==================== design 1
[src/rtl/booth_mac_ctrl_pkg.sv]
// Shared constants and FSM encoding for the Booth multiply-accumulate sequencer.
// Operand and product widths are fixed by the 4-bit Booth multiplier it drives.
package booth_mac_ctrl_pkg;

    localparam int OP_W        = 4;
    localparam int PROD_W      = 8;
    localparam int ACC_W_DEF   = 12;
    localparam int CNT_W_DEF   = 8;
    localparam int TIMEOUT_DEF = 15;

    typedef enum logic [2:0] {
        ST_IDLE  = 3'd0,
        ST_ISSUE = 3'd1,
        ST_WAIT  = 3'd2,
        ST_ACCUM = 3'd3,
        ST_OUT   = 3'd4
    } state_t;

endpackage

[src/rtl/booth_mac_ctrl_if.sv]
// Operand input, multiplier side-channel and result output of the MAC sequencer.
// slave is the controller's view; master is the surrounding environment's view.
interface booth_mac_ctrl_if
    import booth_mac_ctrl_pkg::*;
#(
    parameter int ACC_W = ACC_W_DEF,
    parameter int CNT_W = CNT_W_DEF
);

    logic              in_valid;
    logic              in_ready;
    logic [OP_W-1:0]   in_mplier;
    logic [OP_W-1:0]   in_mcand;
    logic              in_last;

    logic              mul_start;
    logic [OP_W-1:0]   mul_multiplier;
    logic [OP_W-1:0]   mul_multiplicand;
    logic [PROD_W-1:0] mul_product;
    logic              mul_finish;

    logic              out_valid;
    logic              out_ready;
    logic [ACC_W-1:0]  out_acc;
    logic [CNT_W-1:0]  out_count;
    logic              out_sat;
    logic              out_err;

    modport slave (
        input  in_valid, in_mplier, in_mcand, in_last,
        input  mul_product, mul_finish, out_ready,
        output in_ready, mul_start, mul_multiplier, mul_multiplicand,
        output out_valid, out_acc, out_count, out_sat, out_err
    );

    modport master (
        output in_valid, in_mplier, in_mcand, in_last,
        output mul_product, mul_finish, out_ready,
        input  in_ready, mul_start, mul_multiplier, mul_multiplicand,
        input  out_valid, out_acc, out_count, out_sat, out_err
    );

endinterface

[src/rtl/booth_mac_ctrl_sat_add_signed.sv]
// Combinational signed accumulator + sign-extended product adder with clamping.
// One guard bit is enough: the two top bits of the wide sum differ exactly on overflow.
module sat_add_signed
    import booth_mac_ctrl_pkg::*;
#(
    parameter int ACC_W = ACC_W_DEF
) (
    input  logic [ACC_W-1:0]  a,
    input  logic [PROD_W-1:0] b,
    output logic [ACC_W-1:0]  sum,
    output logic              ovf
);

    localparam logic [ACC_W-1:0] ACC_MAX = {1'b0, {(ACC_W-1){1'b1}}};
    localparam logic [ACC_W-1:0] ACC_MIN = {1'b1, {(ACC_W-1){1'b0}}};

    logic [ACC_W:0] wide;

    assign wide = {a[ACC_W-1], a} + {{(ACC_W+1-PROD_W){b[PROD_W-1]}}, b};
    assign ovf  = wide[ACC_W] ^ wide[ACC_W-1];

    always_comb begin
        sum = wide[ACC_W-1:0];
        if (ovf) begin
            sum = wide[ACC_W] ? ACC_MIN : ACC_MAX;
        end
    end

endmodule

[src/rtl/booth_mac_ctrl.sv]
// Sequences operand pairs through the external Booth multiplier and accumulates a
// saturating dot product, presenting it downstream at the end of each burst.
module booth_mac_ctrl
    import booth_mac_ctrl_pkg::*;
#(
    parameter int ACC_W   = ACC_W_DEF,
    parameter int CNT_W   = CNT_W_DEF,
    parameter int TIMEOUT = TIMEOUT_DEF
) (
    input  logic            clk,
    input  logic            rst_n,
    booth_mac_ctrl_if.slave bus
);

    localparam int TMR_W = $clog2(TIMEOUT + 1);
    localparam logic [TMR_W-1:0] TMR_LAST = TMR_W'(TIMEOUT - 1);

    state_t            state_reg,  state_next;
    logic [OP_W-1:0]   mplier_reg, mplier_next;
    logic [OP_W-1:0]   mcand_reg,  mcand_next;
    logic              last_reg,   last_next;
    logic [PROD_W-1:0] prod_reg,   prod_next;
    logic [TMR_W-1:0]  timer_reg,  timer_next;
    logic [ACC_W-1:0]  acc_reg,    acc_next;
    logic [CNT_W-1:0]  cnt_reg,    cnt_next;
    logic              sat_reg,    sat_next;
    logic              err_reg,    err_next;

    logic [ACC_W-1:0]  sum;
    logic              ovf;

    sat_add_signed #(.ACC_W(ACC_W)) u_sat_add (
        .a   (acc_reg),
        .b   (prod_reg),
        .sum (sum),
        .ovf (ovf)
    );

    always_ff @(posedge clk or negedge rst_n) begin
        if (!rst_n) begin
            state_reg  <= ST_IDLE;
            mplier_reg <= '0;
            mcand_reg  <= '0;
            last_reg   <= 1'b0;
            prod_reg   <= '0;
            timer_reg  <= '0;
            acc_reg    <= '0;
            cnt_reg    <= '0;
            sat_reg    <= 1'b0;
            err_reg    <= 1'b0;
        end else begin
            state_reg  <= state_next;
            mplier_reg <= mplier_next;
            mcand_reg  <= mcand_next;
            last_reg   <= last_next;
            prod_reg   <= prod_next;
            timer_reg  <= timer_next;
            acc_reg    <= acc_next;
            cnt_reg    <= cnt_next;
            sat_reg    <= sat_next;
            err_reg    <= err_next;
        end
    end

    always_comb begin
        state_next  = state_reg;
        mplier_next = mplier_reg;
        mcand_next  = mcand_reg;
        last_next   = last_reg;
        prod_next   = prod_reg;
        timer_next  = timer_reg;
        acc_next    = acc_reg;
        cnt_next    = cnt_reg;
        sat_next    = sat_reg;
        err_next    = err_reg;

        case (state_reg)
            ST_IDLE: begin
                if (bus.in_valid) begin
                    mplier_next = bus.in_mplier;
                    mcand_next  = bus.in_mcand;
                    last_next   = bus.in_last;
                    state_next  = ST_ISSUE;
                end
            end
            ST_ISSUE: begin
                timer_next = '0;
                state_next = ST_WAIT;
            end
            ST_WAIT: begin
                timer_next = timer_reg + TMR_W'(1);
                // The multiplier has no reset, so its finish level is stale in the first WAIT cycle.
                if ((timer_reg != '0) && bus.mul_finish) begin
                    prod_next  = bus.mul_product;
                    state_next = ST_ACCUM;
                end else if (timer_reg == TMR_LAST) begin
                    prod_next  = '0;
                    err_next   = 1'b1;
                    state_next = ST_ACCUM;
                end
            end
            ST_ACCUM: begin
                acc_next   = sum;
                sat_next   = sat_reg | ovf;
                cnt_next   = cnt_reg + CNT_W'(1);
                state_next = last_reg ? ST_OUT : ST_IDLE;
            end
            ST_OUT: begin
                if (bus.out_ready) begin
                    acc_next   = '0;
                    cnt_next   = '0;
                    sat_next   = 1'b0;
                    err_next   = 1'b0;
                    state_next = ST_IDLE;
                end
            end
            default: begin
                state_next = ST_IDLE;
            end
        endcase
    end

    assign bus.in_ready         = (state_reg == ST_IDLE);
    assign bus.mul_start        = (state_reg == ST_ISSUE);
    assign bus.mul_multiplier   = mplier_reg;
    assign bus.mul_multiplicand = mcand_reg;
    assign bus.out_valid        = (state_reg == ST_OUT);
    assign bus.out_acc          = acc_reg;
    assign bus.out_count        = cnt_reg;
    assign bus.out_sat          = sat_reg;
    assign bus.out_err          = err_reg;

endmodule

[src/flat_wrapper.sv]
// flat-port wrapper written by rule: the top's interface ports become plain ports
module booth_mac_ctrl_flat import booth_mac_ctrl_pkg::*;
#(
    parameter int ACC_W   = ACC_W_DEF,
    parameter int CNT_W   = CNT_W_DEF,
    parameter int TIMEOUT = TIMEOUT_DEF
)
  (clk, rst_n, bus_in_valid, bus_in_mplier, bus_in_mcand, bus_in_last, bus_mul_product, bus_mul_finish, bus_out_ready, bus_in_ready, bus_mul_start, bus_mul_multiplier, bus_mul_multiplicand, bus_out_valid, bus_out_acc, bus_out_count, bus_out_sat, bus_out_err);
  booth_mac_ctrl_if #(.ACC_W(ACC_W), .CNT_W(CNT_W)) bus_i ();
  input  logic clk;
  input  logic rst_n;
  input wire logic [$bits(bus_i.in_valid)-1:0] bus_in_valid;
  input wire logic [$bits(bus_i.in_mplier)-1:0] bus_in_mplier;
  input wire logic [$bits(bus_i.in_mcand)-1:0] bus_in_mcand;
  input wire logic [$bits(bus_i.in_last)-1:0] bus_in_last;
  input wire logic [$bits(bus_i.mul_product)-1:0] bus_mul_product;
  input wire logic [$bits(bus_i.mul_finish)-1:0] bus_mul_finish;
  input wire logic [$bits(bus_i.out_ready)-1:0] bus_out_ready;
  output wire logic [$bits(bus_i.in_ready)-1:0] bus_in_ready;
  output wire logic [$bits(bus_i.mul_start)-1:0] bus_mul_start;
  output wire logic [$bits(bus_i.mul_multiplier)-1:0] bus_mul_multiplier;
  output wire logic [$bits(bus_i.mul_multiplicand)-1:0] bus_mul_multiplicand;
  output wire logic [$bits(bus_i.out_valid)-1:0] bus_out_valid;
  output wire logic [$bits(bus_i.out_acc)-1:0] bus_out_acc;
  output wire logic [$bits(bus_i.out_count)-1:0] bus_out_count;
  output wire logic [$bits(bus_i.out_sat)-1:0] bus_out_sat;
  output wire logic [$bits(bus_i.out_err)-1:0] bus_out_err;
  assign bus_i.in_valid = bus_in_valid;
  assign bus_i.in_mplier = bus_in_mplier;
  assign bus_i.in_mcand = bus_in_mcand;
  assign bus_i.in_last = bus_in_last;
  assign bus_i.mul_product = bus_mul_product;
  assign bus_i.mul_finish = bus_mul_finish;
  assign bus_i.out_ready = bus_out_ready;
  assign bus_in_ready = bus_i.in_ready;
  assign bus_mul_start = bus_i.mul_start;
  assign bus_mul_multiplier = bus_i.mul_multiplier;
  assign bus_mul_multiplicand = bus_i.mul_multiplicand;
  assign bus_out_valid = bus_i.out_valid;
  assign bus_out_acc = bus_i.out_acc;
  assign bus_out_count = bus_i.out_count;
  assign bus_out_sat = bus_i.out_sat;
  assign bus_out_err = bus_i.out_err;
  booth_mac_ctrl #(.ACC_W(ACC_W), .CNT_W(CNT_W), .TIMEOUT(TIMEOUT)) u_core (.clk(clk), .rst_n(rst_n), .bus(bus_i));
endmodule
[config.mk]
export PLATFORM = sky130hd
export DESIGN_NAME = booth_mac_ctrl_flat
export DESIGN_NICKNAME = d
export VERILOG_FILES = /design/src/rtl/booth_mac_ctrl_pkg.sv /design/src/rtl/booth_mac_ctrl_if.sv /design/src/rtl/booth_mac_ctrl_sat_add_signed.sv /design/src/rtl/booth_mac_ctrl.sv /design/src/flat_wrapper.sv
export SDC_FILE = /design/constraint.sdc
export NUM_CORES = 1
export LEC_CHECK = 0
export CORE_MARGIN = 8
export CORE_UTILIZATION = 25
export DETAILED_ROUTE_END_ITERATION = 6
export PLACE_DENSITY = 0.45
export SLEW_MARGIN = 20
export SYNTH_ARGS = -nofsm -noshare
export SYNTH_HDL_FRONTEND = slang
export SYNTH_SLANG_ARGS = --single-unit
[constraint.sdc]
create_clock -name clk -period 2.6 [get_ports clk]
set_input_delay 0.65 -clock clk [delete_from_list [all_inputs] [get_ports clk]]
set_output_delay 0.65 -clock clk [all_outputs]
set_load 0.01 [all_outputs]
==================== design 2
**src/rtl/ctrl_fsm_core.sv**
```systemverilog
// Flash playback controller: walks word addresses start..finish, reads each word,
// and plays its four bytes LSB-first as audio samples, one per sync rising edge.
module ctrl_fsm_core (
    input  logic        clk,
    input  logic        reset_n,
    input  logic        start_from_pico,
    input  logic [23:0] start_addr,
    input  logic [23:0] finish_addr,
    input  logic        play,
    input  logic        sync,
    input  logic        done_read,
    input  logic [31:0] data_in_read,
    output logic        start_flag,
    output logic [23:0] addr,
    output logic [7:0]  flash_data_audio,
    output logic        finish_to_pico
);

    typedef enum logic [2:0] {
        IDLE,
        READ,
        WAIT_READ,
        WAIT_SYNC,
        NEXT,
        DONE
    } state_t;

    state_t      state_reg;
    logic [31:0] word_reg;
    logic [1:0]  idx_reg;
    logic [23:0] end_reg;
    logic        sync_d_reg;
    logic        sync_rise;
    logic [7:0]  byte_sel;

    // A sync held high only ever claims one sample slot.
    assign sync_rise = sync & ~sync_d_reg;
    assign byte_sel  = word_reg[{idx_reg, 3'b000} +: 8];

    // start_flag and finish_to_pico are set on entry to READ / DONE so each
    // is high for exactly the one cycle spent in that state.
    always_ff @(posedge clk or negedge reset_n) begin
        if (!reset_n) begin
            state_reg        <= IDLE;
            addr             <= 24'd0;
            flash_data_audio <= 8'd0;
            start_flag       <= 1'b0;
            finish_to_pico   <= 1'b0;
            word_reg         <= 32'd0;
            idx_reg          <= 2'd0;
            end_reg          <= 24'd0;
            sync_d_reg       <= 1'b0;
        end else begin
            sync_d_reg     <= sync;
            start_flag     <= 1'b0;
            finish_to_pico <= 1'b0;
            case (state_reg)
                IDLE: begin
                    if (start_from_pico && play) begin
                        addr       <= start_addr;
                        end_reg    <= finish_addr;
                        start_flag <= 1'b1;
                        state_reg  <= READ;
                    end
                end
                READ: begin
                    state_reg <= WAIT_READ;
                end
                WAIT_READ: begin
                    if (done_read) begin
                        word_reg  <= data_in_read;
                        idx_reg   <= 2'd0;
                        state_reg <= WAIT_SYNC;
                    end
                end
                WAIT_SYNC: begin
                    // play=0 freezes everything; sync edges during pause are dropped.
                    if (sync_rise && play) begin
                        flash_data_audio <= byte_sel;
                        idx_reg          <= idx_reg + 2'd1;
                        if (idx_reg == 2'd3) begin
                            state_reg <= NEXT;
                        end
                    end
                end
                NEXT: begin
                    // >= also terminates a reversed range after its first word.
                    if (addr >= end_reg) begin
                        finish_to_pico <= 1'b1;
                        state_reg      <= DONE;
                    end else begin
                        addr       <= addr + 24'd1;
                        start_flag <= 1'b1;
                        state_reg  <= READ;
                    end
                end
                DONE: begin
                    state_reg <= IDLE;
                end
                default: begin
                    state_reg <= IDLE;
                end
            endcase
        end
    end

endmodule

```
**config.mk**
```make
export PLATFORM = sky130hd
export DESIGN_NAME = ctrl_fsm_core
export DESIGN_NICKNAME = d
export VERILOG_FILES = /design/src/rtl/ctrl_fsm_core.sv
export SDC_FILE = /design/constraint.sdc
export NUM_CORES = 1
export LEC_CHECK = 0
export ABC_AREA = 1
export CAP_MARGIN = 20
export CORE_MARGIN = 2
export CORE_UTILIZATION = 35
export CTS_CLUSTER_SIZE = 25
export DETAILED_ROUTE_END_ITERATION = 16
export PLACE_DENSITY = 0.62
export REMOVE_ABC_BUFFERS = 1
export SLEW_MARGIN = 20
export SYNTH_ARGS = -nofsm -noshare
export SYNTH_HDL_FRONTEND = slang
export SYNTH_SLANG_ARGS = --single-unit
```
**constraint.sdc**
```tcl
create_clock -name clk -period 2 [get_ports clk]
set_input_delay 0.4 -clock clk [delete_from_list [all_inputs] [get_ports clk]]
set_output_delay 0.4 -clock clk [all_outputs]
set_load 0.03 [all_outputs]
```
==================== design 3
[src/rtl/uart_line_loader.sv]
// uart_line_loader: parses the UART header and packed-BCD lines into a valid/ready line stream
module uart_line_loader #(
  parameter int MAX_BYTES = 50,
  parameter int TIMEOUT   = 10_000_000
) (
  input  logic                   sysclk,
  input  logic                   reset,
  input  logic                   rx_valid,
  input  logic [7:0]             rx_data,
  input  logic                   rx_par_ok,
  input  logic                   err_clr,
  output logic                   hdr_valid,
  output logic [7:0]             hdr_len,
  output logic [11:0]            hdr_lines,
  output logic [3:0]             hdr_digits,
  output logic [8*MAX_BYTES-1:0] line_data,
  output logic                   line_valid,
  input  logic                   line_ready,
  output logic                   last_line,
  output logic                   err,
  output logic [1:0]             err_code
);
  localparam int W  = 8*MAX_BYTES;
  localparam int TW = $clog2(TIMEOUT+1);
  typedef enum logic [2:0] {SYNC, HDR, LOAD, HOLD, ERR} state_t;
  state_t          state_q, state_d, cur_st;
  logic [1:0]      hcnt_q, hcnt_d;
  logic [7:0]      hb1_q, hb1_d, hb2_q, hb2_d;
  logic [7:0]      len_q, len_d;
  logic [11:0]     lines_q, lines_d;
  logic [3:0]      dig_q, dig_d;
  logic            hv_q, hv_d;
  logic [W-1:0]    data_q, data_d, cur_data;
  logic [7:0]      cnt_q, cnt_d, cur_cnt;
  logic [11:0]     left_q, left_d, cur_left;
  logic            last_q, last_d, err_q, err_d;
  logic [1:0]      code_q, code_d;
  logic [TW-1:0]   tmr_q, tmr_d;
  logic            xfer, tmo, hdr_ok, bad_byte;
  logic [11:0]     nnn;
  always_ff @(posedge sysclk) begin
    if (reset) begin
      state_q <= SYNC;
      hcnt_q  <= '0;
      hb1_q   <= '0;
      hb2_q   <= '0;
      len_q   <= '0;
      lines_q <= '0;
      dig_q   <= '0;
      hv_q    <= 1'b0;
      data_q  <= '0;
      cnt_q   <= '0;
      left_q  <= '0;
      last_q  <= 1'b0;
      err_q   <= 1'b0;
      code_q  <= '0;
      tmr_q   <= '0;
    end else begin
      state_q <= state_d;
      hcnt_q  <= hcnt_d;
      hb1_q   <= hb1_d;
      hb2_q   <= hb2_d;
      len_q   <= len_d;
      lines_q <= lines_d;
      dig_q   <= dig_d;
      hv_q    <= hv_d;
      data_q  <= data_d;
      cnt_q   <= cnt_d;
      left_q  <= left_d;
      last_q  <= last_d;
      err_q   <= err_d;
      code_q  <= code_d;
      tmr_q   <= tmr_d;
    end
  end
  always_comb begin
    xfer     = state_q == HOLD && line_ready;
    nnn      = {hb2_q, rx_data[7:4]};
    hdr_ok   = hb1_q != 8'd0 && 32'(hb1_q) <= MAX_BYTES && nnn != 12'd0 &&
               rx_data[3:0] != 4'd0 && {5'd0, rx_data[3:0]} <= {hb1_q, 1'b0};
    bad_byte = !rx_par_ok || rx_data[7:4] > 4'd9 || rx_data[3:0] > 4'd9;
    // a transfer hands this cycle's byte to the state that follows HOLD
    cur_st   = xfer ? (last_q ? SYNC : LOAD) : state_q;
    cur_data = xfer ? '0 : data_q;
    cur_cnt  = xfer ? 8'd0 : cnt_q;
    cur_left = xfer ? left_q - 12'd1 : left_q;
    tmo      = tmr_q == TW'(TIMEOUT-1);
    state_d  = cur_st;
    hcnt_d   = hcnt_q;
    hb1_d    = hb1_q;
    hb2_d    = hb2_q;
    len_d    = len_q;
    lines_d  = lines_q;
    dig_d    = dig_q;
    hv_d     = 1'b0;
    data_d   = cur_data;
    cnt_d    = cur_cnt;
    left_d   = cur_left;
    last_d   = xfer ? 1'b0 : last_q;
    err_d    = err_q;
    code_d   = code_q;
    tmr_d    = (rx_valid || (cur_st != HDR && cur_st != LOAD)) ? '0 : tmr_q + TW'(1);
    case (cur_st)
      SYNC: if (rx_valid && rx_data == 8'hAA) begin
        state_d = HDR;
        hcnt_d  = '0;
      end
      HDR: if (rx_valid) begin
        hcnt_d = hcnt_q + 2'd1;
        hb1_d  = hcnt_q == 2'd0 ? rx_data : hb1_q;
        hb2_d  = hcnt_q == 2'd1 ? rx_data : hb2_q;
        if (hcnt_q == 2'd2) begin
          if (hdr_ok) begin
            state_d = LOAD;
            len_d   = hb1_q;
            lines_d = nnn;
            dig_d   = rx_data[3:0];
            hv_d    = 1'b1;
            left_d  = nnn;
            data_d  = '0;
            cnt_d   = '0;
          end else begin
            state_d = ERR;
            err_d   = 1'b1;
            code_d  = 2'd1;
          end
        end
      end else if (tmo) state_d = SYNC;
      LOAD: if (rx_valid) begin
        if (bad_byte) begin
          state_d = ERR;
          err_d   = 1'b1;
          code_d  = 2'd2;
          data_d  = '0;
        end else begin
          data_d = (cur_data << 8) | W'(rx_data);
          cnt_d  = cur_cnt + 8'd1;
          if (cur_cnt + 8'd1 == len_q) begin
            state_d = HOLD;
            last_d  = cur_left == 12'd1;
          end
        end
      end else if (tmo) begin
        state_d = SYNC;
        data_d  = '0;
        cnt_d   = '0;
      end
      HOLD: if (rx_valid) begin
        state_d = ERR;
        err_d   = 1'b1;
        code_d  = 2'd3;
        data_d  = '0;
        last_d  = 1'b0;
      end
      ERR: if (err_clr) begin
        state_d = SYNC;
        err_d   = 1'b0;
        code_d  = 2'd0;
      end
      default: state_d = SYNC;
    endcase
  end
  assign hdr_valid  = hv_q;
  assign hdr_len    = len_q;
  assign hdr_lines  = lines_q;
  assign hdr_digits = dig_q;
  assign line_data  = data_q;
  assign line_valid = state_q == HOLD;
  assign last_line  = last_q;
  assign err        = err_q;
  assign err_code   = code_q;
endmodule
[config.mk]
export PLATFORM = sky130hd
export DESIGN_NAME = uart_line_loader
export DESIGN_NICKNAME = d
export VERILOG_FILES = /design/src/rtl/uart_line_loader.sv
export SDC_FILE = /design/constraint.sdc
export NUM_CORES = 1
export LEC_CHECK = 0
export CORE_MARGIN = 2
export CORE_UTILIZATION = 53
export CTS_CLUSTER_DIAMETER = 120
export DETAILED_ROUTE_END_ITERATION = 12
export GPL_TIMING_DRIVEN = 0
export PLACE_DENSITY_LB_ADDON = 0.25
export SETUP_SLACK_MARGIN = 0.5
export SLEW_MARGIN = 20
export SYNTH_ARGS = -nofsm -noshare
export SYNTH_HDL_FRONTEND = slang
export SYNTH_SLANG_ARGS = --single-unit
export TNS_END_PERCENT = 10
[constraint.sdc]
create_clock -name sysclk -period 5.3 [get_ports sysclk]
set_input_delay 0.795 -clock sysclk [delete_from_list [all_inputs] [get_ports sysclk]]
set_output_delay 0.795 -clock sysclk [all_outputs]
set_load 0.05 [all_outputs]
==================== design 4
### src/rtl/output_periph_pkg.sv
// Shared types for the memory-mapped output bank:
// LCD strobe states, register kinds and LCD bit positions.
package output_periph_pkg;

    typedef enum logic [1:0] {
        IDLE,
        SETUP,
        PULSE,
        HOLD
    } lcd_state_e;

    typedef enum logic [2:0] {
        RK_NONE,
        RK_HEX,
        RK_LEDR,
        RK_LEDG,
        RK_LCD,
        RK_STATUS,
        RK_BLINK
    } reg_idx_e;

    localparam int LCD_ON_BIT    = 31;
    localparam int LCD_E_BIT     = 10;
    localparam int LCD_RS_BIT    = 9;
    localparam int LCD_RW_BIT    = 8;
    localparam int STAT_BUSY_BIT = 0;
    localparam int STAT_OVR_BIT  = 1;

    function automatic logic [31:0] bmerge(
        input logic [31:0] old_v,
        input logic [31:0] new_v,
        input logic [3:0]  be
    );
        logic [31:0] r;
        for (int k = 0; k < 4; k++) begin
            r[8*k +: 8] = be[k] ? new_v[8*k +: 8] : old_v[8*k +: 8];
        end
        return r;
    endfunction

endpackage

### src/rtl/lcd_strobe_fsm.sv
// LCD write sequencer: SETUP -> PULSE (E high) -> HOLD,
// one down-counter reloaded on every state entry.
module lcd_strobe_fsm
    import output_periph_pkg::*;
#(
    parameter int SETUP_CYC = 4,
    parameter int E_CYC     = 24
) (
    input  logic clk_i,
    input  logic rst_ni,
    input  logic start_i,
    output logic e_o,
    output logic busy_o
);

    localparam int MAXC = (SETUP_CYC > E_CYC) ? SETUP_CYC : E_CYC;
    localparam int CW   = $clog2(MAXC + 1);

    lcd_state_e      r_state;
    logic [CW-1:0]   r_cnt;
    logic            r_e;
    logic            r_busy;

    always_ff @(posedge clk_i or negedge rst_ni) begin
        if (!rst_ni) begin
            r_state <= IDLE;
            r_cnt   <= '0;
            r_e     <= 1'b0;
            r_busy  <= 1'b0;
        end else begin
            unique case (r_state)
                IDLE: begin
                    if (start_i) begin
                        r_state <= SETUP;
                        r_cnt   <= CW'(SETUP_CYC - 1);
                        r_busy  <= 1'b1;
                    end
                end
                SETUP: begin
                    if (r_cnt == '0) begin
                        r_state <= PULSE;
                        r_cnt   <= CW'(E_CYC - 1);
                        r_e     <= 1'b1;
                    end else begin
                        r_cnt <= r_cnt - 1'b1;
                    end
                end
                PULSE: begin
                    if (r_cnt == '0) begin
                        r_state <= HOLD;
                        r_cnt   <= CW'(SETUP_CYC - 1);
                        r_e     <= 1'b0;
                    end else begin
                        r_cnt <= r_cnt - 1'b1;
                    end
                end
                HOLD: begin
                    if (r_cnt == '0) begin
                        r_state <= IDLE;
                        r_busy  <= 1'b0;
                    end else begin
                        r_cnt <= r_cnt - 1'b1;
                    end
                end
                default: begin
                    r_state <= IDLE;
                    r_e     <= 1'b0;
                    r_busy  <= 1'b0;
                end
            endcase
        end
    end

    assign e_o    = r_e;
    assign busy_o = r_busy;

endmodule

### src/rtl/output_peripheral_v2.sv
// Memory-mapped HEX/LEDR/LEDG/LCD output bank with byte masks and LCD strobe.
// Optional HEX blink register enabled by OUTPUT_PERIPHERAL_BLINK_EN.
module output_peripheral_v2
    import output_periph_pkg::*;
#(
    parameter int          NUM_HEX      = 8,
    parameter int          HEX_W        = 7,
    parameter int          LEDR_W       = 17,
    parameter int          LEDG_W       = 8,
    parameter logic [11:0] BASE_ADDR    = 12'h800,
    parameter logic [11:0] STRIDE       = 12'h010,
    parameter int          LCD_SETUP    = 4,
    parameter int          LCD_E_CYCLES = 24,
    parameter int          BLINK_DIV    = 25_000_000
) (
    input  logic                      clk_i,
    input  logic                      rst_ni,
    input  logic                      st_en_i,
    input  logic [11:0]               addr_i,
    input  logic [31:0]               st_data_i,
    input  logic [3:0]                bmask_i,
    output logic [NUM_HEX-1:0][31:0]  io_hex_o,
    output logic [31:0]               io_ledr_o,
    output logic [31:0]               io_ledg_o,
    output logic [31:0]               io_lcd_o,
    output logic                      lcd_busy_o,
    output logic [31:0]               ld_data_o
);

    localparam logic [HEX_W-1:0] HEX_BLANK = HEX_W'(7'h7F);

    function automatic logic [11:0] slot(input int j);
        return BASE_ADDR + STRIDE * 12'(j);
    endfunction

    logic [HEX_W-1:0]   r_hex [NUM_HEX];
    logic [LEDR_W-1:0]  r_ledr;
    logic [LEDG_W-1:0]  r_ledg;
    logic               r_lcd_on;
    logic               r_lcd_rs;
    logic               r_lcd_rw;
    logic [7:0]         r_lcd_data;
    logic               r_ovr;

    reg_idx_e           w_kind;
    logic [NUM_HEX-1:0] w_hex_hit;
    logic               w_e;
    logic               w_busy;
    logic               w_lcd_wr;
    logic               w_lcd_seq;
    logic               w_start;
    logic               w_ovr_set;
    logic               w_ovr_clr;
    logic               w_lcd_on_wr;
    logic [31:0]        w_lcd_word;
    logic [31:0]        w_status;
    logic [31:0]        w_rd;

    always_comb begin
        w_kind    = RK_NONE;
        w_hex_hit = '0;
        for (int i = 0; i < NUM_HEX; i++) begin
            if (addr_i == slot(i)) begin
                w_hex_hit[i] = 1'b1;
                w_kind       = RK_HEX;
            end
        end
        if (addr_i == slot(NUM_HEX))          w_kind = RK_LEDR;
        else if (addr_i == slot(NUM_HEX + 1)) w_kind = RK_LEDG;
        else if (addr_i == slot(NUM_HEX + 2)) w_kind = RK_LCD;
        else if (addr_i == slot(NUM_HEX + 3)) w_kind = RK_STATUS;
`ifdef OUTPUT_PERIPHERAL_BLINK_EN
        else if (addr_i == slot(NUM_HEX + 4)) w_kind = RK_BLINK;
`endif
    end

    // Bytes 0/1 carry DATA/RS/RW and start a strobe; an ON-only store does not.
    assign w_lcd_wr    = st_en_i && (w_kind == RK_LCD);
    assign w_lcd_seq   = w_lcd_wr && (|bmask_i[1:0]);
    assign w_start     = w_lcd_seq && !w_busy;
    assign w_ovr_set   = w_lcd_seq && w_busy;
    assign w_lcd_on_wr = w_lcd_wr && bmask_i[3] && !w_ovr_set;
    assign w_ovr_clr   = st_en_i && (w_kind == RK_STATUS)
                       && bmask_i[0] && st_data_i[STAT_OVR_BIT];

    lcd_strobe_fsm #(
        .SETUP_CYC (LCD_SETUP),
        .E_CYC     (LCD_E_CYCLES)
    ) u_lcd_fsm (
        .clk_i   (clk_i),
        .rst_ni  (rst_ni),
        .start_i (w_start),
        .e_o     (w_e),
        .busy_o  (w_busy)
    );

    always_ff @(posedge clk_i or negedge rst_ni) begin
        if (!rst_ni) begin
            for (int i = 0; i < NUM_HEX; i++) begin
                r_hex[i] <= HEX_BLANK;
            end
            r_ledr     <= '0;
            r_ledg     <= '0;
            r_lcd_on   <= 1'b0;
            r_lcd_rs   <= 1'b0;
            r_lcd_rw   <= 1'b0;
            r_lcd_data <= '0;
            r_ovr      <= 1'b0;
        end else begin
            for (int i = 0; i < NUM_HEX; i++) begin
                if (st_en_i && w_hex_hit[i]) begin
                    r_hex[i] <= HEX_W'(bmerge(32'(r_hex[i]), st_data_i, bmask_i));
                end
            end
            if (st_en_i && (w_kind == RK_LEDR)) begin
                r_ledr <= LEDR_W'(bmerge(32'(r_ledr), st_data_i, bmask_i));
            end
            if (st_en_i && (w_kind == RK_LEDG)) begin
                r_ledg <= LEDG_W'(bmerge(32'(r_ledg), st_data_i, bmask_i));
            end
            if (w_start) begin
                if (bmask_i[0]) r_lcd_data <= st_data_i[7:0];
                if (bmask_i[1]) begin
                    r_lcd_rs <= st_data_i[LCD_RS_BIT];
                    r_lcd_rw <= st_data_i[LCD_RW_BIT];
                end
            end
            if (w_lcd_on_wr) r_lcd_on <= st_data_i[LCD_ON_BIT];
            if (w_ovr_set)      r_ovr <= 1'b1;
            else if (w_ovr_clr) r_ovr <= 1'b0;
        end
    end

`ifdef OUTPUT_PERIPHERAL_BLINK_EN
    localparam int BW = $clog2(BLINK_DIV + 1);

    logic [NUM_HEX-1:0] r_blink;
    logic [BW-1:0]      r_bcnt;
    logic               r_phase;

    always_ff @(posedge clk_i or negedge rst_ni) begin
        if (!rst_ni) begin
            r_blink <= '0;
            r_bcnt  <= '0;
            r_phase <= 1'b0;
        end else begin
            if (st_en_i && (w_kind == RK_BLINK)) begin
                r_blink <= NUM_HEX'(bmerge(32'(r_blink), st_data_i, bmask_i));
            end
            if (r_bcnt == BW'(BLINK_DIV - 1)) begin
                r_bcnt  <= '0;
                r_phase <= ~r_phase;
            end else begin
                r_bcnt <= r_bcnt + 1'b1;
            end
        end
    end
`else
    logic w_unused_blink;
    assign w_unused_blink = (BLINK_DIV != 0);
`endif

    always_comb begin
        for (int i = 0; i < NUM_HEX; i++) begin
            io_hex_o[i] = 32'(r_hex[i]);
`ifdef OUTPUT_PERIPHERAL_BLINK_EN
            if (r_phase && r_blink[i]) io_hex_o[i] = 32'(HEX_BLANK);
`endif
        end
    end

    always_comb begin
        w_lcd_word             = '0;
        w_lcd_word[LCD_ON_BIT] = r_lcd_on;
        w_lcd_word[LCD_E_BIT]  = w_e;
        w_lcd_word[LCD_RS_BIT] = r_lcd_rs;
        w_lcd_word[LCD_RW_BIT] = r_lcd_rw;
        w_lcd_word[7:0]        = r_lcd_data;
    end

    always_comb begin
        w_status                = '0;
        w_status[STAT_BUSY_BIT] = w_busy;
        w_status[STAT_OVR_BIT]  = r_ovr;
    end

    always_comb begin
        w_rd = '0;
        case (w_kind)
            RK_HEX: begin
                for (int i = 0; i < NUM_HEX; i++) begin
                    if (w_hex_hit[i]) w_rd = 32'(r_hex[i]);
                end
            end
            RK_LEDR:   w_rd = 32'(r_ledr);
            RK_LEDG:   w_rd = 32'(r_ledg);
            RK_LCD:    w_rd = w_lcd_word;
            RK_STATUS: w_rd = w_status;
`ifdef OUTPUT_PERIPHERAL_BLINK_EN
            RK_BLINK:  w_rd = 32'(r_blink);
`endif
            default:   w_rd = '0;
        endcase
    end

    assign io_ledr_o  = 32'(r_ledr);
    assign io_ledg_o  = 32'(r_ledg);
    assign io_lcd_o   = w_lcd_word;
    assign lcd_busy_o = w_busy;
    assign ld_data_o  = w_rd;

endmodule

### config.mk
export PLATFORM = sky130hd
export DESIGN_NAME = output_peripheral_v2
export DESIGN_NICKNAME = d
export VERILOG_FILES = /design/src/rtl/output_periph_pkg.sv /design/src/rtl/lcd_strobe_fsm.sv /design/src/rtl/output_peripheral_v2.sv
export SDC_FILE = /design/constraint.sdc
export NUM_CORES = 1
export LEC_CHECK = 0
export ABC_AREA = 1
export CORE_AREA = 4 4 169 171
export DETAILED_ROUTE_END_ITERATION = 12
export DIE_AREA = 0 0 173 175
export PLACE_DENSITY = 0.69
export SLEW_MARGIN = 20
export SYNTH_ARGS = -nofsm -noshare
export SYNTH_HDL_FRONTEND = slang
export SYNTH_HIERARCHICAL = 1
export SYNTH_SLANG_ARGS = --single-unit
### constraint.sdc
create_clock -name clk_i -period 2.8 [get_ports clk_i]
set_clock_uncertainty 0.2 [all_clocks]
set_input_delay 0.56 -clock clk_i [delete_from_list [all_inputs] [get_ports clk_i]]
set_output_delay 0.56 -clock clk_i [all_outputs]
set_load 0.1 [all_outputs]
design_2/pdn.png
Bar = 50 um. Pins as bars on the die edge.
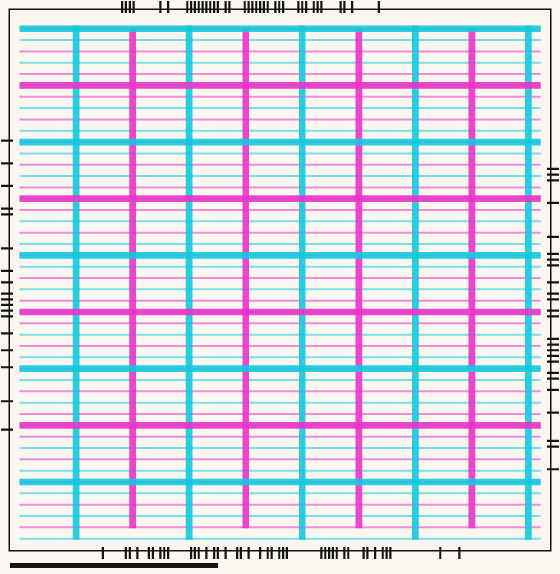
Key: VDD = magenta; VSS = cyan
9 straps on met5. The core has 45 rows.

==> Changelog: implementation, design 2 <==
## Implementation

- CP endpoint kind: flip-flop
- Synth Cell Area: 5520 um^2
- Failing checks: setup timing
- CTS Sinks: 96
- Remaining global-route overflow: 0
- Outcome: finished, violations left
- Average cell area after synthesis: 7.86 um^2
- Power Internal: 6.85 mW
- CTS tree: built
- GPL Wtd Cong: 0.922
- Final setup margin: -0.00585 ns
- Core area: 15,300 um^2
- Finished Cell Area: 8190 um^2
- CP startpoint: end_reg[19]
- CTS resizes: 3
- Lkg Pwr: 4.03 nW
- Setup crit end: addr[3]
- Final setup fails: 4
- # Post-CTS Setup Buffers: 0
- Post-Layout Cell Count: 1,090
## design 2: critical path, stage by stage, from the launching register on
cell       delay, ns
dfrtp_1         0.38
inv_2           0.08
ha_4            0.22
nand2_4         0.07
nor2_4          0.04
buf_6           0.11
nand2_4         0.07
inv_2           0.04
nand2_2         0.06
nand3_2         0.09
nor2_4          0.16
nand3_4         0.16
buf_6           0.17
clkbuf_16       0.15
nand3_2         0.05
nand2_1         0.05
## design 2: layer usage
metal,vias to the layer above,track usage (%)
met5,-,0
met2,121,28.6
met1,2414,26.1
met4,0,7.27
li1,2601,-
met3,18,2.52
## design 2: cell families after synthesis
kind of cell | count (synthesis) | share of synthesized area (%)
AOI/OAI and AO/OA | 81 | 7.79
xor gates and xnor gates | 5 | 0.793
adders and majority gates | 26 | 5.89
buffers and inverters | 84 | 6.52
DFF | 96 | 43.5
muxes | 33 | 6.73
and+or+nand+nor | 378 | 28.8
## design 2: cell type report
type	count	area, um^2
fillers	1464	7130
multi-input cells	526	3160
flip-flops and latches	96	2400
repair buffers	181	1830
well taps	211	264
clock buffers	9	225
inverters	60	225
clock inverters	7	86.3
design_4/final_clocks.png
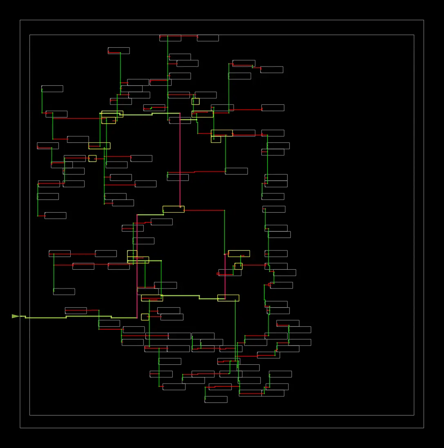
clock buffers: 9
Power Clock: 1.29 mW

==> Changelog: implementation, design 4 <==
## Implementation

- Worst reg2reg path depth: 7
- Largest net degree at the start of global routing: 56
- Outcome: finished, violations left
- Synth area leader: buf_4
- Remaining antenna violation count: 0
- Crit path DAT: 2.13 ns
- Post-Route WL: 21,600 um
- Setup crit end: ld_data_o[1]
- CP Buf/Inv Count: 5
- Max cap viols: 0
- Lkg Pwr: 4.77 nW
- Initial antenna violation count: 1
- Chip area: 30,300 um^2
- Worst hold path class: in2async
- Tool warnings: 47
- Placed wire-length estimate: 17,100 um
- Residual DRC: 0
- DR iter-0 viols: 295
- Final Hold Fails: 0
- H-tree level count: 3
- Gate Count Post-Synth: 917
- Met3 Use GR: 3.63%
- Finished Cell Area: 9340 um^2
- Yosys adder share: 1.03%
- Via density: 3.98
- CTS tree: built
- Final setup margin: -0.0941 ns
- Die width: 173 um
- Most frequent CP cell: buf_6
- Metal-1 WL: 8220 um
- Remaining global-route overflow: 0
- Unrepaired setup endpoints after global routing: true
- FMAX: 346 MHz
- I/O pin cnt: 436
- Comb pwr share: 45.4%
- CP startpoint: addr_i[0]
- Failing checks: setup timing
- Final setup fails: 7
- Max Slew Vio Count: 0
- Met1 Usage GRT: 15.0%
design 4: cells by family (layout without fill, tap and decap cells):
logic type / count (synthesis) / count (layout)
other: 1 / 273
flip-flops: 102 / 102
adder cells (fa/ha/maj): 6 / 6
multiplexers: 1 / 1
AND-OR/OR-AND: 137 / 137
buffers and inverters: 349 / 269
AND/OR/NAND/NOR: 321 / 321
design 4: sequential cells by signal (all words and copies together), names as in the netlist:
register / count
r_lcd_on: 1
r_lcd_data: 8
r_ledg: 8
r_ledr: 17
u_lcd_fsm/r_state: 2
u_lcd_fsm/busy_o: 1
io_hex_o: 56
r_lcd_rw: 1
u_lcd_fsm/e_o: 1
r_lcd_rs: 1
u_lcd_fsm/r_cnt: 5
r_ovr: 1
design 4: area by class of cell:
class | count | area, um^2 | share of cell area (%)
Tap cell | 341 | 427 | 4.57
Timing Repair Buffer | 205 | 2040 | 21.9
Sequential cell | 102 | 2620 | 28.1
Clock buffer | 9 | 225 | 2.41
Inverter | 48 | 190 | 2.04
Clock inverter | 7 | 73.8 | 0.791
Multi-Input combinational cell | 738 | 3760 | 40.3
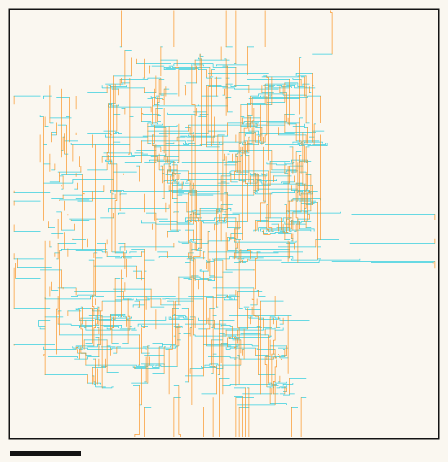
design_1/metal_stack.png
Bar = 20 um. Only two layers are drawn.
Key: met2 = orange [wire length 3,330 um]; met1 = cyan [wire length 3,360 um]

==> Changelog: implementation, design 1 <==
## Implementation

- Outcome: completed
- # diodes: 0
- Min Tclk post-route: 2.53 ns
- Mi-comb count: 206
- FMAX: 396 MHz
- Placed insts: 479
- Relative slew slack: 60.1%
- Worst-margin pin slew: 0.598 ns
- Met3 Use GR: 3.78%
- Yosys Warn Count: 0
- Fin crit share: 97.2%
- Synth async-reset ratio: 100%
- Remaining global-route overflow: 0
- GPL Wtd Cong: 0.800
- Residual DRC: 0
- Nets: 386
- DP Area: 3500 um^2
- CP endpoint kind: primary output
- First-pass GRT wire length: 12,000 um
design 1: timing repair:
item / CTS / global route
hold endpoints to repair: 0 / 0
endpoints found under the setup margin: 0 / 10
gates resized: 0 / 9
design 1: logic make-up after synthesis:
kind of cell,count (synthesis),synth area share [%]
simple gates,85,17.0
xor+xnor,8,2.56
mux,11,4.47
compound gates,85,20.6
flops,46,42.0
fa+ha+maj,17,8.03
buf+inv,29,5.34
design 1: synth_stat cells, drive strengths merged, types with 3 or more instances:
library cell	number	area [um^2]
o21ai	29	149
xor2	6	52.6
mux2	10	113
clkbuf	6	22.5
and2	5	31.3
nand2	23	86.3
nor2b	3	18.8
nor3	7	35.0
nand3b	4	30.0
nand3	7	35.0
a41oi	3	26.3
buf	9	71.3
nand2b	4	25.0
o211ai	7	52.6
nand4	5	31.3
nor2	12	47.6
ha	16	200
a31oi	3	18.8
or3b	3	26.3
a22o	9	78.8
a21oi	14	70.1
or3	3	18.8
inv	14	52.6
a21o	5	37.5
dfrtp	46	1150
design 1: worst max-delay path, cell delays in order, from the launching register on:
cell	delay [ns]
dfrtp_2	0.44
or3b_2	0.50
inv_1	0.10
clkdlybuf4s50_1	0.54
design_3/final_clocks.png
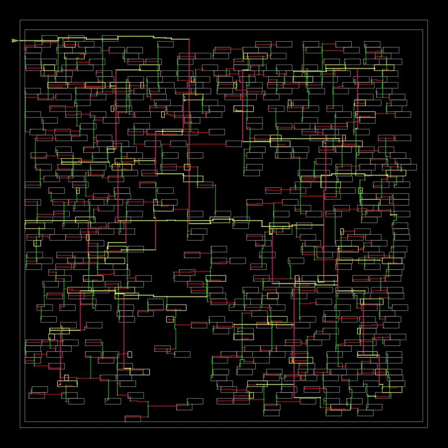
Power Clock: 3.38 mW
CTS Sinks: 494

==> Changelog: implementation, design 3 <==
## Implementation

- Outcome: completed
- Reg clk slew, reported paths: 0.06 ns
- Final setup fails: 0
- Via density: 5.89
- Top class by area: registers
- Crit path DAT: 4.21 ns
- Worst hold path class: reg2reg
- Die width: 189 um
- Met1 Usage GRT: 38.0%
- Max Slew Vio Count: 0
- First-pass GRT wire length: 90,900 um
- Fin crit share: 70.0%
- Most frequent logic cell in the layout: nand2_1
- Gate Count Post-Synth: 1,971
- Aoi share: 18.5%
- Fp_density: 54.1%
- Yosys simple share: 16.5%
- Layout cells sized above 1: 6.05%
- Met2 usage: 54.4%
- Worst r2r src: state_q[2]
- Power Internal: 5.68 mW
- Register bit total from synthesis: 494
- Worst-margin pin slew: 1.03 ns
- # Post-CTS Setup Buffers: 0
- Dominant cell area share: 54.2%
- Top FF cell, synth: dfxtp_1
- Multiplexer share: 0.172%
- Initial antenna violation count: 0
[design 3: per-stage QoR]
stage	std cells	total power, mW	hold slack, ns	util (%)	setup slack [ns]
final	2945	7.20	0.456	73.5	1.59
after global routing	2945	7.39	0.482	73.5	1.44
after CTS	2945	7.22	0.456	73.5	1.60
after detailed placement	2860	3.91	0.447	68.9	1.05
after global placement	2860	3.91	0.444	68.9	1.17
after floorplan	1971	3.86	0.436	-	2.37
[design 3: worst max-delay path, stage by stage]
cell and delay (ns):
clkdlybuf4s50_1 0.70, ha_1 0.34, nor2b_1 0.14, o21ai_0 0.18
a21oi_1 0.13, o21ai_0 0.50, and4_1 0.31, clkbuf_1 0.23
clkbuf_1 0.59, nand2_1 0.14, a21oi_1 0.14
[design 3: flip-flops by register name (all words and copies together), names as in the netlist]
signal / flops
cnt_q: 8
err: 1
err_code: 2
hb1_q: 8
hb2_q: 8
hcnt_q: 2
hdr_digits: 4
hdr_len: 8
hdr_lines: 12
hdr_valid: 1
last_line: 1
left_q: 12
line_data: 400
state_q: 3
tmr_q: 24

==================== design 5
design_5/met2.png
Bar = 100 um.
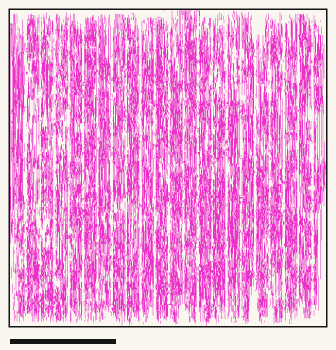

`config.mk`:
```
export PLATFORM = sky130hd
export DESIGN_NAME = odo_sbox_bank
export DESIGN_NICKNAME = d
export VERILOG_FILES = /design/src/rtl/odo_sbox_bank.sv
export SDC_FILE = /design/constraint.sdc
export NUM_CORES = 1
export LEC_CHECK = 0
export ABC_CLOCK_PERIOD_IN_PS = 3410
export CORE_UTILIZATION = 60
export CTS_CLUSTER_DIAMETER = 60
export CTS_CLUSTER_SIZE = 16
export DETAILED_ROUTE_END_ITERATION = 10
export PLACE_DENSITY = 0.77
export SYNTH_ARGS = -nofsm -noshare
export SYNTH_HDL_FRONTEND = slang
export SYNTH_SLANG_ARGS = --single-unit
```
`constraint.sdc`:
```
create_clock -name clk -period 3.41 [get_ports clk]
set_input_delay 0.5115 -clock clk [delete_from_list [all_inputs] [get_ports clk]]
set_output_delay 0.5115 -clock clk [all_outputs]
set_load 0.01 [all_outputs]
```
`src/rtl/odo_sbox_bank.sv`:
```
// Double-buffered, runtime-reloadable S-box bank: LANES lookups per transfer from the
// active table while the shadow table streams in, is checked as a permutation and swapped in.
module odo_sbox_bank #(
  parameter int WIDTH = 6,
  parameter int LANES = 4
) (
  input  logic                     clk,
  input  logic                     rst_n,
  input  logic                     in_valid,
  output logic                     in_ready,
  input  logic [LANES*WIDTH-1:0]   in_data,
  output logic                     out_valid,
  input  logic                     out_ready,
  output logic [LANES*WIDTH-1:0]   out_data,
  input  logic                     ld_valid,
  output logic                     ld_ready,
  input  logic [WIDTH-1:0]         ld_data,
  input  logic                     ld_restart,
  input  logic                     swap_req,
  output logic                     swap_err,
  output logic                     table_live,
  output logic                     active_bank
);

  localparam int DEPTH = 1 << WIDTH;

  typedef enum logic [1:0] {
    IDLE,
    FILL,
    FULL
  } ld_state_e;

  ld_state_e               state_q, state_d;
  logic [WIDTH-1:0]        cnt_q, cnt_d;
  logic [DEPTH-1:0]        seen_q, seen_d;
  logic                    dup_q, dup_d;
  logic                    swap_err_q, swap_err_d;
  logic                    bank_q, bank_d;
  logic                    live_q, live_d;
  logic                    out_valid_q;
  logic [LANES*WIDTH-1:0]  out_data_q;
  logic [LANES*WIDTH-1:0]  lookup;
  logic                    ld_beat;
  logic                    lk_accept;

  logic [WIDTH-1:0]        mem_q [2][DEPTH];

  assign ld_ready  = (state_q != FULL);
  assign ld_beat   = ld_valid & ld_ready & ~ld_restart;
  assign in_ready  = live_q & (~out_valid_q | out_ready);
  assign lk_accept = in_valid & in_ready;

  // NOTE: table storage has no reset; it is only read once table_live proves a full load was promoted.
  always_ff @(posedge clk) begin
    if (ld_beat) mem_q[~bank_q][cnt_q] <= ld_data;
  end

  // NOTE: every variable gets a default before any branch so no latch can be inferred.
  always_comb begin
    state_d    = state_q;
    cnt_d      = cnt_q;
    seen_d     = seen_q;
    dup_d      = dup_q;
    swap_err_d = 1'b0;
    bank_d     = bank_q;
    live_d     = live_q;
    if (ld_restart) begin
      state_d = IDLE;
      cnt_d   = '0;
      seen_d  = '0;
      dup_d   = 1'b0;
    end else begin
      if (ld_beat) begin
        cnt_d          = cnt_q + WIDTH'(1);
        seen_d[ld_data] = 1'b1;
        if (seen_q[ld_data]) dup_d = 1'b1;
      end
      case (state_q)
        IDLE: begin
          if (ld_beat)  state_d    = FILL;
          if (swap_req) swap_err_d = 1'b1;
        end
        FILL: begin
          if (ld_beat && (cnt_q == {WIDTH{1'b1}})) state_d = FULL;
          if (swap_req) swap_err_d = 1'b1;
        end
        FULL: begin
          if (swap_req) begin
            // A duplicate means the shadow is not a permutation: refuse and drop it.
            if (dup_q) begin
              swap_err_d = 1'b1;
            end else begin
              bank_d = ~bank_q;
              live_d = 1'b1;
            end
            state_d = IDLE;
            cnt_d   = '0;
            seen_d  = '0;
            dup_d   = 1'b0;
          end
        end
        default: state_d = IDLE;
      endcase
    end
  end

  // NOTE: sequential state uses non-blocking assignments so all registers update together.
  always_ff @(posedge clk or negedge rst_n) begin
    if (!rst_n) begin
      state_q    <= IDLE;
      cnt_q      <= '0;
      seen_q     <= '0;
      dup_q      <= 1'b0;
      swap_err_q <= 1'b0;
      bank_q     <= 1'b0;
      live_q     <= 1'b0;
    end else begin
      state_q    <= state_d;
      cnt_q      <= cnt_d;
      seen_q     <= seen_d;
      dup_q      <= dup_d;
      swap_err_q <= swap_err_d;
      bank_q     <= bank_d;
      live_q     <= live_d;
    end
  end

  // Reads the bank active before any same-cycle swap, so the swap-cycle lookup sees the old table.
  always_comb begin
    lookup = '0;
    for (int i = 0; i < LANES; i++) begin
      lookup[i*WIDTH +: WIDTH] = mem_q[bank_q][in_data[i*WIDTH +: WIDTH]];
    end
  end

  always_ff @(posedge clk or negedge rst_n) begin
    if (!rst_n) begin
      out_valid_q <= 1'b0;
      out_data_q  <= '0;
    end else if (lk_accept) begin
      out_valid_q <= 1'b1;
      out_data_q  <= lookup;
    end else if (out_ready) begin
      out_valid_q <= 1'b0;
    end
  end

  assign out_valid   = out_valid_q;
  assign out_data    = out_data_q;
  assign swap_err    = swap_err_q;
  assign table_live  = live_q;
  assign active_bank = bank_q;

endmodule

```
==================== design 6
## src/rtl/link_pkg.sv

```systemverilog
// Shared constants, FSM encoding, rate table and reply strings
// for the PC-board link session controller.
package link_pkg;

  localparam logic [7:0] CH_U = 8'h55;
  localparam logic [7:0] CH_T = 8'h54;
  localparam logic [7:0] CH_N = 8'h4E;
  localparam logic [7:0] CH_V = 8'h76;
  localparam logic [7:0] CH_2 = 8'h32;
  localparam logic [7:0] CH_O = 8'h4F;
  localparam logic [7:0] CH_K = 8'h4B;
  localparam logic [7:0] CH_E = 8'h45;
  localparam logic [7:0] CH_R = 8'h52;

  typedef enum logic [3:0] {
    S_IDLE,
    S_GOT_U,
    S_GOT_T,
    S_TX_HELLO,
    S_RX_RATE_H,
    S_RX_RATE_L,
    S_CHECK,
    S_TX_OK,
    S_TX_ERR,
    S_STREAM
  } state_e;

  typedef enum logic [1:0] {
    STR_HELLO,
    STR_OK,
    STR_ERR
  } str_e;

  function automatic logic [15:0] rate_hz(
    input logic [2:0] idx
  );
    logic [15:0] r;
    unique case (idx)
      3'd0: r = 16'd48000;
      3'd1: r = 16'd44100;
      3'd2: r = 16'd32000;
      3'd3: r = 16'd24000;
      3'd4: r = 16'd22050;
      3'd5: r = 16'd16000;
      3'd6: r = 16'd11025;
      default: r = 16'd8000;
    endcase
    return r;
  endfunction

  function automatic logic [2:0] str_len(
    input str_e id
  );
    logic [2:0] n;
    unique case (id)
      STR_HELLO: n = 3'd5;
      STR_OK:    n = 3'd2;
      default:   n = 3'd3;
    endcase
    return n;
  endfunction

  function automatic logic [7:0] str_byte(
    input str_e       id,
    input logic [2:0] idx
  );
    logic [7:0] b;
    b = 8'h00;
    unique case (id)
      STR_HELLO: begin
        unique case (idx)
          3'd0: b = CH_U;
          3'd1: b = CH_T;
          3'd2: b = CH_N;
          3'd3: b = CH_V;
          default: b = CH_2;
        endcase
      end
      STR_OK:  b = (idx == 3'd0) ? CH_O : CH_K;
      default: b = (idx == 3'd0) ? CH_E : CH_R;
    endcase
    return b;
  endfunction

endpackage

```

## src/rtl/link_session_ctrl_hs_tx_seq.sv

```systemverilog
// Sends one reply string byte by byte over the four-phase
// tx_rq/tx_st handshake; pulses done after the last ack drops.
module hs_tx_seq
  import link_pkg::*;
(
  input  logic       clk,
  input  logic       rst,
  input  logic       start_i,
  input  str_e       id_i,
  input  logic       tx_st_s_i,
  output logic       tx_rq_o,
  output logic [7:0] tx_data_o,
  output logic       done_o
);

  typedef enum logic [1:0] {
    T_IDLE,
    T_REQ,
    T_ACK
  } ph_e;

  ph_e        ph_q, ph_d;
  str_e       id_q, id_d;
  logic [2:0] idx_q, idx_d;
  logic       rq_q, rq_d;
  logic [7:0] data_q, data_d;
  logic       done_q, done_d;

  always_ff @(posedge clk or negedge rst) begin
    if (!rst) begin
      ph_q   <= T_IDLE;
      id_q   <= STR_HELLO;
      idx_q  <= 3'd0;
      rq_q   <= 1'b0;
      data_q <= 8'h00;
      done_q <= 1'b0;
    end else begin
      ph_q   <= ph_d;
      id_q   <= id_d;
      idx_q  <= idx_d;
      rq_q   <= rq_d;
      data_q <= data_d;
      done_q <= done_d;
    end
  end

  always_comb begin
    ph_d   = ph_q;
    id_d   = id_q;
    idx_d  = idx_q;
    rq_d   = rq_q;
    data_d = data_q;
    done_d = 1'b0;
    unique case (ph_q)
      T_IDLE: begin
        if (start_i) begin
          id_d   = id_i;
          idx_d  = 3'd0;
          data_d = str_byte(id_i, 3'd0);
          rq_d   = 1'b1;
          ph_d   = T_REQ;
        end
      end
      T_REQ: begin
        if (tx_st_s_i) begin
          rq_d = 1'b0;
          ph_d = T_ACK;
        end
      end
      T_ACK: begin
        if (!tx_st_s_i) begin
          if (idx_q == str_len(id_q) - 3'd1) begin
            done_d = 1'b1;
            ph_d   = T_IDLE;
          end else begin
            idx_d  = idx_q + 3'd1;
            data_d = str_byte(id_q, idx_q + 3'd1);
            rq_d   = 1'b1;
            ph_d   = T_REQ;
          end
        end
      end
      default: ph_d = T_IDLE;
    endcase
  end

  assign tx_rq_o   = rq_q;
  assign tx_data_o = data_q;
  assign done_o    = done_q;

endmodule

```

## src/rtl/link_session_ctrl.sv

```systemverilog
// Link bring-up: UTN hello, sample-rate negotiation, then
// hand-off to the sample path under a sample watchdog.
module link_session_ctrl
  import link_pkg::*;
#(
  parameter int          CLK_HZ       = 12000000,
  parameter logic [23:0] BYTE_TIMEOUT = 24'(CLK_HZ / 2),
  parameter logic [15:0] WD_TIMEOUT   = 16'(CLK_HZ / 1000),
  parameter logic [24:0] GRACE_CYCLES = 25'(CLK_HZ * 2)
) (
  input  logic       clk,
  input  logic       rst,
  input  logic       rx_rq,
  input  logic [7:0] rx_data,
  output logic       rx_st,
  output logic       tx_rq,
  output logic [7:0] tx_data,
  input  logic       tx_st,
  input  logic       sample_stb,
  output logic       stream_en,
  output logic [2:0] rate_sel,
  output logic       alarm,
  output logic       init_rdy
);

  state_e      state_q, state_d;
  logic        rx_rq_s_q, tx_st_s_q;
  logic        rx_st_q, rx_st_d;
  logic [7:0]  rx_byte_q, rx_byte_d;
  logic [7:0]  rate_hi_q, rate_hi_d;
  logic [7:0]  rate_lo_q, rate_lo_d;
  logic [2:0]  rate_sel_q, rate_sel_d;
  logic        stream_en_q, stream_en_d;
  logic        alarm_q, alarm_d;
  logic        init_rdy_q, init_rdy_d;
  logic [23:0] byte_cnt_q, byte_cnt_d;
  logic [24:0] grace_cnt_q, grace_cnt_d;
  logic [15:0] wd_cnt_q, wd_cnt_d;

  logic        byte_vld, timed, tmo, armed;
  logic        rate_hit;
  logic [2:0]  rate_idx;
  logic        tx_start, tx_done;
  str_e        tx_id;

  always_ff @(posedge clk or negedge rst) begin
    if (!rst) begin
      state_q     <= S_IDLE;
      rx_rq_s_q   <= 1'b0;
      tx_st_s_q   <= 1'b0;
      rx_st_q     <= 1'b0;
      rx_byte_q   <= 8'h00;
      rate_hi_q   <= 8'h00;
      rate_lo_q   <= 8'h00;
      rate_sel_q  <= 3'd0;
      stream_en_q <= 1'b0;
      alarm_q     <= 1'b1;
      init_rdy_q  <= 1'b0;
      byte_cnt_q  <= 24'd0;
      grace_cnt_q <= 25'd0;
      wd_cnt_q    <= 16'd0;
    end else begin
      state_q     <= state_d;
      rx_rq_s_q   <= rx_rq;
      tx_st_s_q   <= tx_st;
      rx_st_q     <= rx_st_d;
      rx_byte_q   <= rx_byte_d;
      rate_hi_q   <= rate_hi_d;
      rate_lo_q   <= rate_lo_d;
      rate_sel_q  <= rate_sel_d;
      stream_en_q <= stream_en_d;
      alarm_q     <= alarm_d;
      init_rdy_q  <= init_rdy_d;
      byte_cnt_q  <= byte_cnt_d;
      grace_cnt_q <= grace_cnt_d;
      wd_cnt_q    <= wd_cnt_d;
    end
  end

  always_comb begin
    rate_hit = 1'b0;
    rate_idx = 3'd0;
    for (int i = 0; i < 8; i++) begin
      if ({rate_hi_q, rate_lo_q} == rate_hz(3'(i))) begin
        rate_hit = 1'b1;
        rate_idx = 3'(i);
      end
    end
  end

  // The sample path owns the RX handshake while streaming.
  always_comb begin
    rx_st_d   = rx_st_q;
    rx_byte_d = rx_byte_q;
    byte_vld  = 1'b0;
    if (stream_en_q) begin
      rx_st_d = 1'b0;
    end else if (rx_rq_s_q && !rx_st_q) begin
      rx_st_d   = 1'b1;
      rx_byte_d = rx_data;
    end else if (!rx_rq_s_q && rx_st_q) begin
      rx_st_d  = 1'b0;
      byte_vld = 1'b1;
    end
  end

  always_comb begin
    timed = (state_q == S_GOT_U) || (state_q == S_GOT_T) ||
            (state_q == S_RX_RATE_H) ||
            (state_q == S_RX_RATE_L);
    if (!timed || byte_vld) begin
      byte_cnt_d = 24'd0;
    end else if (byte_cnt_q == '1) begin
      byte_cnt_d = byte_cnt_q;
    end else begin
      byte_cnt_d = byte_cnt_q + 24'd1;
    end
    tmo = timed && !byte_vld && (byte_cnt_q >= BYTE_TIMEOUT);
  end

  always_comb begin
    armed       = grace_cnt_q >= GRACE_CYCLES;
    grace_cnt_d = 25'd0;
    wd_cnt_d    = 16'd0;
    if (state_q == S_STREAM) begin
      grace_cnt_d = armed ? grace_cnt_q : grace_cnt_q + 25'd1;
      if (armed && !sample_stb) begin
        wd_cnt_d = (wd_cnt_q == '1) ? wd_cnt_q : wd_cnt_q + 16'd1;
      end
    end
  end

  always_comb begin
    state_d     = state_q;
    rate_hi_d   = rate_hi_q;
    rate_lo_d   = rate_lo_q;
    rate_sel_d  = rate_sel_q;
    stream_en_d = stream_en_q;
    alarm_d     = alarm_q;
    init_rdy_d  = 1'b0;
    unique case (state_q)
      S_IDLE: begin
        if (byte_vld && rx_byte_q == CH_U) state_d = S_GOT_U;
      end
      S_GOT_U: begin
        if (byte_vld) begin
          unique case (1'b1)
            rx_byte_q == CH_T: state_d = S_GOT_T;
            rx_byte_q == CH_U: state_d = S_GOT_U;
            default:           state_d = S_IDLE;
          endcase
        end else if (tmo) begin
          state_d = S_IDLE;
        end
      end
      S_GOT_T: begin
        if (byte_vld) begin
          unique case (1'b1)
            rx_byte_q == CH_N: state_d = S_TX_HELLO;
            rx_byte_q == CH_U: state_d = S_GOT_U;
            default:           state_d = S_IDLE;
          endcase
        end else if (tmo) begin
          state_d = S_IDLE;
        end
      end
      S_TX_HELLO: begin
        if (tx_done) state_d = S_RX_RATE_H;
      end
      S_RX_RATE_H: begin
        if (byte_vld) begin
          rate_hi_d = rx_byte_q;
          state_d   = S_RX_RATE_L;
        end else if (tmo) begin
          state_d = S_IDLE;
        end
      end
      S_RX_RATE_L: begin
        if (byte_vld) begin
          rate_lo_d = rx_byte_q;
          state_d   = S_CHECK;
        end else if (tmo) begin
          state_d = S_IDLE;
        end
      end
      S_CHECK: begin
        if (rate_hit) begin
          rate_sel_d = rate_idx;
          state_d    = S_TX_OK;
        end else begin
          state_d = S_TX_ERR;
        end
      end
      S_TX_OK: begin
        if (tx_done) begin
          stream_en_d = 1'b1;
          alarm_d     = 1'b0;
          init_rdy_d  = 1'b1;
          state_d     = S_STREAM;
        end
      end
      S_TX_ERR: begin
        if (tx_done) state_d = S_IDLE;
      end
      S_STREAM: begin
        if (armed && wd_cnt_d >= WD_TIMEOUT) begin
          stream_en_d = 1'b0;
          alarm_d     = 1'b1;
          state_d     = S_IDLE;
        end
      end
      default: state_d = S_IDLE;
    endcase
  end

  // Kick the string sender on entry to each reply state.
  always_comb begin
    tx_start = 1'b0;
    tx_id    = STR_HELLO;
    if (state_d != state_q) begin
      unique case (state_d)
        S_TX_HELLO: begin
          tx_start = 1'b1;
          tx_id    = STR_HELLO;
        end
        S_TX_OK: begin
          tx_start = 1'b1;
          tx_id    = STR_OK;
        end
        S_TX_ERR: begin
          tx_start = 1'b1;
          tx_id    = STR_ERR;
        end
        default: tx_start = 1'b0;
      endcase
    end
  end

  hs_tx_seq u_tx (
    .clk       (clk),
    .rst       (rst),
    .start_i   (tx_start),
    .id_i      (tx_id),
    .tx_st_s_i (tx_st_s_q),
    .tx_rq_o   (tx_rq),
    .tx_data_o (tx_data),
    .done_o    (tx_done)
  );

  assign rx_st     = rx_st_q;
  assign stream_en = stream_en_q;
  assign rate_sel  = rate_sel_q;
  assign alarm     = alarm_q;
  assign init_rdy  = init_rdy_q;

endmodule

```

## config.mk

```make
export PLATFORM = sky130hd
export DESIGN_NAME = link_session_ctrl
export DESIGN_NICKNAME = d
export VERILOG_FILES = /design/src/rtl/link_pkg.sv /design/src/rtl/link_session_ctrl_hs_tx_seq.sv /design/src/rtl/link_session_ctrl.sv
export SDC_FILE = /design/constraint.sdc
export NUM_CORES = 1
export LEC_CHECK = 0
export ABC_AREA = 1
export CAP_MARGIN = 5
export CORE_ASPECT_RATIO = 1.4
export CORE_MARGIN = 2
export CORE_UTILIZATION = 35
export CTS_CLUSTER_SIZE = 8
export DETAILED_ROUTE_END_ITERATION = 8
export REMOVE_ABC_BUFFERS = 1
export SYNTH_ARGS = -nofsm -noshare
export SYNTH_HDL_FRONTEND = slang
export SYNTH_SLANG_ARGS = --single-unit
```

## constraint.sdc

```tcl
create_clock -name clk -period 4.3 [get_ports clk]
set_input_delay 0.86 -clock clk [delete_from_list [all_inputs] [get_ports clk]]
set_output_delay 0.86 -clock clk [all_outputs]
set_load 0.02 [all_outputs]
```

==================== design 7
### config.mk
export PLATFORM = sky130hd
export DESIGN_NAME = direct_decoder_stream
export DESIGN_NICKNAME = d
export VERILOG_FILES = /design/src/rtl/direct_codec_pkg.sv /design/src/rtl/direct_lock_fsm.sv /design/src/rtl/direct_decoder_stream.sv
export SDC_FILE = /design/constraint.sdc
export NUM_CORES = 1
export LEC_CHECK = 0
export ABC_AREA = 1
export CORE_MARGIN = 5
export CORE_UTILIZATION = 40
export CTS_BUF_LIST = sky130_fd_sc_hd__clkbuf_8 sky130_fd_sc_hd__clkbuf_16
export DETAILED_ROUTE_END_ITERATION = 12
export GPL_ROUTABILITY_DRIVEN = 1
export HOLD_SLACK_MARGIN = 0.12
export PLACE_DENSITY = 0.73
export SLEW_MARGIN = 20
export SYNTH_ARGS = -nofsm -noshare
export SYNTH_HDL_FRONTEND = slang
export SYNTH_SLANG_ARGS = --single-unit
### constraint.sdc
create_clock -name clk -period 1.72 [get_ports clk]
set_clock_uncertainty 0.1 [all_clocks]
set_input_delay 0.344 -clock clk [delete_from_list [all_inputs] [get_ports clk]]
set_output_delay 0.344 -clock clk [all_outputs]
set_load 0.02 [all_outputs]
### src/rtl/direct_codec_pkg.sv
// Shared definitions for the direct codec: codeword layout {data, marker},
// lock-state type and the encoder-side reference function.
package direct_codec_pkg;
  localparam int CW_DATA_WIDTH   = 8;
  localparam int CW_MARKER_WIDTH = 4;
  localparam int CW_WIDTH        = CW_DATA_WIDTH + CW_MARKER_WIDTH;
  localparam logic [CW_MARKER_WIDTH-1:0] CW_MARKER = 4'b1010;

  typedef enum logic {SEARCH = 1'b0, LOCKED = 1'b1} lock_state_t;

  function automatic logic [CW_DATA_WIDTH-1:0] cw_data(input logic [CW_WIDTH-1:0] cw);
    return cw[CW_WIDTH-1:CW_MARKER_WIDTH];
  endfunction

  function automatic logic [CW_MARKER_WIDTH-1:0] cw_marker(input logic [CW_WIDTH-1:0] cw);
    return cw[CW_MARKER_WIDTH-1:0];
  endfunction

  function automatic logic [CW_WIDTH-1:0] encode(input logic [CW_DATA_WIDTH-1:0] d);
    return {d, CW_MARKER};
  endfunction
endpackage

### src/rtl/direct_lock_fsm.sv
// Marker-lock FSM: counts consecutive good markers to lock and consecutive
// bad markers to drop back to search.
module direct_lock_fsm
  import direct_codec_pkg::*;
#(
  parameter int LOCK_COUNT   = 3,
  parameter int UNLOCK_COUNT = 2
) (
  input  logic        clk,
  input  logic        rst_n,
  input  logic        acc_i,
  input  logic        good_i,
  output lock_state_t state_o,
  output logic        locked_o
);
  lock_state_t state_q, state_d;
  logic [3:0]  good_run_q, good_run_d;
  logic [3:0]  bad_run_q, bad_run_d;

  always_ff @(posedge clk or negedge rst_n) begin
    if (!rst_n) begin
      state_q    <= SEARCH;
      good_run_q <= '0;
      bad_run_q  <= '0;
    end else begin
      state_q    <= state_d;
      good_run_q <= good_run_d;
      bad_run_q  <= bad_run_d;
    end
  end

  // Run counters compared one bit wider so "reaches count" never wraps.
  always_comb begin
    state_d    = state_q;
    good_run_d = good_run_q;
    bad_run_d  = bad_run_q;
    if (acc_i) begin
      case (state_q)
        SEARCH: begin
          if (!good_i) begin
            good_run_d = '0;
          end else if (({1'b0, good_run_q} + 5'd1) == 5'(LOCK_COUNT)) begin
            state_d    = LOCKED;
            good_run_d = '0;
            bad_run_d  = '0;
          end else begin
            good_run_d = good_run_q + 4'd1;
          end
        end
        default: begin
          if (good_i) begin
            bad_run_d = '0;
          end else if (({1'b0, bad_run_q} + 5'd1) == 5'(UNLOCK_COUNT)) begin
            state_d    = SEARCH;
            good_run_d = '0;
            bad_run_d  = '0;
          end else begin
            bad_run_d = bad_run_q + 4'd1;
          end
        end
      endcase
    end
  end

  always_comb begin
    state_o  = state_q;
    locked_o = (state_q == LOCKED);
  end
endmodule

### src/rtl/direct_decoder_stream.sv
// Direct decoder: checks codeword markers, tracks lock and forwards payloads
// accepted while locked through a single valid/ready output register.
module direct_decoder_stream
  import direct_codec_pkg::*;
#(
  parameter int DATA_WIDTH    = CW_DATA_WIDTH,
  parameter int MARKER_WIDTH  = CW_MARKER_WIDTH,
  parameter logic [MARKER_WIDTH-1:0] MARKER = CW_MARKER,
  parameter int LOCK_COUNT    = 3,
  parameter int UNLOCK_COUNT  = 2,
  parameter int ERR_CNT_WIDTH = 16
) (
  input  logic                                 clk,
  input  logic                                 rst_n,
  input  logic                                 in_valid,
  output logic                                 in_ready,
  input  logic [DATA_WIDTH+MARKER_WIDTH-1:0]   in_codeword,
  output logic                                 out_valid,
  input  logic                                 out_ready,
  output logic [DATA_WIDTH-1:0]                out_data,
  output logic                                 out_marker_err,
  output logic                                 locked,
  output logic [ERR_CNT_WIDTH-1:0]             err_count,
  input  logic                                 clr_count
);
  lock_state_t            state;
  logic                   acc, good, load;
  logic                   out_valid_q, out_valid_d;
  logic [DATA_WIDTH-1:0]  out_data_q, out_data_d;
  logic                   out_err_q, out_err_d;
  logic [ERR_CNT_WIDTH-1:0] err_q, err_d;

  direct_lock_fsm #(
    .LOCK_COUNT   (LOCK_COUNT),
    .UNLOCK_COUNT (UNLOCK_COUNT)
  ) u_fsm (
    .clk      (clk),
    .rst_n    (rst_n),
    .acc_i    (acc),
    .good_i   (good),
    .state_o  (state),
    .locked_o (locked)
  );

  // Search consumes every word; locked backpressures via the output register.
  assign in_ready = (state == LOCKED) ? (!out_valid_q | out_ready) : 1'b1;
  assign acc      = in_valid & in_ready;
  assign good     = (in_codeword[MARKER_WIDTH-1:0] == MARKER);
  assign load     = acc & (state == LOCKED);

  always_comb begin
    out_valid_d = out_valid_q;
    out_data_d  = out_data_q;
    out_err_d   = out_err_q;
    if (load) begin
      out_valid_d = 1'b1;
      out_data_d  = in_codeword[DATA_WIDTH+MARKER_WIDTH-1:MARKER_WIDTH];
      out_err_d   = !good;
    end else if (out_ready) begin
      out_valid_d = 1'b0;
    end
  end

  always_comb begin
    err_d = err_q;
    if (clr_count)                         err_d = '0;
    else if (acc && !good && err_q != '1)  err_d = err_q + 1'b1;
  end

  always_ff @(posedge clk or negedge rst_n) begin
    if (!rst_n) begin
      out_valid_q <= 1'b0;
      out_data_q  <= '0;
      out_err_q   <= 1'b0;
      err_q       <= '0;
    end else begin
      out_valid_q <= out_valid_d;
      out_data_q  <= out_data_d;
      out_err_q   <= out_err_d;
      err_q       <= err_d;
    end
  end

  assign out_valid      = out_valid_q;
  assign out_data       = out_data_q;
  assign out_marker_err = out_err_q;
  assign err_count      = err_q;
endmodule

==================== design 8
$ cat src/rtl/pipe_ctrl_pkg.sv
// Shared definitions for the pipeline stall/flush sequencer.
// Stage indices, FSM state type and flush counter width.
package pipe_ctrl_pkg;

  localparam int STAGE_IF  = 0;
  localparam int STAGE_ID  = 1;
  localparam int STAGE_EX  = 2;
  localparam int STAGE_MEM = 3;

  localparam int FLUSH_CNT_W = 4;

  typedef enum logic {
    RUN,
    FLUSH
  } pipe_ctrl_state_t;

endpackage

$ cat src/rtl/pipe_ctrl_prio.sv
// stall_prio_enc: picks the deepest stalling stage, one-hot.
// Priority MEM > EX > ID > IF; purely combinational.
module stall_prio_enc
  import pipe_ctrl_pkg::*;
(
  input  logic [3:0] req,
  output logic [3:0] hot
);

  always_comb begin
    hot = '0;
    if (req[STAGE_MEM])
      hot[STAGE_MEM] = 1'b1;
    else if (req[STAGE_EX])
      hot[STAGE_EX] = 1'b1;
    else if (req[STAGE_ID])
      hot[STAGE_ID] = 1'b1;
    else if (req[STAGE_IF])
      hot[STAGE_IF] = 1'b1;
  end

endmodule

$ cat src/rtl/pipe_ctrl.sv
// pipe_ctrl: stall/flush sequencer for the 5-stage pipeline.
// PIPE_CTRL_PERF_EN adds stall and redirect performance counters.
module pipe_ctrl
  import pipe_ctrl_pkg::*;
#(
  parameter int FLUSH_CYCLES = 1,
  parameter int ADDR_W       = 32
) (
  input  logic              clk,
  input  logic              rst,
  input  logic              stallreq_if,
  input  logic              stallreq_id,
  input  logic              stallreq_ex,
  input  logic              stallreq_mem,
  input  logic              excp_req,
  input  logic [ADDR_W-1:0] excp_target,
  output logic              excp_ack,
  output logic              redirect_valid,
  output logic [ADDR_W-1:0] redirect_pc,
  output logic              en_pc,
  output logic              en_if_id,
  output logic              en_id_ex,
  output logic              en_ex_mem,
  output logic              en_mem_wb,
  output logic              bub_if_id,
  output logic              bub_id_ex,
  output logic              bub_ex_mem,
  output logic              bub_mem_wb,
  output logic [31:0]       perf_stall_cnt,
  output logic [31:0]       perf_flush_cnt
);

  localparam logic [FLUSH_CNT_W-1:0] FLUSH_INIT =
    FLUSH_CNT_W'(FLUSH_CYCLES);

  pipe_ctrl_state_t       state_q, state_d;
  logic [FLUSH_CNT_W-1:0] cnt_q, cnt_d;
  logic [3:0]             req, hot;

  assign req = {stallreq_mem, stallreq_ex,
                stallreq_id, stallreq_if};

  stall_prio_enc u_enc (
    .req (req),
    .hot (hot)
  );

  // Outputs fall back to reset values while rst is high.
  always_comb begin
    state_d    = state_q;
    cnt_d      = cnt_q;
    excp_ack   = 1'b0;
    en_pc      = 1'b1;
    en_if_id   = 1'b1;
    en_id_ex   = 1'b1;
    en_ex_mem  = 1'b1;
    en_mem_wb  = 1'b1;
    bub_if_id  = 1'b0;
    bub_id_ex  = 1'b0;
    bub_ex_mem = 1'b0;
    bub_mem_wb = 1'b0;
    if (!rst) begin
      unique case (state_q)
        RUN: begin
          if (excp_req && !stallreq_mem) begin
            excp_ack   = 1'b1;
            bub_if_id  = 1'b1;
            bub_id_ex  = 1'b1;
            bub_ex_mem = 1'b1;
            bub_mem_wb = 1'b1;
            state_d    = FLUSH;
            cnt_d      = FLUSH_INIT;
          end else begin
            en_pc      = ~|hot;
            en_if_id   = ~|hot[3:1];
            en_id_ex   = ~|hot[3:2];
            en_ex_mem  = ~hot[3];
            bub_if_id  = hot[0];
            bub_id_ex  = hot[1];
            bub_ex_mem = hot[2];
            bub_mem_wb = hot[3];
          end
        end
        FLUSH: begin
          bub_if_id  = 1'b1;
          bub_id_ex  = 1'b1;
          bub_ex_mem = 1'b1;
          cnt_d      = cnt_q - 4'd1;
          if (cnt_q == 4'd1)
            state_d = RUN;
        end
        default: state_d = RUN;
      endcase
    end
  end

  always_ff @(posedge clk or posedge rst) begin
    if (rst) begin
      state_q        <= RUN;
      cnt_q          <= '0;
      redirect_pc    <= '0;
      redirect_valid <= 1'b0;
    end else begin
      state_q        <= state_d;
      cnt_q          <= cnt_d;
      redirect_valid <= excp_ack;
      if (excp_ack)
        redirect_pc <= excp_target;
    end
  end

`ifdef PIPE_CTRL_PERF_EN
  always_ff @(posedge clk or posedge rst) begin
    if (rst) begin
      perf_stall_cnt <= '0;
      perf_flush_cnt <= '0;
    end else begin
      if (state_q == RUN && |req)
        perf_stall_cnt <= perf_stall_cnt + 32'd1;
      if (excp_ack)
        perf_flush_cnt <= perf_flush_cnt + 32'd1;
    end
  end
`else
  assign perf_stall_cnt = '0;
  assign perf_flush_cnt = '0;
`endif

endmodule

$ cat config.mk
export PLATFORM = sky130hd
export DESIGN_NAME = pipe_ctrl
export DESIGN_NICKNAME = d
export VERILOG_FILES = /design/src/rtl/pipe_ctrl_pkg.sv /design/src/rtl/pipe_ctrl_prio.sv /design/src/rtl/pipe_ctrl.sv
export SDC_FILE = /design/constraint.sdc
export NUM_CORES = 1
export LEC_CHECK = 0
export CORE_ASPECT_RATIO = 0.5
export CORE_MARGIN = 5
export CORE_UTILIZATION = 38
export DETAILED_ROUTE_END_ITERATION = 12
export GPL_TIMING_DRIVEN = 0
export HOLD_SLACK_MARGIN = 0.1
export PLACE_DENSITY = 0.93
export SLEW_MARGIN = 5
export SYNTH_ARGS = -nofsm -noshare
export SYNTH_HDL_FRONTEND = slang
export SYNTH_HIERARCHICAL = 1
export SYNTH_SLANG_ARGS = --single-unit
$ cat constraint.sdc
create_clock -name clk -period 3.92 [get_ports clk]
set_input_delay 0.98 -clock clk [delete_from_list [all_inputs] [get_ports clk]]
set_output_delay 0.98 -clock clk [all_outputs]
set_load 0.02 [all_outputs]
design_5/final_clocks.png
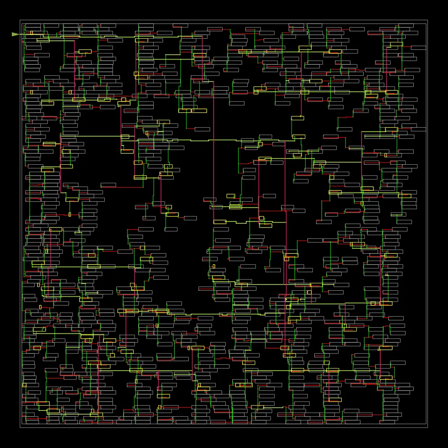
CTS Sinks: 869
total CTS buffers: 78
Worst Clk Skew: 0.0272 ns

## Picture notes: design_5/met2.png
The layer carries 93.2 mm of wire. The longest straight run is 182 um. 3,452 nets have wire on it. The wires run mostly vertical.

==> Changelog: implementation, design 5 <==
## Implementation

- Outcome: completed
- Largest net degree at the start of global routing: 129
- Clock buffers: 93
- Via density: 8.10
- Gate Count Post-Synth: 3,321
- Tool warnings: 35
- Worst hold path depth: 1
- Synth area leader: edfxtp_1
- Remaining global-route overflow: 0
- Fp_density: 60.8%
- # diodes: 3
- Aoi share: 6.54%
- Mi-comb count: 2,139
- Top class by area: registers
- Area delta synth->final: 13.4%
- Worst-margin pin slew: 1.23 ns
design 5: where the power goes:
| part | switching, mW | total (mW) | leakage, nW | internal, mW |
|---|---|---|---|---|
| registers | 0.209 | 11.9 | 8.27 | 11.7 |
| logic | 2.53 | 4.48 | 10.7 | 1.95 |
| clock network | 4.35 | 8.86 | 1.19 | 4.52 |
| total | 7.09 | 25.2 | 20.2 | 18.1 |
design 5: logic make-up (layout without fill, tap and decap cells):
family / after synthesis / count (layout)
and+or+nand+nor: 673 / 673
other: 0 / 3
muxes: 969 / 969
xor gates and xnor gates: 5 / 5
DFF: 869 / 869
buffers and inverters: 313 / 733
adders and majority gates: 1 / 1
AOI/OAI and AO/OA: 491 / 491
design 5: registers in the layout, indices dropped and copies added (netlist names):
signal,flops
swap_err,1
mem_q,768
out_data,24
table_live,1
out_valid,1
state_q,2
active_bank,1
seen_q,64
dup_q,1
cnt_q,6
design 5: layer usage:
metal	up-vias	global-route usage (%)	wire, um
met3	815	13.7	30900
met4	14	30.7	17600
li1	14900	-	-
met5	-	0	117
met2	3833	70.6	93200
met1	20100	61.5	68000
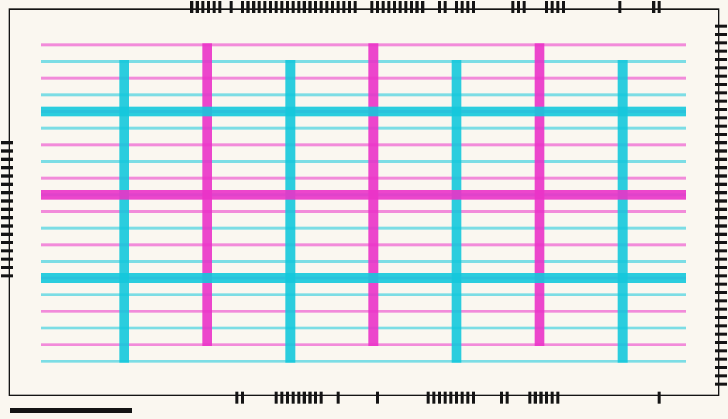
design_8/pdn.png
Bar = 20 um. Pins as bars on the die edge.
Key: VDD = magenta; VSS = cyan
146 signal pins sit on the boundary. 3 straps on met5.

==> Changelog: implementation, design 8 <==
## Implementation

- Max cap viols: 0
- Worst-skew pair later-pin latency: 0.28 ns
- TritonRoute pass-1 iters: 4
- Top cells by area: dfrtp_1 (45%), buf_4 (24%), mux2_2 (18%), buf_6 (1.6%), ha_1 (1.2%)
- Total negative slack: 0 ns
- Top logic cells by instance count in the layout: clkdlybuf4s50_1 (77), buf_4 (68), conb_1 (65)
- Heaviest power group: combinational logic
- Min Tclk post-route: 3.73 ns
- EDFF count, synth: 0
- Startpoint class of the critical path: primary input
- Post-Route WL: 5100 um
- Dominant cell area share: 44.9%
- I/O Buffers: 79
- Fin crit share: 95.1%
- Final setup fails: 0
- Via density: 3.89
- Power Internal: 1.28 mW
- Synth Cell Area: 2120 um^2
- Power Clock: 244 uW
- Lkg Pwr: 1.64 nW
- Residual DRC: 0
- Min Hold Slack: 0.508 ns
- Core area: 5440 um^2
- Biggest regs: redirect_pc (32), cnt_q (4)
- Vias in the first global route: 1,640
- Final setup margin: 0.193 ns
- Placed insts: 396
- Number of flip-flops in the largest register: 32
- Outcome: completed
- I/O pin cnt: 146
- # diodes: 0
- Finished Cell Area: 3330 um^2
- Crit path max-delay family: buffers and inverters
- CP endpoint kind: primary output
- Max VDD drop: 0.000480 V
- Number of cells in Yosys stat: 181
- Area delta synth->final: 57.0%
- XOR/XNOR Area Share: 0%
- Crit path DAT: 2.75 ns
- Sequential power share: 34.1%
- Largest net degree at the start of global routing: 40
- Die y size: 62.8 um
- Most frequent CP cell: clkdlybuf4s50_1
- Average cell area after synthesis: 11.7 um^2
- Remaining antenna violation count: 0
- Max incr delay on CP: 0.64 ns
-- design 8: worst register-to-register path: stages, from the launching register on --
cell,delay (ns)
dfrtp_1,0.40
nor4b_4,0.33
buf_4,0.23
buf_4,0.21
mux2_2,0.35
-- design 8: per-layer routing --
layer	up-vias	wire [um]	GRT usage (%)
met3	8	554	4.55
met1	729	1650	13.7
met2	72	2810	25.6
li1	763	-	-
met4	0	95	5.50
met5	-	0	0
-- design 8: area by class of cell --
class	instances	area (um^2)	area share, %
clock buffers	7	76.3	2.29
flip-flops and latches	38	951	28.6
plain buffers	71	541	16.2
multi-input cells	132	858	25.8
inverters	3	11.3	0.338
well taps	73	91.3	2.74
repair buffers	80	800	24.0
-- design 8: worst paths after layout --
| kind | startpoint | to | slack (ns) | cells past startpoint |
|---|---|---|---|---|
| worst max-delay path | excp_req | bub_mem_wb | 0.19 | 5 |
| worst min-delay path | redirect_pc[1] | redirect_pc[1] | 0.51 | 1 |
| worst max register to register | state_q | redirect_pc[7] | 2.28 | 4 |
| worst min register to register | redirect_pc[1] | redirect_pc[1] | 0.51 | 1 |
| max in group asynchronous | rst | redirect_pc[10] | 2.54 | 2 |
| min in group asynchronous | rst | redirect_pc[26] | 0.88 | 2 |
design_6/pdn.png
Bar = 20 um. Pins as bars on the die edge.
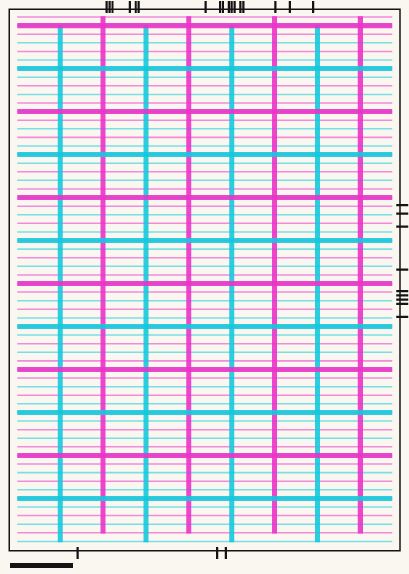
Key: VSS = cyan; VDD = magenta
29 signal pins sit on the boundary. The core has 61 rows. 62 met1 rails follow the rows. 8 straps on met4.
Max VDD drop: 0.000282 V
die width: 123 um
core area: 19,700 um^2
die y size: 171 um

design_6/final_clocks.png
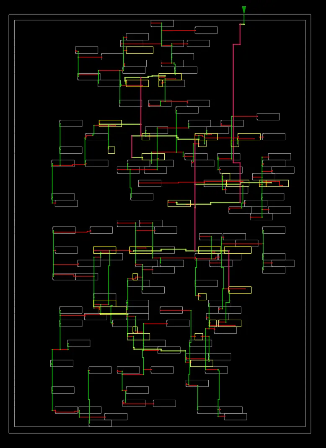
CTS Sinks: 118
worst-skew pair later-pin latency: 0.43 ns

==> Changelog: implementation, design 6 <==
## Implementation

- Hold worst-path end: grace_cnt_q[22]
- Yosys cell types: 44
- I/O Buffers: 27
- Worst r2r src: wd_cnt_q[0]
- Most frequent logic cell in the layout: nand2_1
- Vias in the first global route: 6,108
- Crit path DAT: 3.33 ns
- Total CTS buffers: 17
- CP Cell Sequence: ha_1, nand3_2, nor2_4, nand2_2, clkinv_1, nor2_1, nor2_1, nand3_1, nor2_1, nor2_2, nand2_4, nand2_2, nand2_1, nand2_1, nand2_1, nand2_2, nand2_2, nand2_2, nand2_1, nand2_1
- CP startpoint: wd_cnt_q[0]
- Chip area: 21,000 um^2
- CP Buf/Inv Count: 1
- CTS resizes: 0
- Finished Cell Area: 8100 um^2
- Fp_density: 35.3%
- Gate Count Post-Synth: 986
- Startpoint class of the critical path: flip-flop
- DR vias: 6,226
- Critical path type: reg2reg
- Min Tclk post-route: 3.02 ns
- Yosys adder share: 1.80%
- Max Root-Sink Buffers: 2
- Remaining antenna violation count: 0
- Synth logic family: simple AND/OR/NAND/NOR gates
- Average cell area after synthesis: 7.06 um^2
- GPL Wtd Cong: 0.875
- Reg clk slew, reported paths: 0.06 ns
- DP Worst Slack: 1.09 ns
- Clock power frac: 48.6%
- Crit path max-delay family: simple AND/OR/NAND/NOR gates
- Outcome: completed
- Min-delay src: grace_cnt_q[22]
- Via density: 4.85
- Row cnt: 61
- R2r endpoint: u_tx.tx_data_o[6]
- Final setup margin: 1.28 ns
design 6: kinds of logic (layout without fill, tap and decap cells):
group / count (synthesis) / after routing
AND/OR/NAND/NOR: 556 / 556
buffers and inverters: 165 / 212
AND-OR/OR-AND: 128 / 128
flip-flops: 118 / 118
adder cells (fa/ha/maj): 10 / 10
XOR/XNOR: 8 / 8
other: 1 / 1
design 6: per-layer routing:
layer / share of wire [%] / wire [um] / vias up / global-route usage, %
met4: 1.9 / 305 / 0 / 6.03
li1: - / - / 3249 / -
met2: 53 / 8490 / 76 / 30.1
met3: 2.3 / 364 / 25 / 3.37
met5: 0 / 0 / - / 0
met1: 43 / 6890 / 2876 / 18.9
design 6: power groups by stage:
stage	combinational, mW	clock [mW]	sequential (mW)
after floorplan	0.179	0	1.24
after global routing	0.404	1.55	1.21
after detailed placement	0.355	0	1.22
after global placement	0.349	0	1.22
final	0.349	1.47	1.20
after CTS	0.356	1.50	1.20
design 6: layout make-up:
cell class	count	area [um^2]	share of cell area, %
Clock buffer	18	429	5.30
Tap cell	252	315	3.89
Multi-Input combinational cell	703	3360	41.5
Inverter	151	568	7.02
Clock inverter	14	175	2.16
Sequential cell	118	2950	36.5
Timing Repair Buffer	29	295	3.65
design_7/final_clocks.png
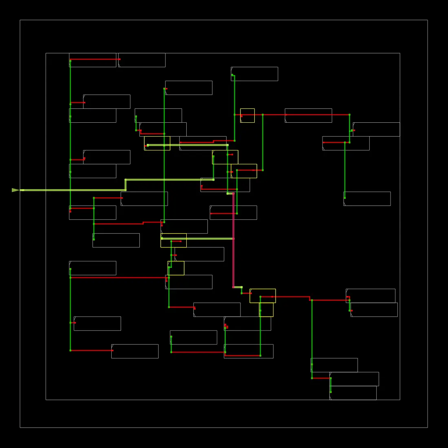
worst-skew pair later-pin latency: 0.29 ns
total CTS buffers: 5
clock buffers: 5

design_7/met2.png
Bar = 20 um.
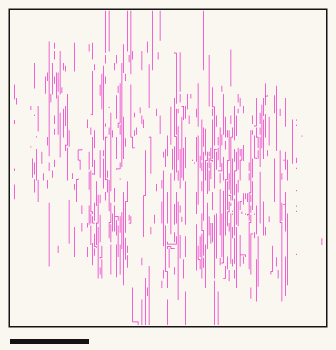
The layer carries 2,280 um of wire. The layer holds 49% of the routed length. The longest straight run is 28.9 um.

==> Changelog: implementation, design 7 <==
## Implementation

- Placed wire-length estimate: 3360 um
- Drt wl/cell: 11.9 um
- Seq. pwr: 1.10 mW
- Outcome: completed
- Final setup fails: 0
- Row cnt: 25
- Post-Route WL: 4610 um
- Remaining global-route overflow: 0
- PD cells: 964 nW/um^2
- CP Cell Sequence: ha_2, nand3_2, inv_2, nand2_2, nor2_4, nor2_4, nor2_8, nand2_1, nand2_1
- Synth Cell Area: 1960 um^2
- Nets: 341
- CP max FO: 15
- Die y size: 79.9 um
- Multi-input combinational area share: 37.6%
- Yosys Warn Count: 0
- DR iter-0 viols: 97
- Max VDD drop: 0.000674 V
- Core area: 4720 um^2
- Mi-comb count: 202
- Storage cell area: 882 um^2
- Relative slew slack: 81.3%
- CP endpoint kind: flip-flop
- GPL Wtd Cong: 0.896
- Worst reg2reg path depth: 9
[design 7: metrics by stage]
| step | instances | setup WS (ns) | hold slack [ns] | instance area (um^2) |
|---|---|---|---|---|
| 4_1_cts | 386 | 0.00127 | 0.322 | 2630 |
| 3_5_place_dp | 378 | -0.258 | 0.364 | 2560 |
| 3_3_place_gp | 378 | -0.246 | 0.359 | 2560 |
| 5_1_grt | 387 | 0.00356 | 0.354 | 2660 |
| 2_1_floorplan | 258 | 0.00310 | -0.0516 | 1960 |
| 6_report | 387 | 0.115 | 0.324 | 2660 |
[design 7: metal layers]
metal | GRT usage [%] | share of wire [%] | up-vias
met5 | 0 | 0 | -
li1 | - | - | 946
met4 | 3.72 | 0.39 | 0
met3 | 4.40 | 5.8 | 3
met1 | 18.8 | 44 | 857
met2 | 27.6 | 49 | 48
[design 7: kinds of logic (layout without fill, tap and decap cells)]
group,after synthesis,count (layout)
AND-OR/OR-AND,11,11
AND/OR/NAND/NOR,176,176
adder cells (fa/ha/maj),5,5
buffers and inverters,21,83
flip-flops,35,35
XOR/XNOR,10,10


==> screenshots <==
Supply network.
panel A
Bar = 20 um. Pins as bars on the die edge.
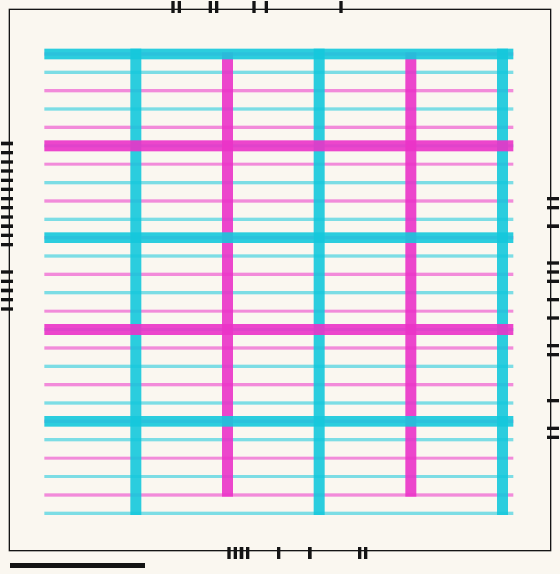
panel B
Bar = 50 um. Pins as bars on the die edge.
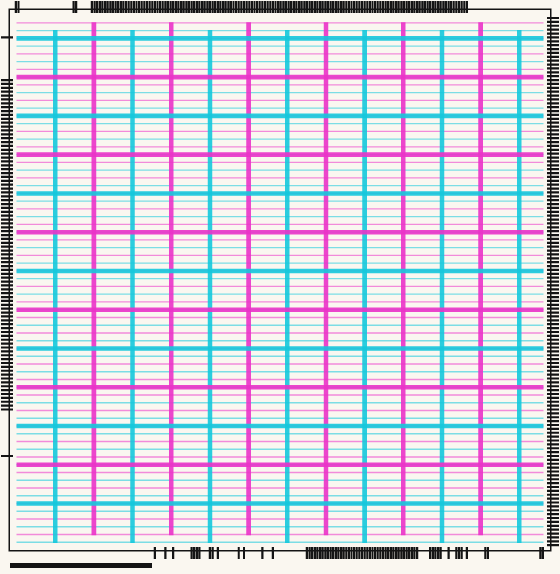
panel C
Bar = 20 um. Pins as bars on the die edge.
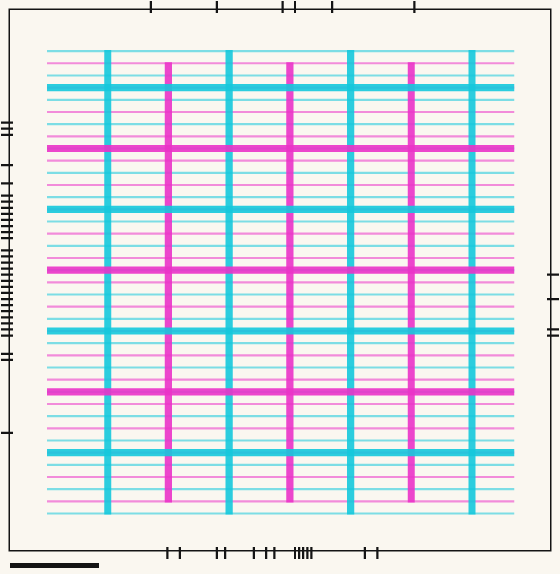
panel D
Bar = 50 um. Pins as bars on the die edge.
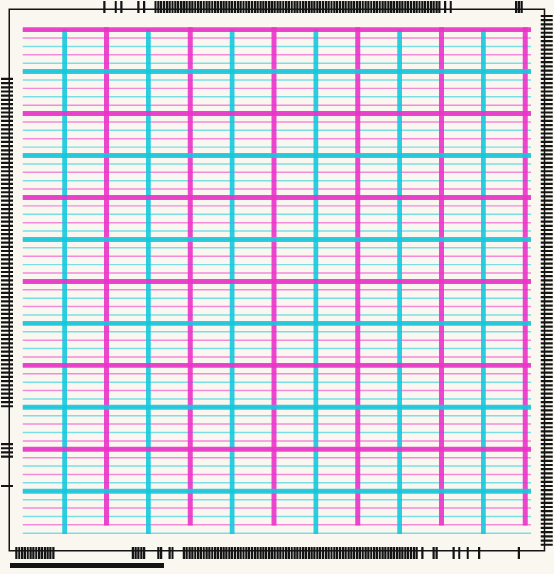
panel E
Bar = 100 um. Pins as bars on the die edge.
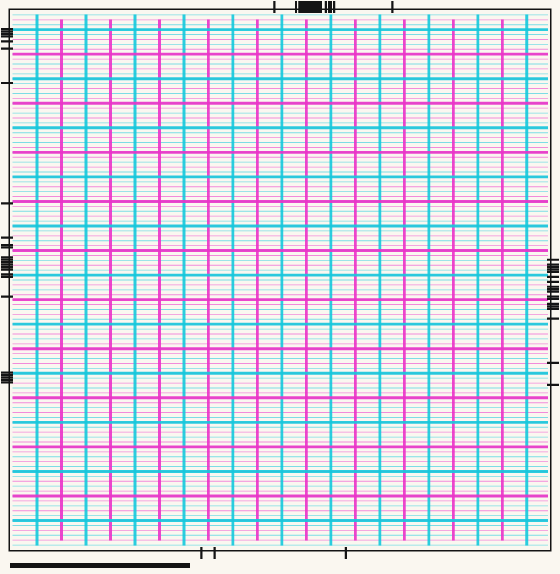
The one with the fewest pins is panel A.
- design 1 = panel C
- design 5 = panel E
- design 3 = panel B
- design 7 = panel A
- design 4 = panel D

Key to panel A:
Key: VDD = magenta; VSS = cyan
26 met1 rails follow the rows. 5 straps on met4. The core has 25 rows. 5 straps on met5. 45 signal pins sit on the boundary.


==> notes/layouts.md <==
Pictures saved along the way, in no particular order.

Clock nets.
(a)
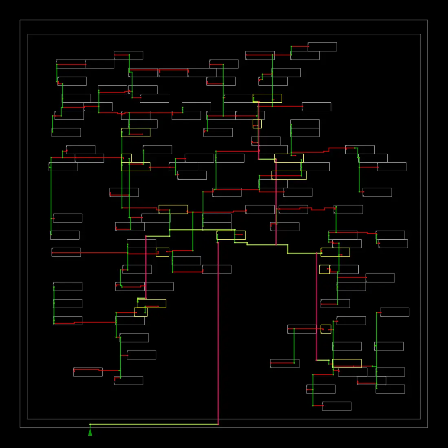
(b)
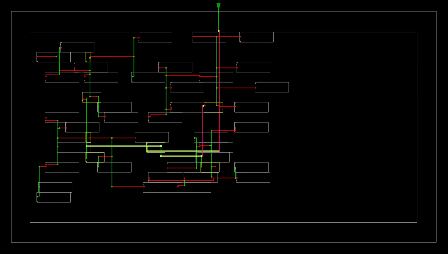
(c)
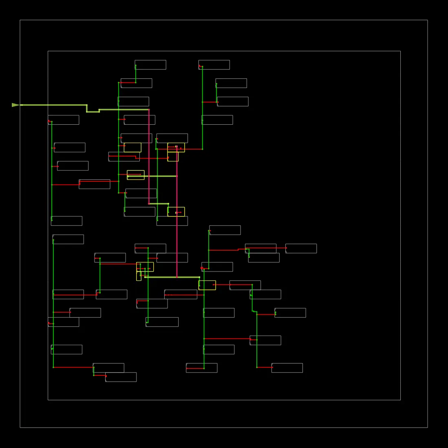
- most sequential cells: (a)
- fewest sequential cells: (b)
(a) is design 2.
(b) is design 8.
(c) is design 1.

Power is estimated from default activity; no workload was simulated.
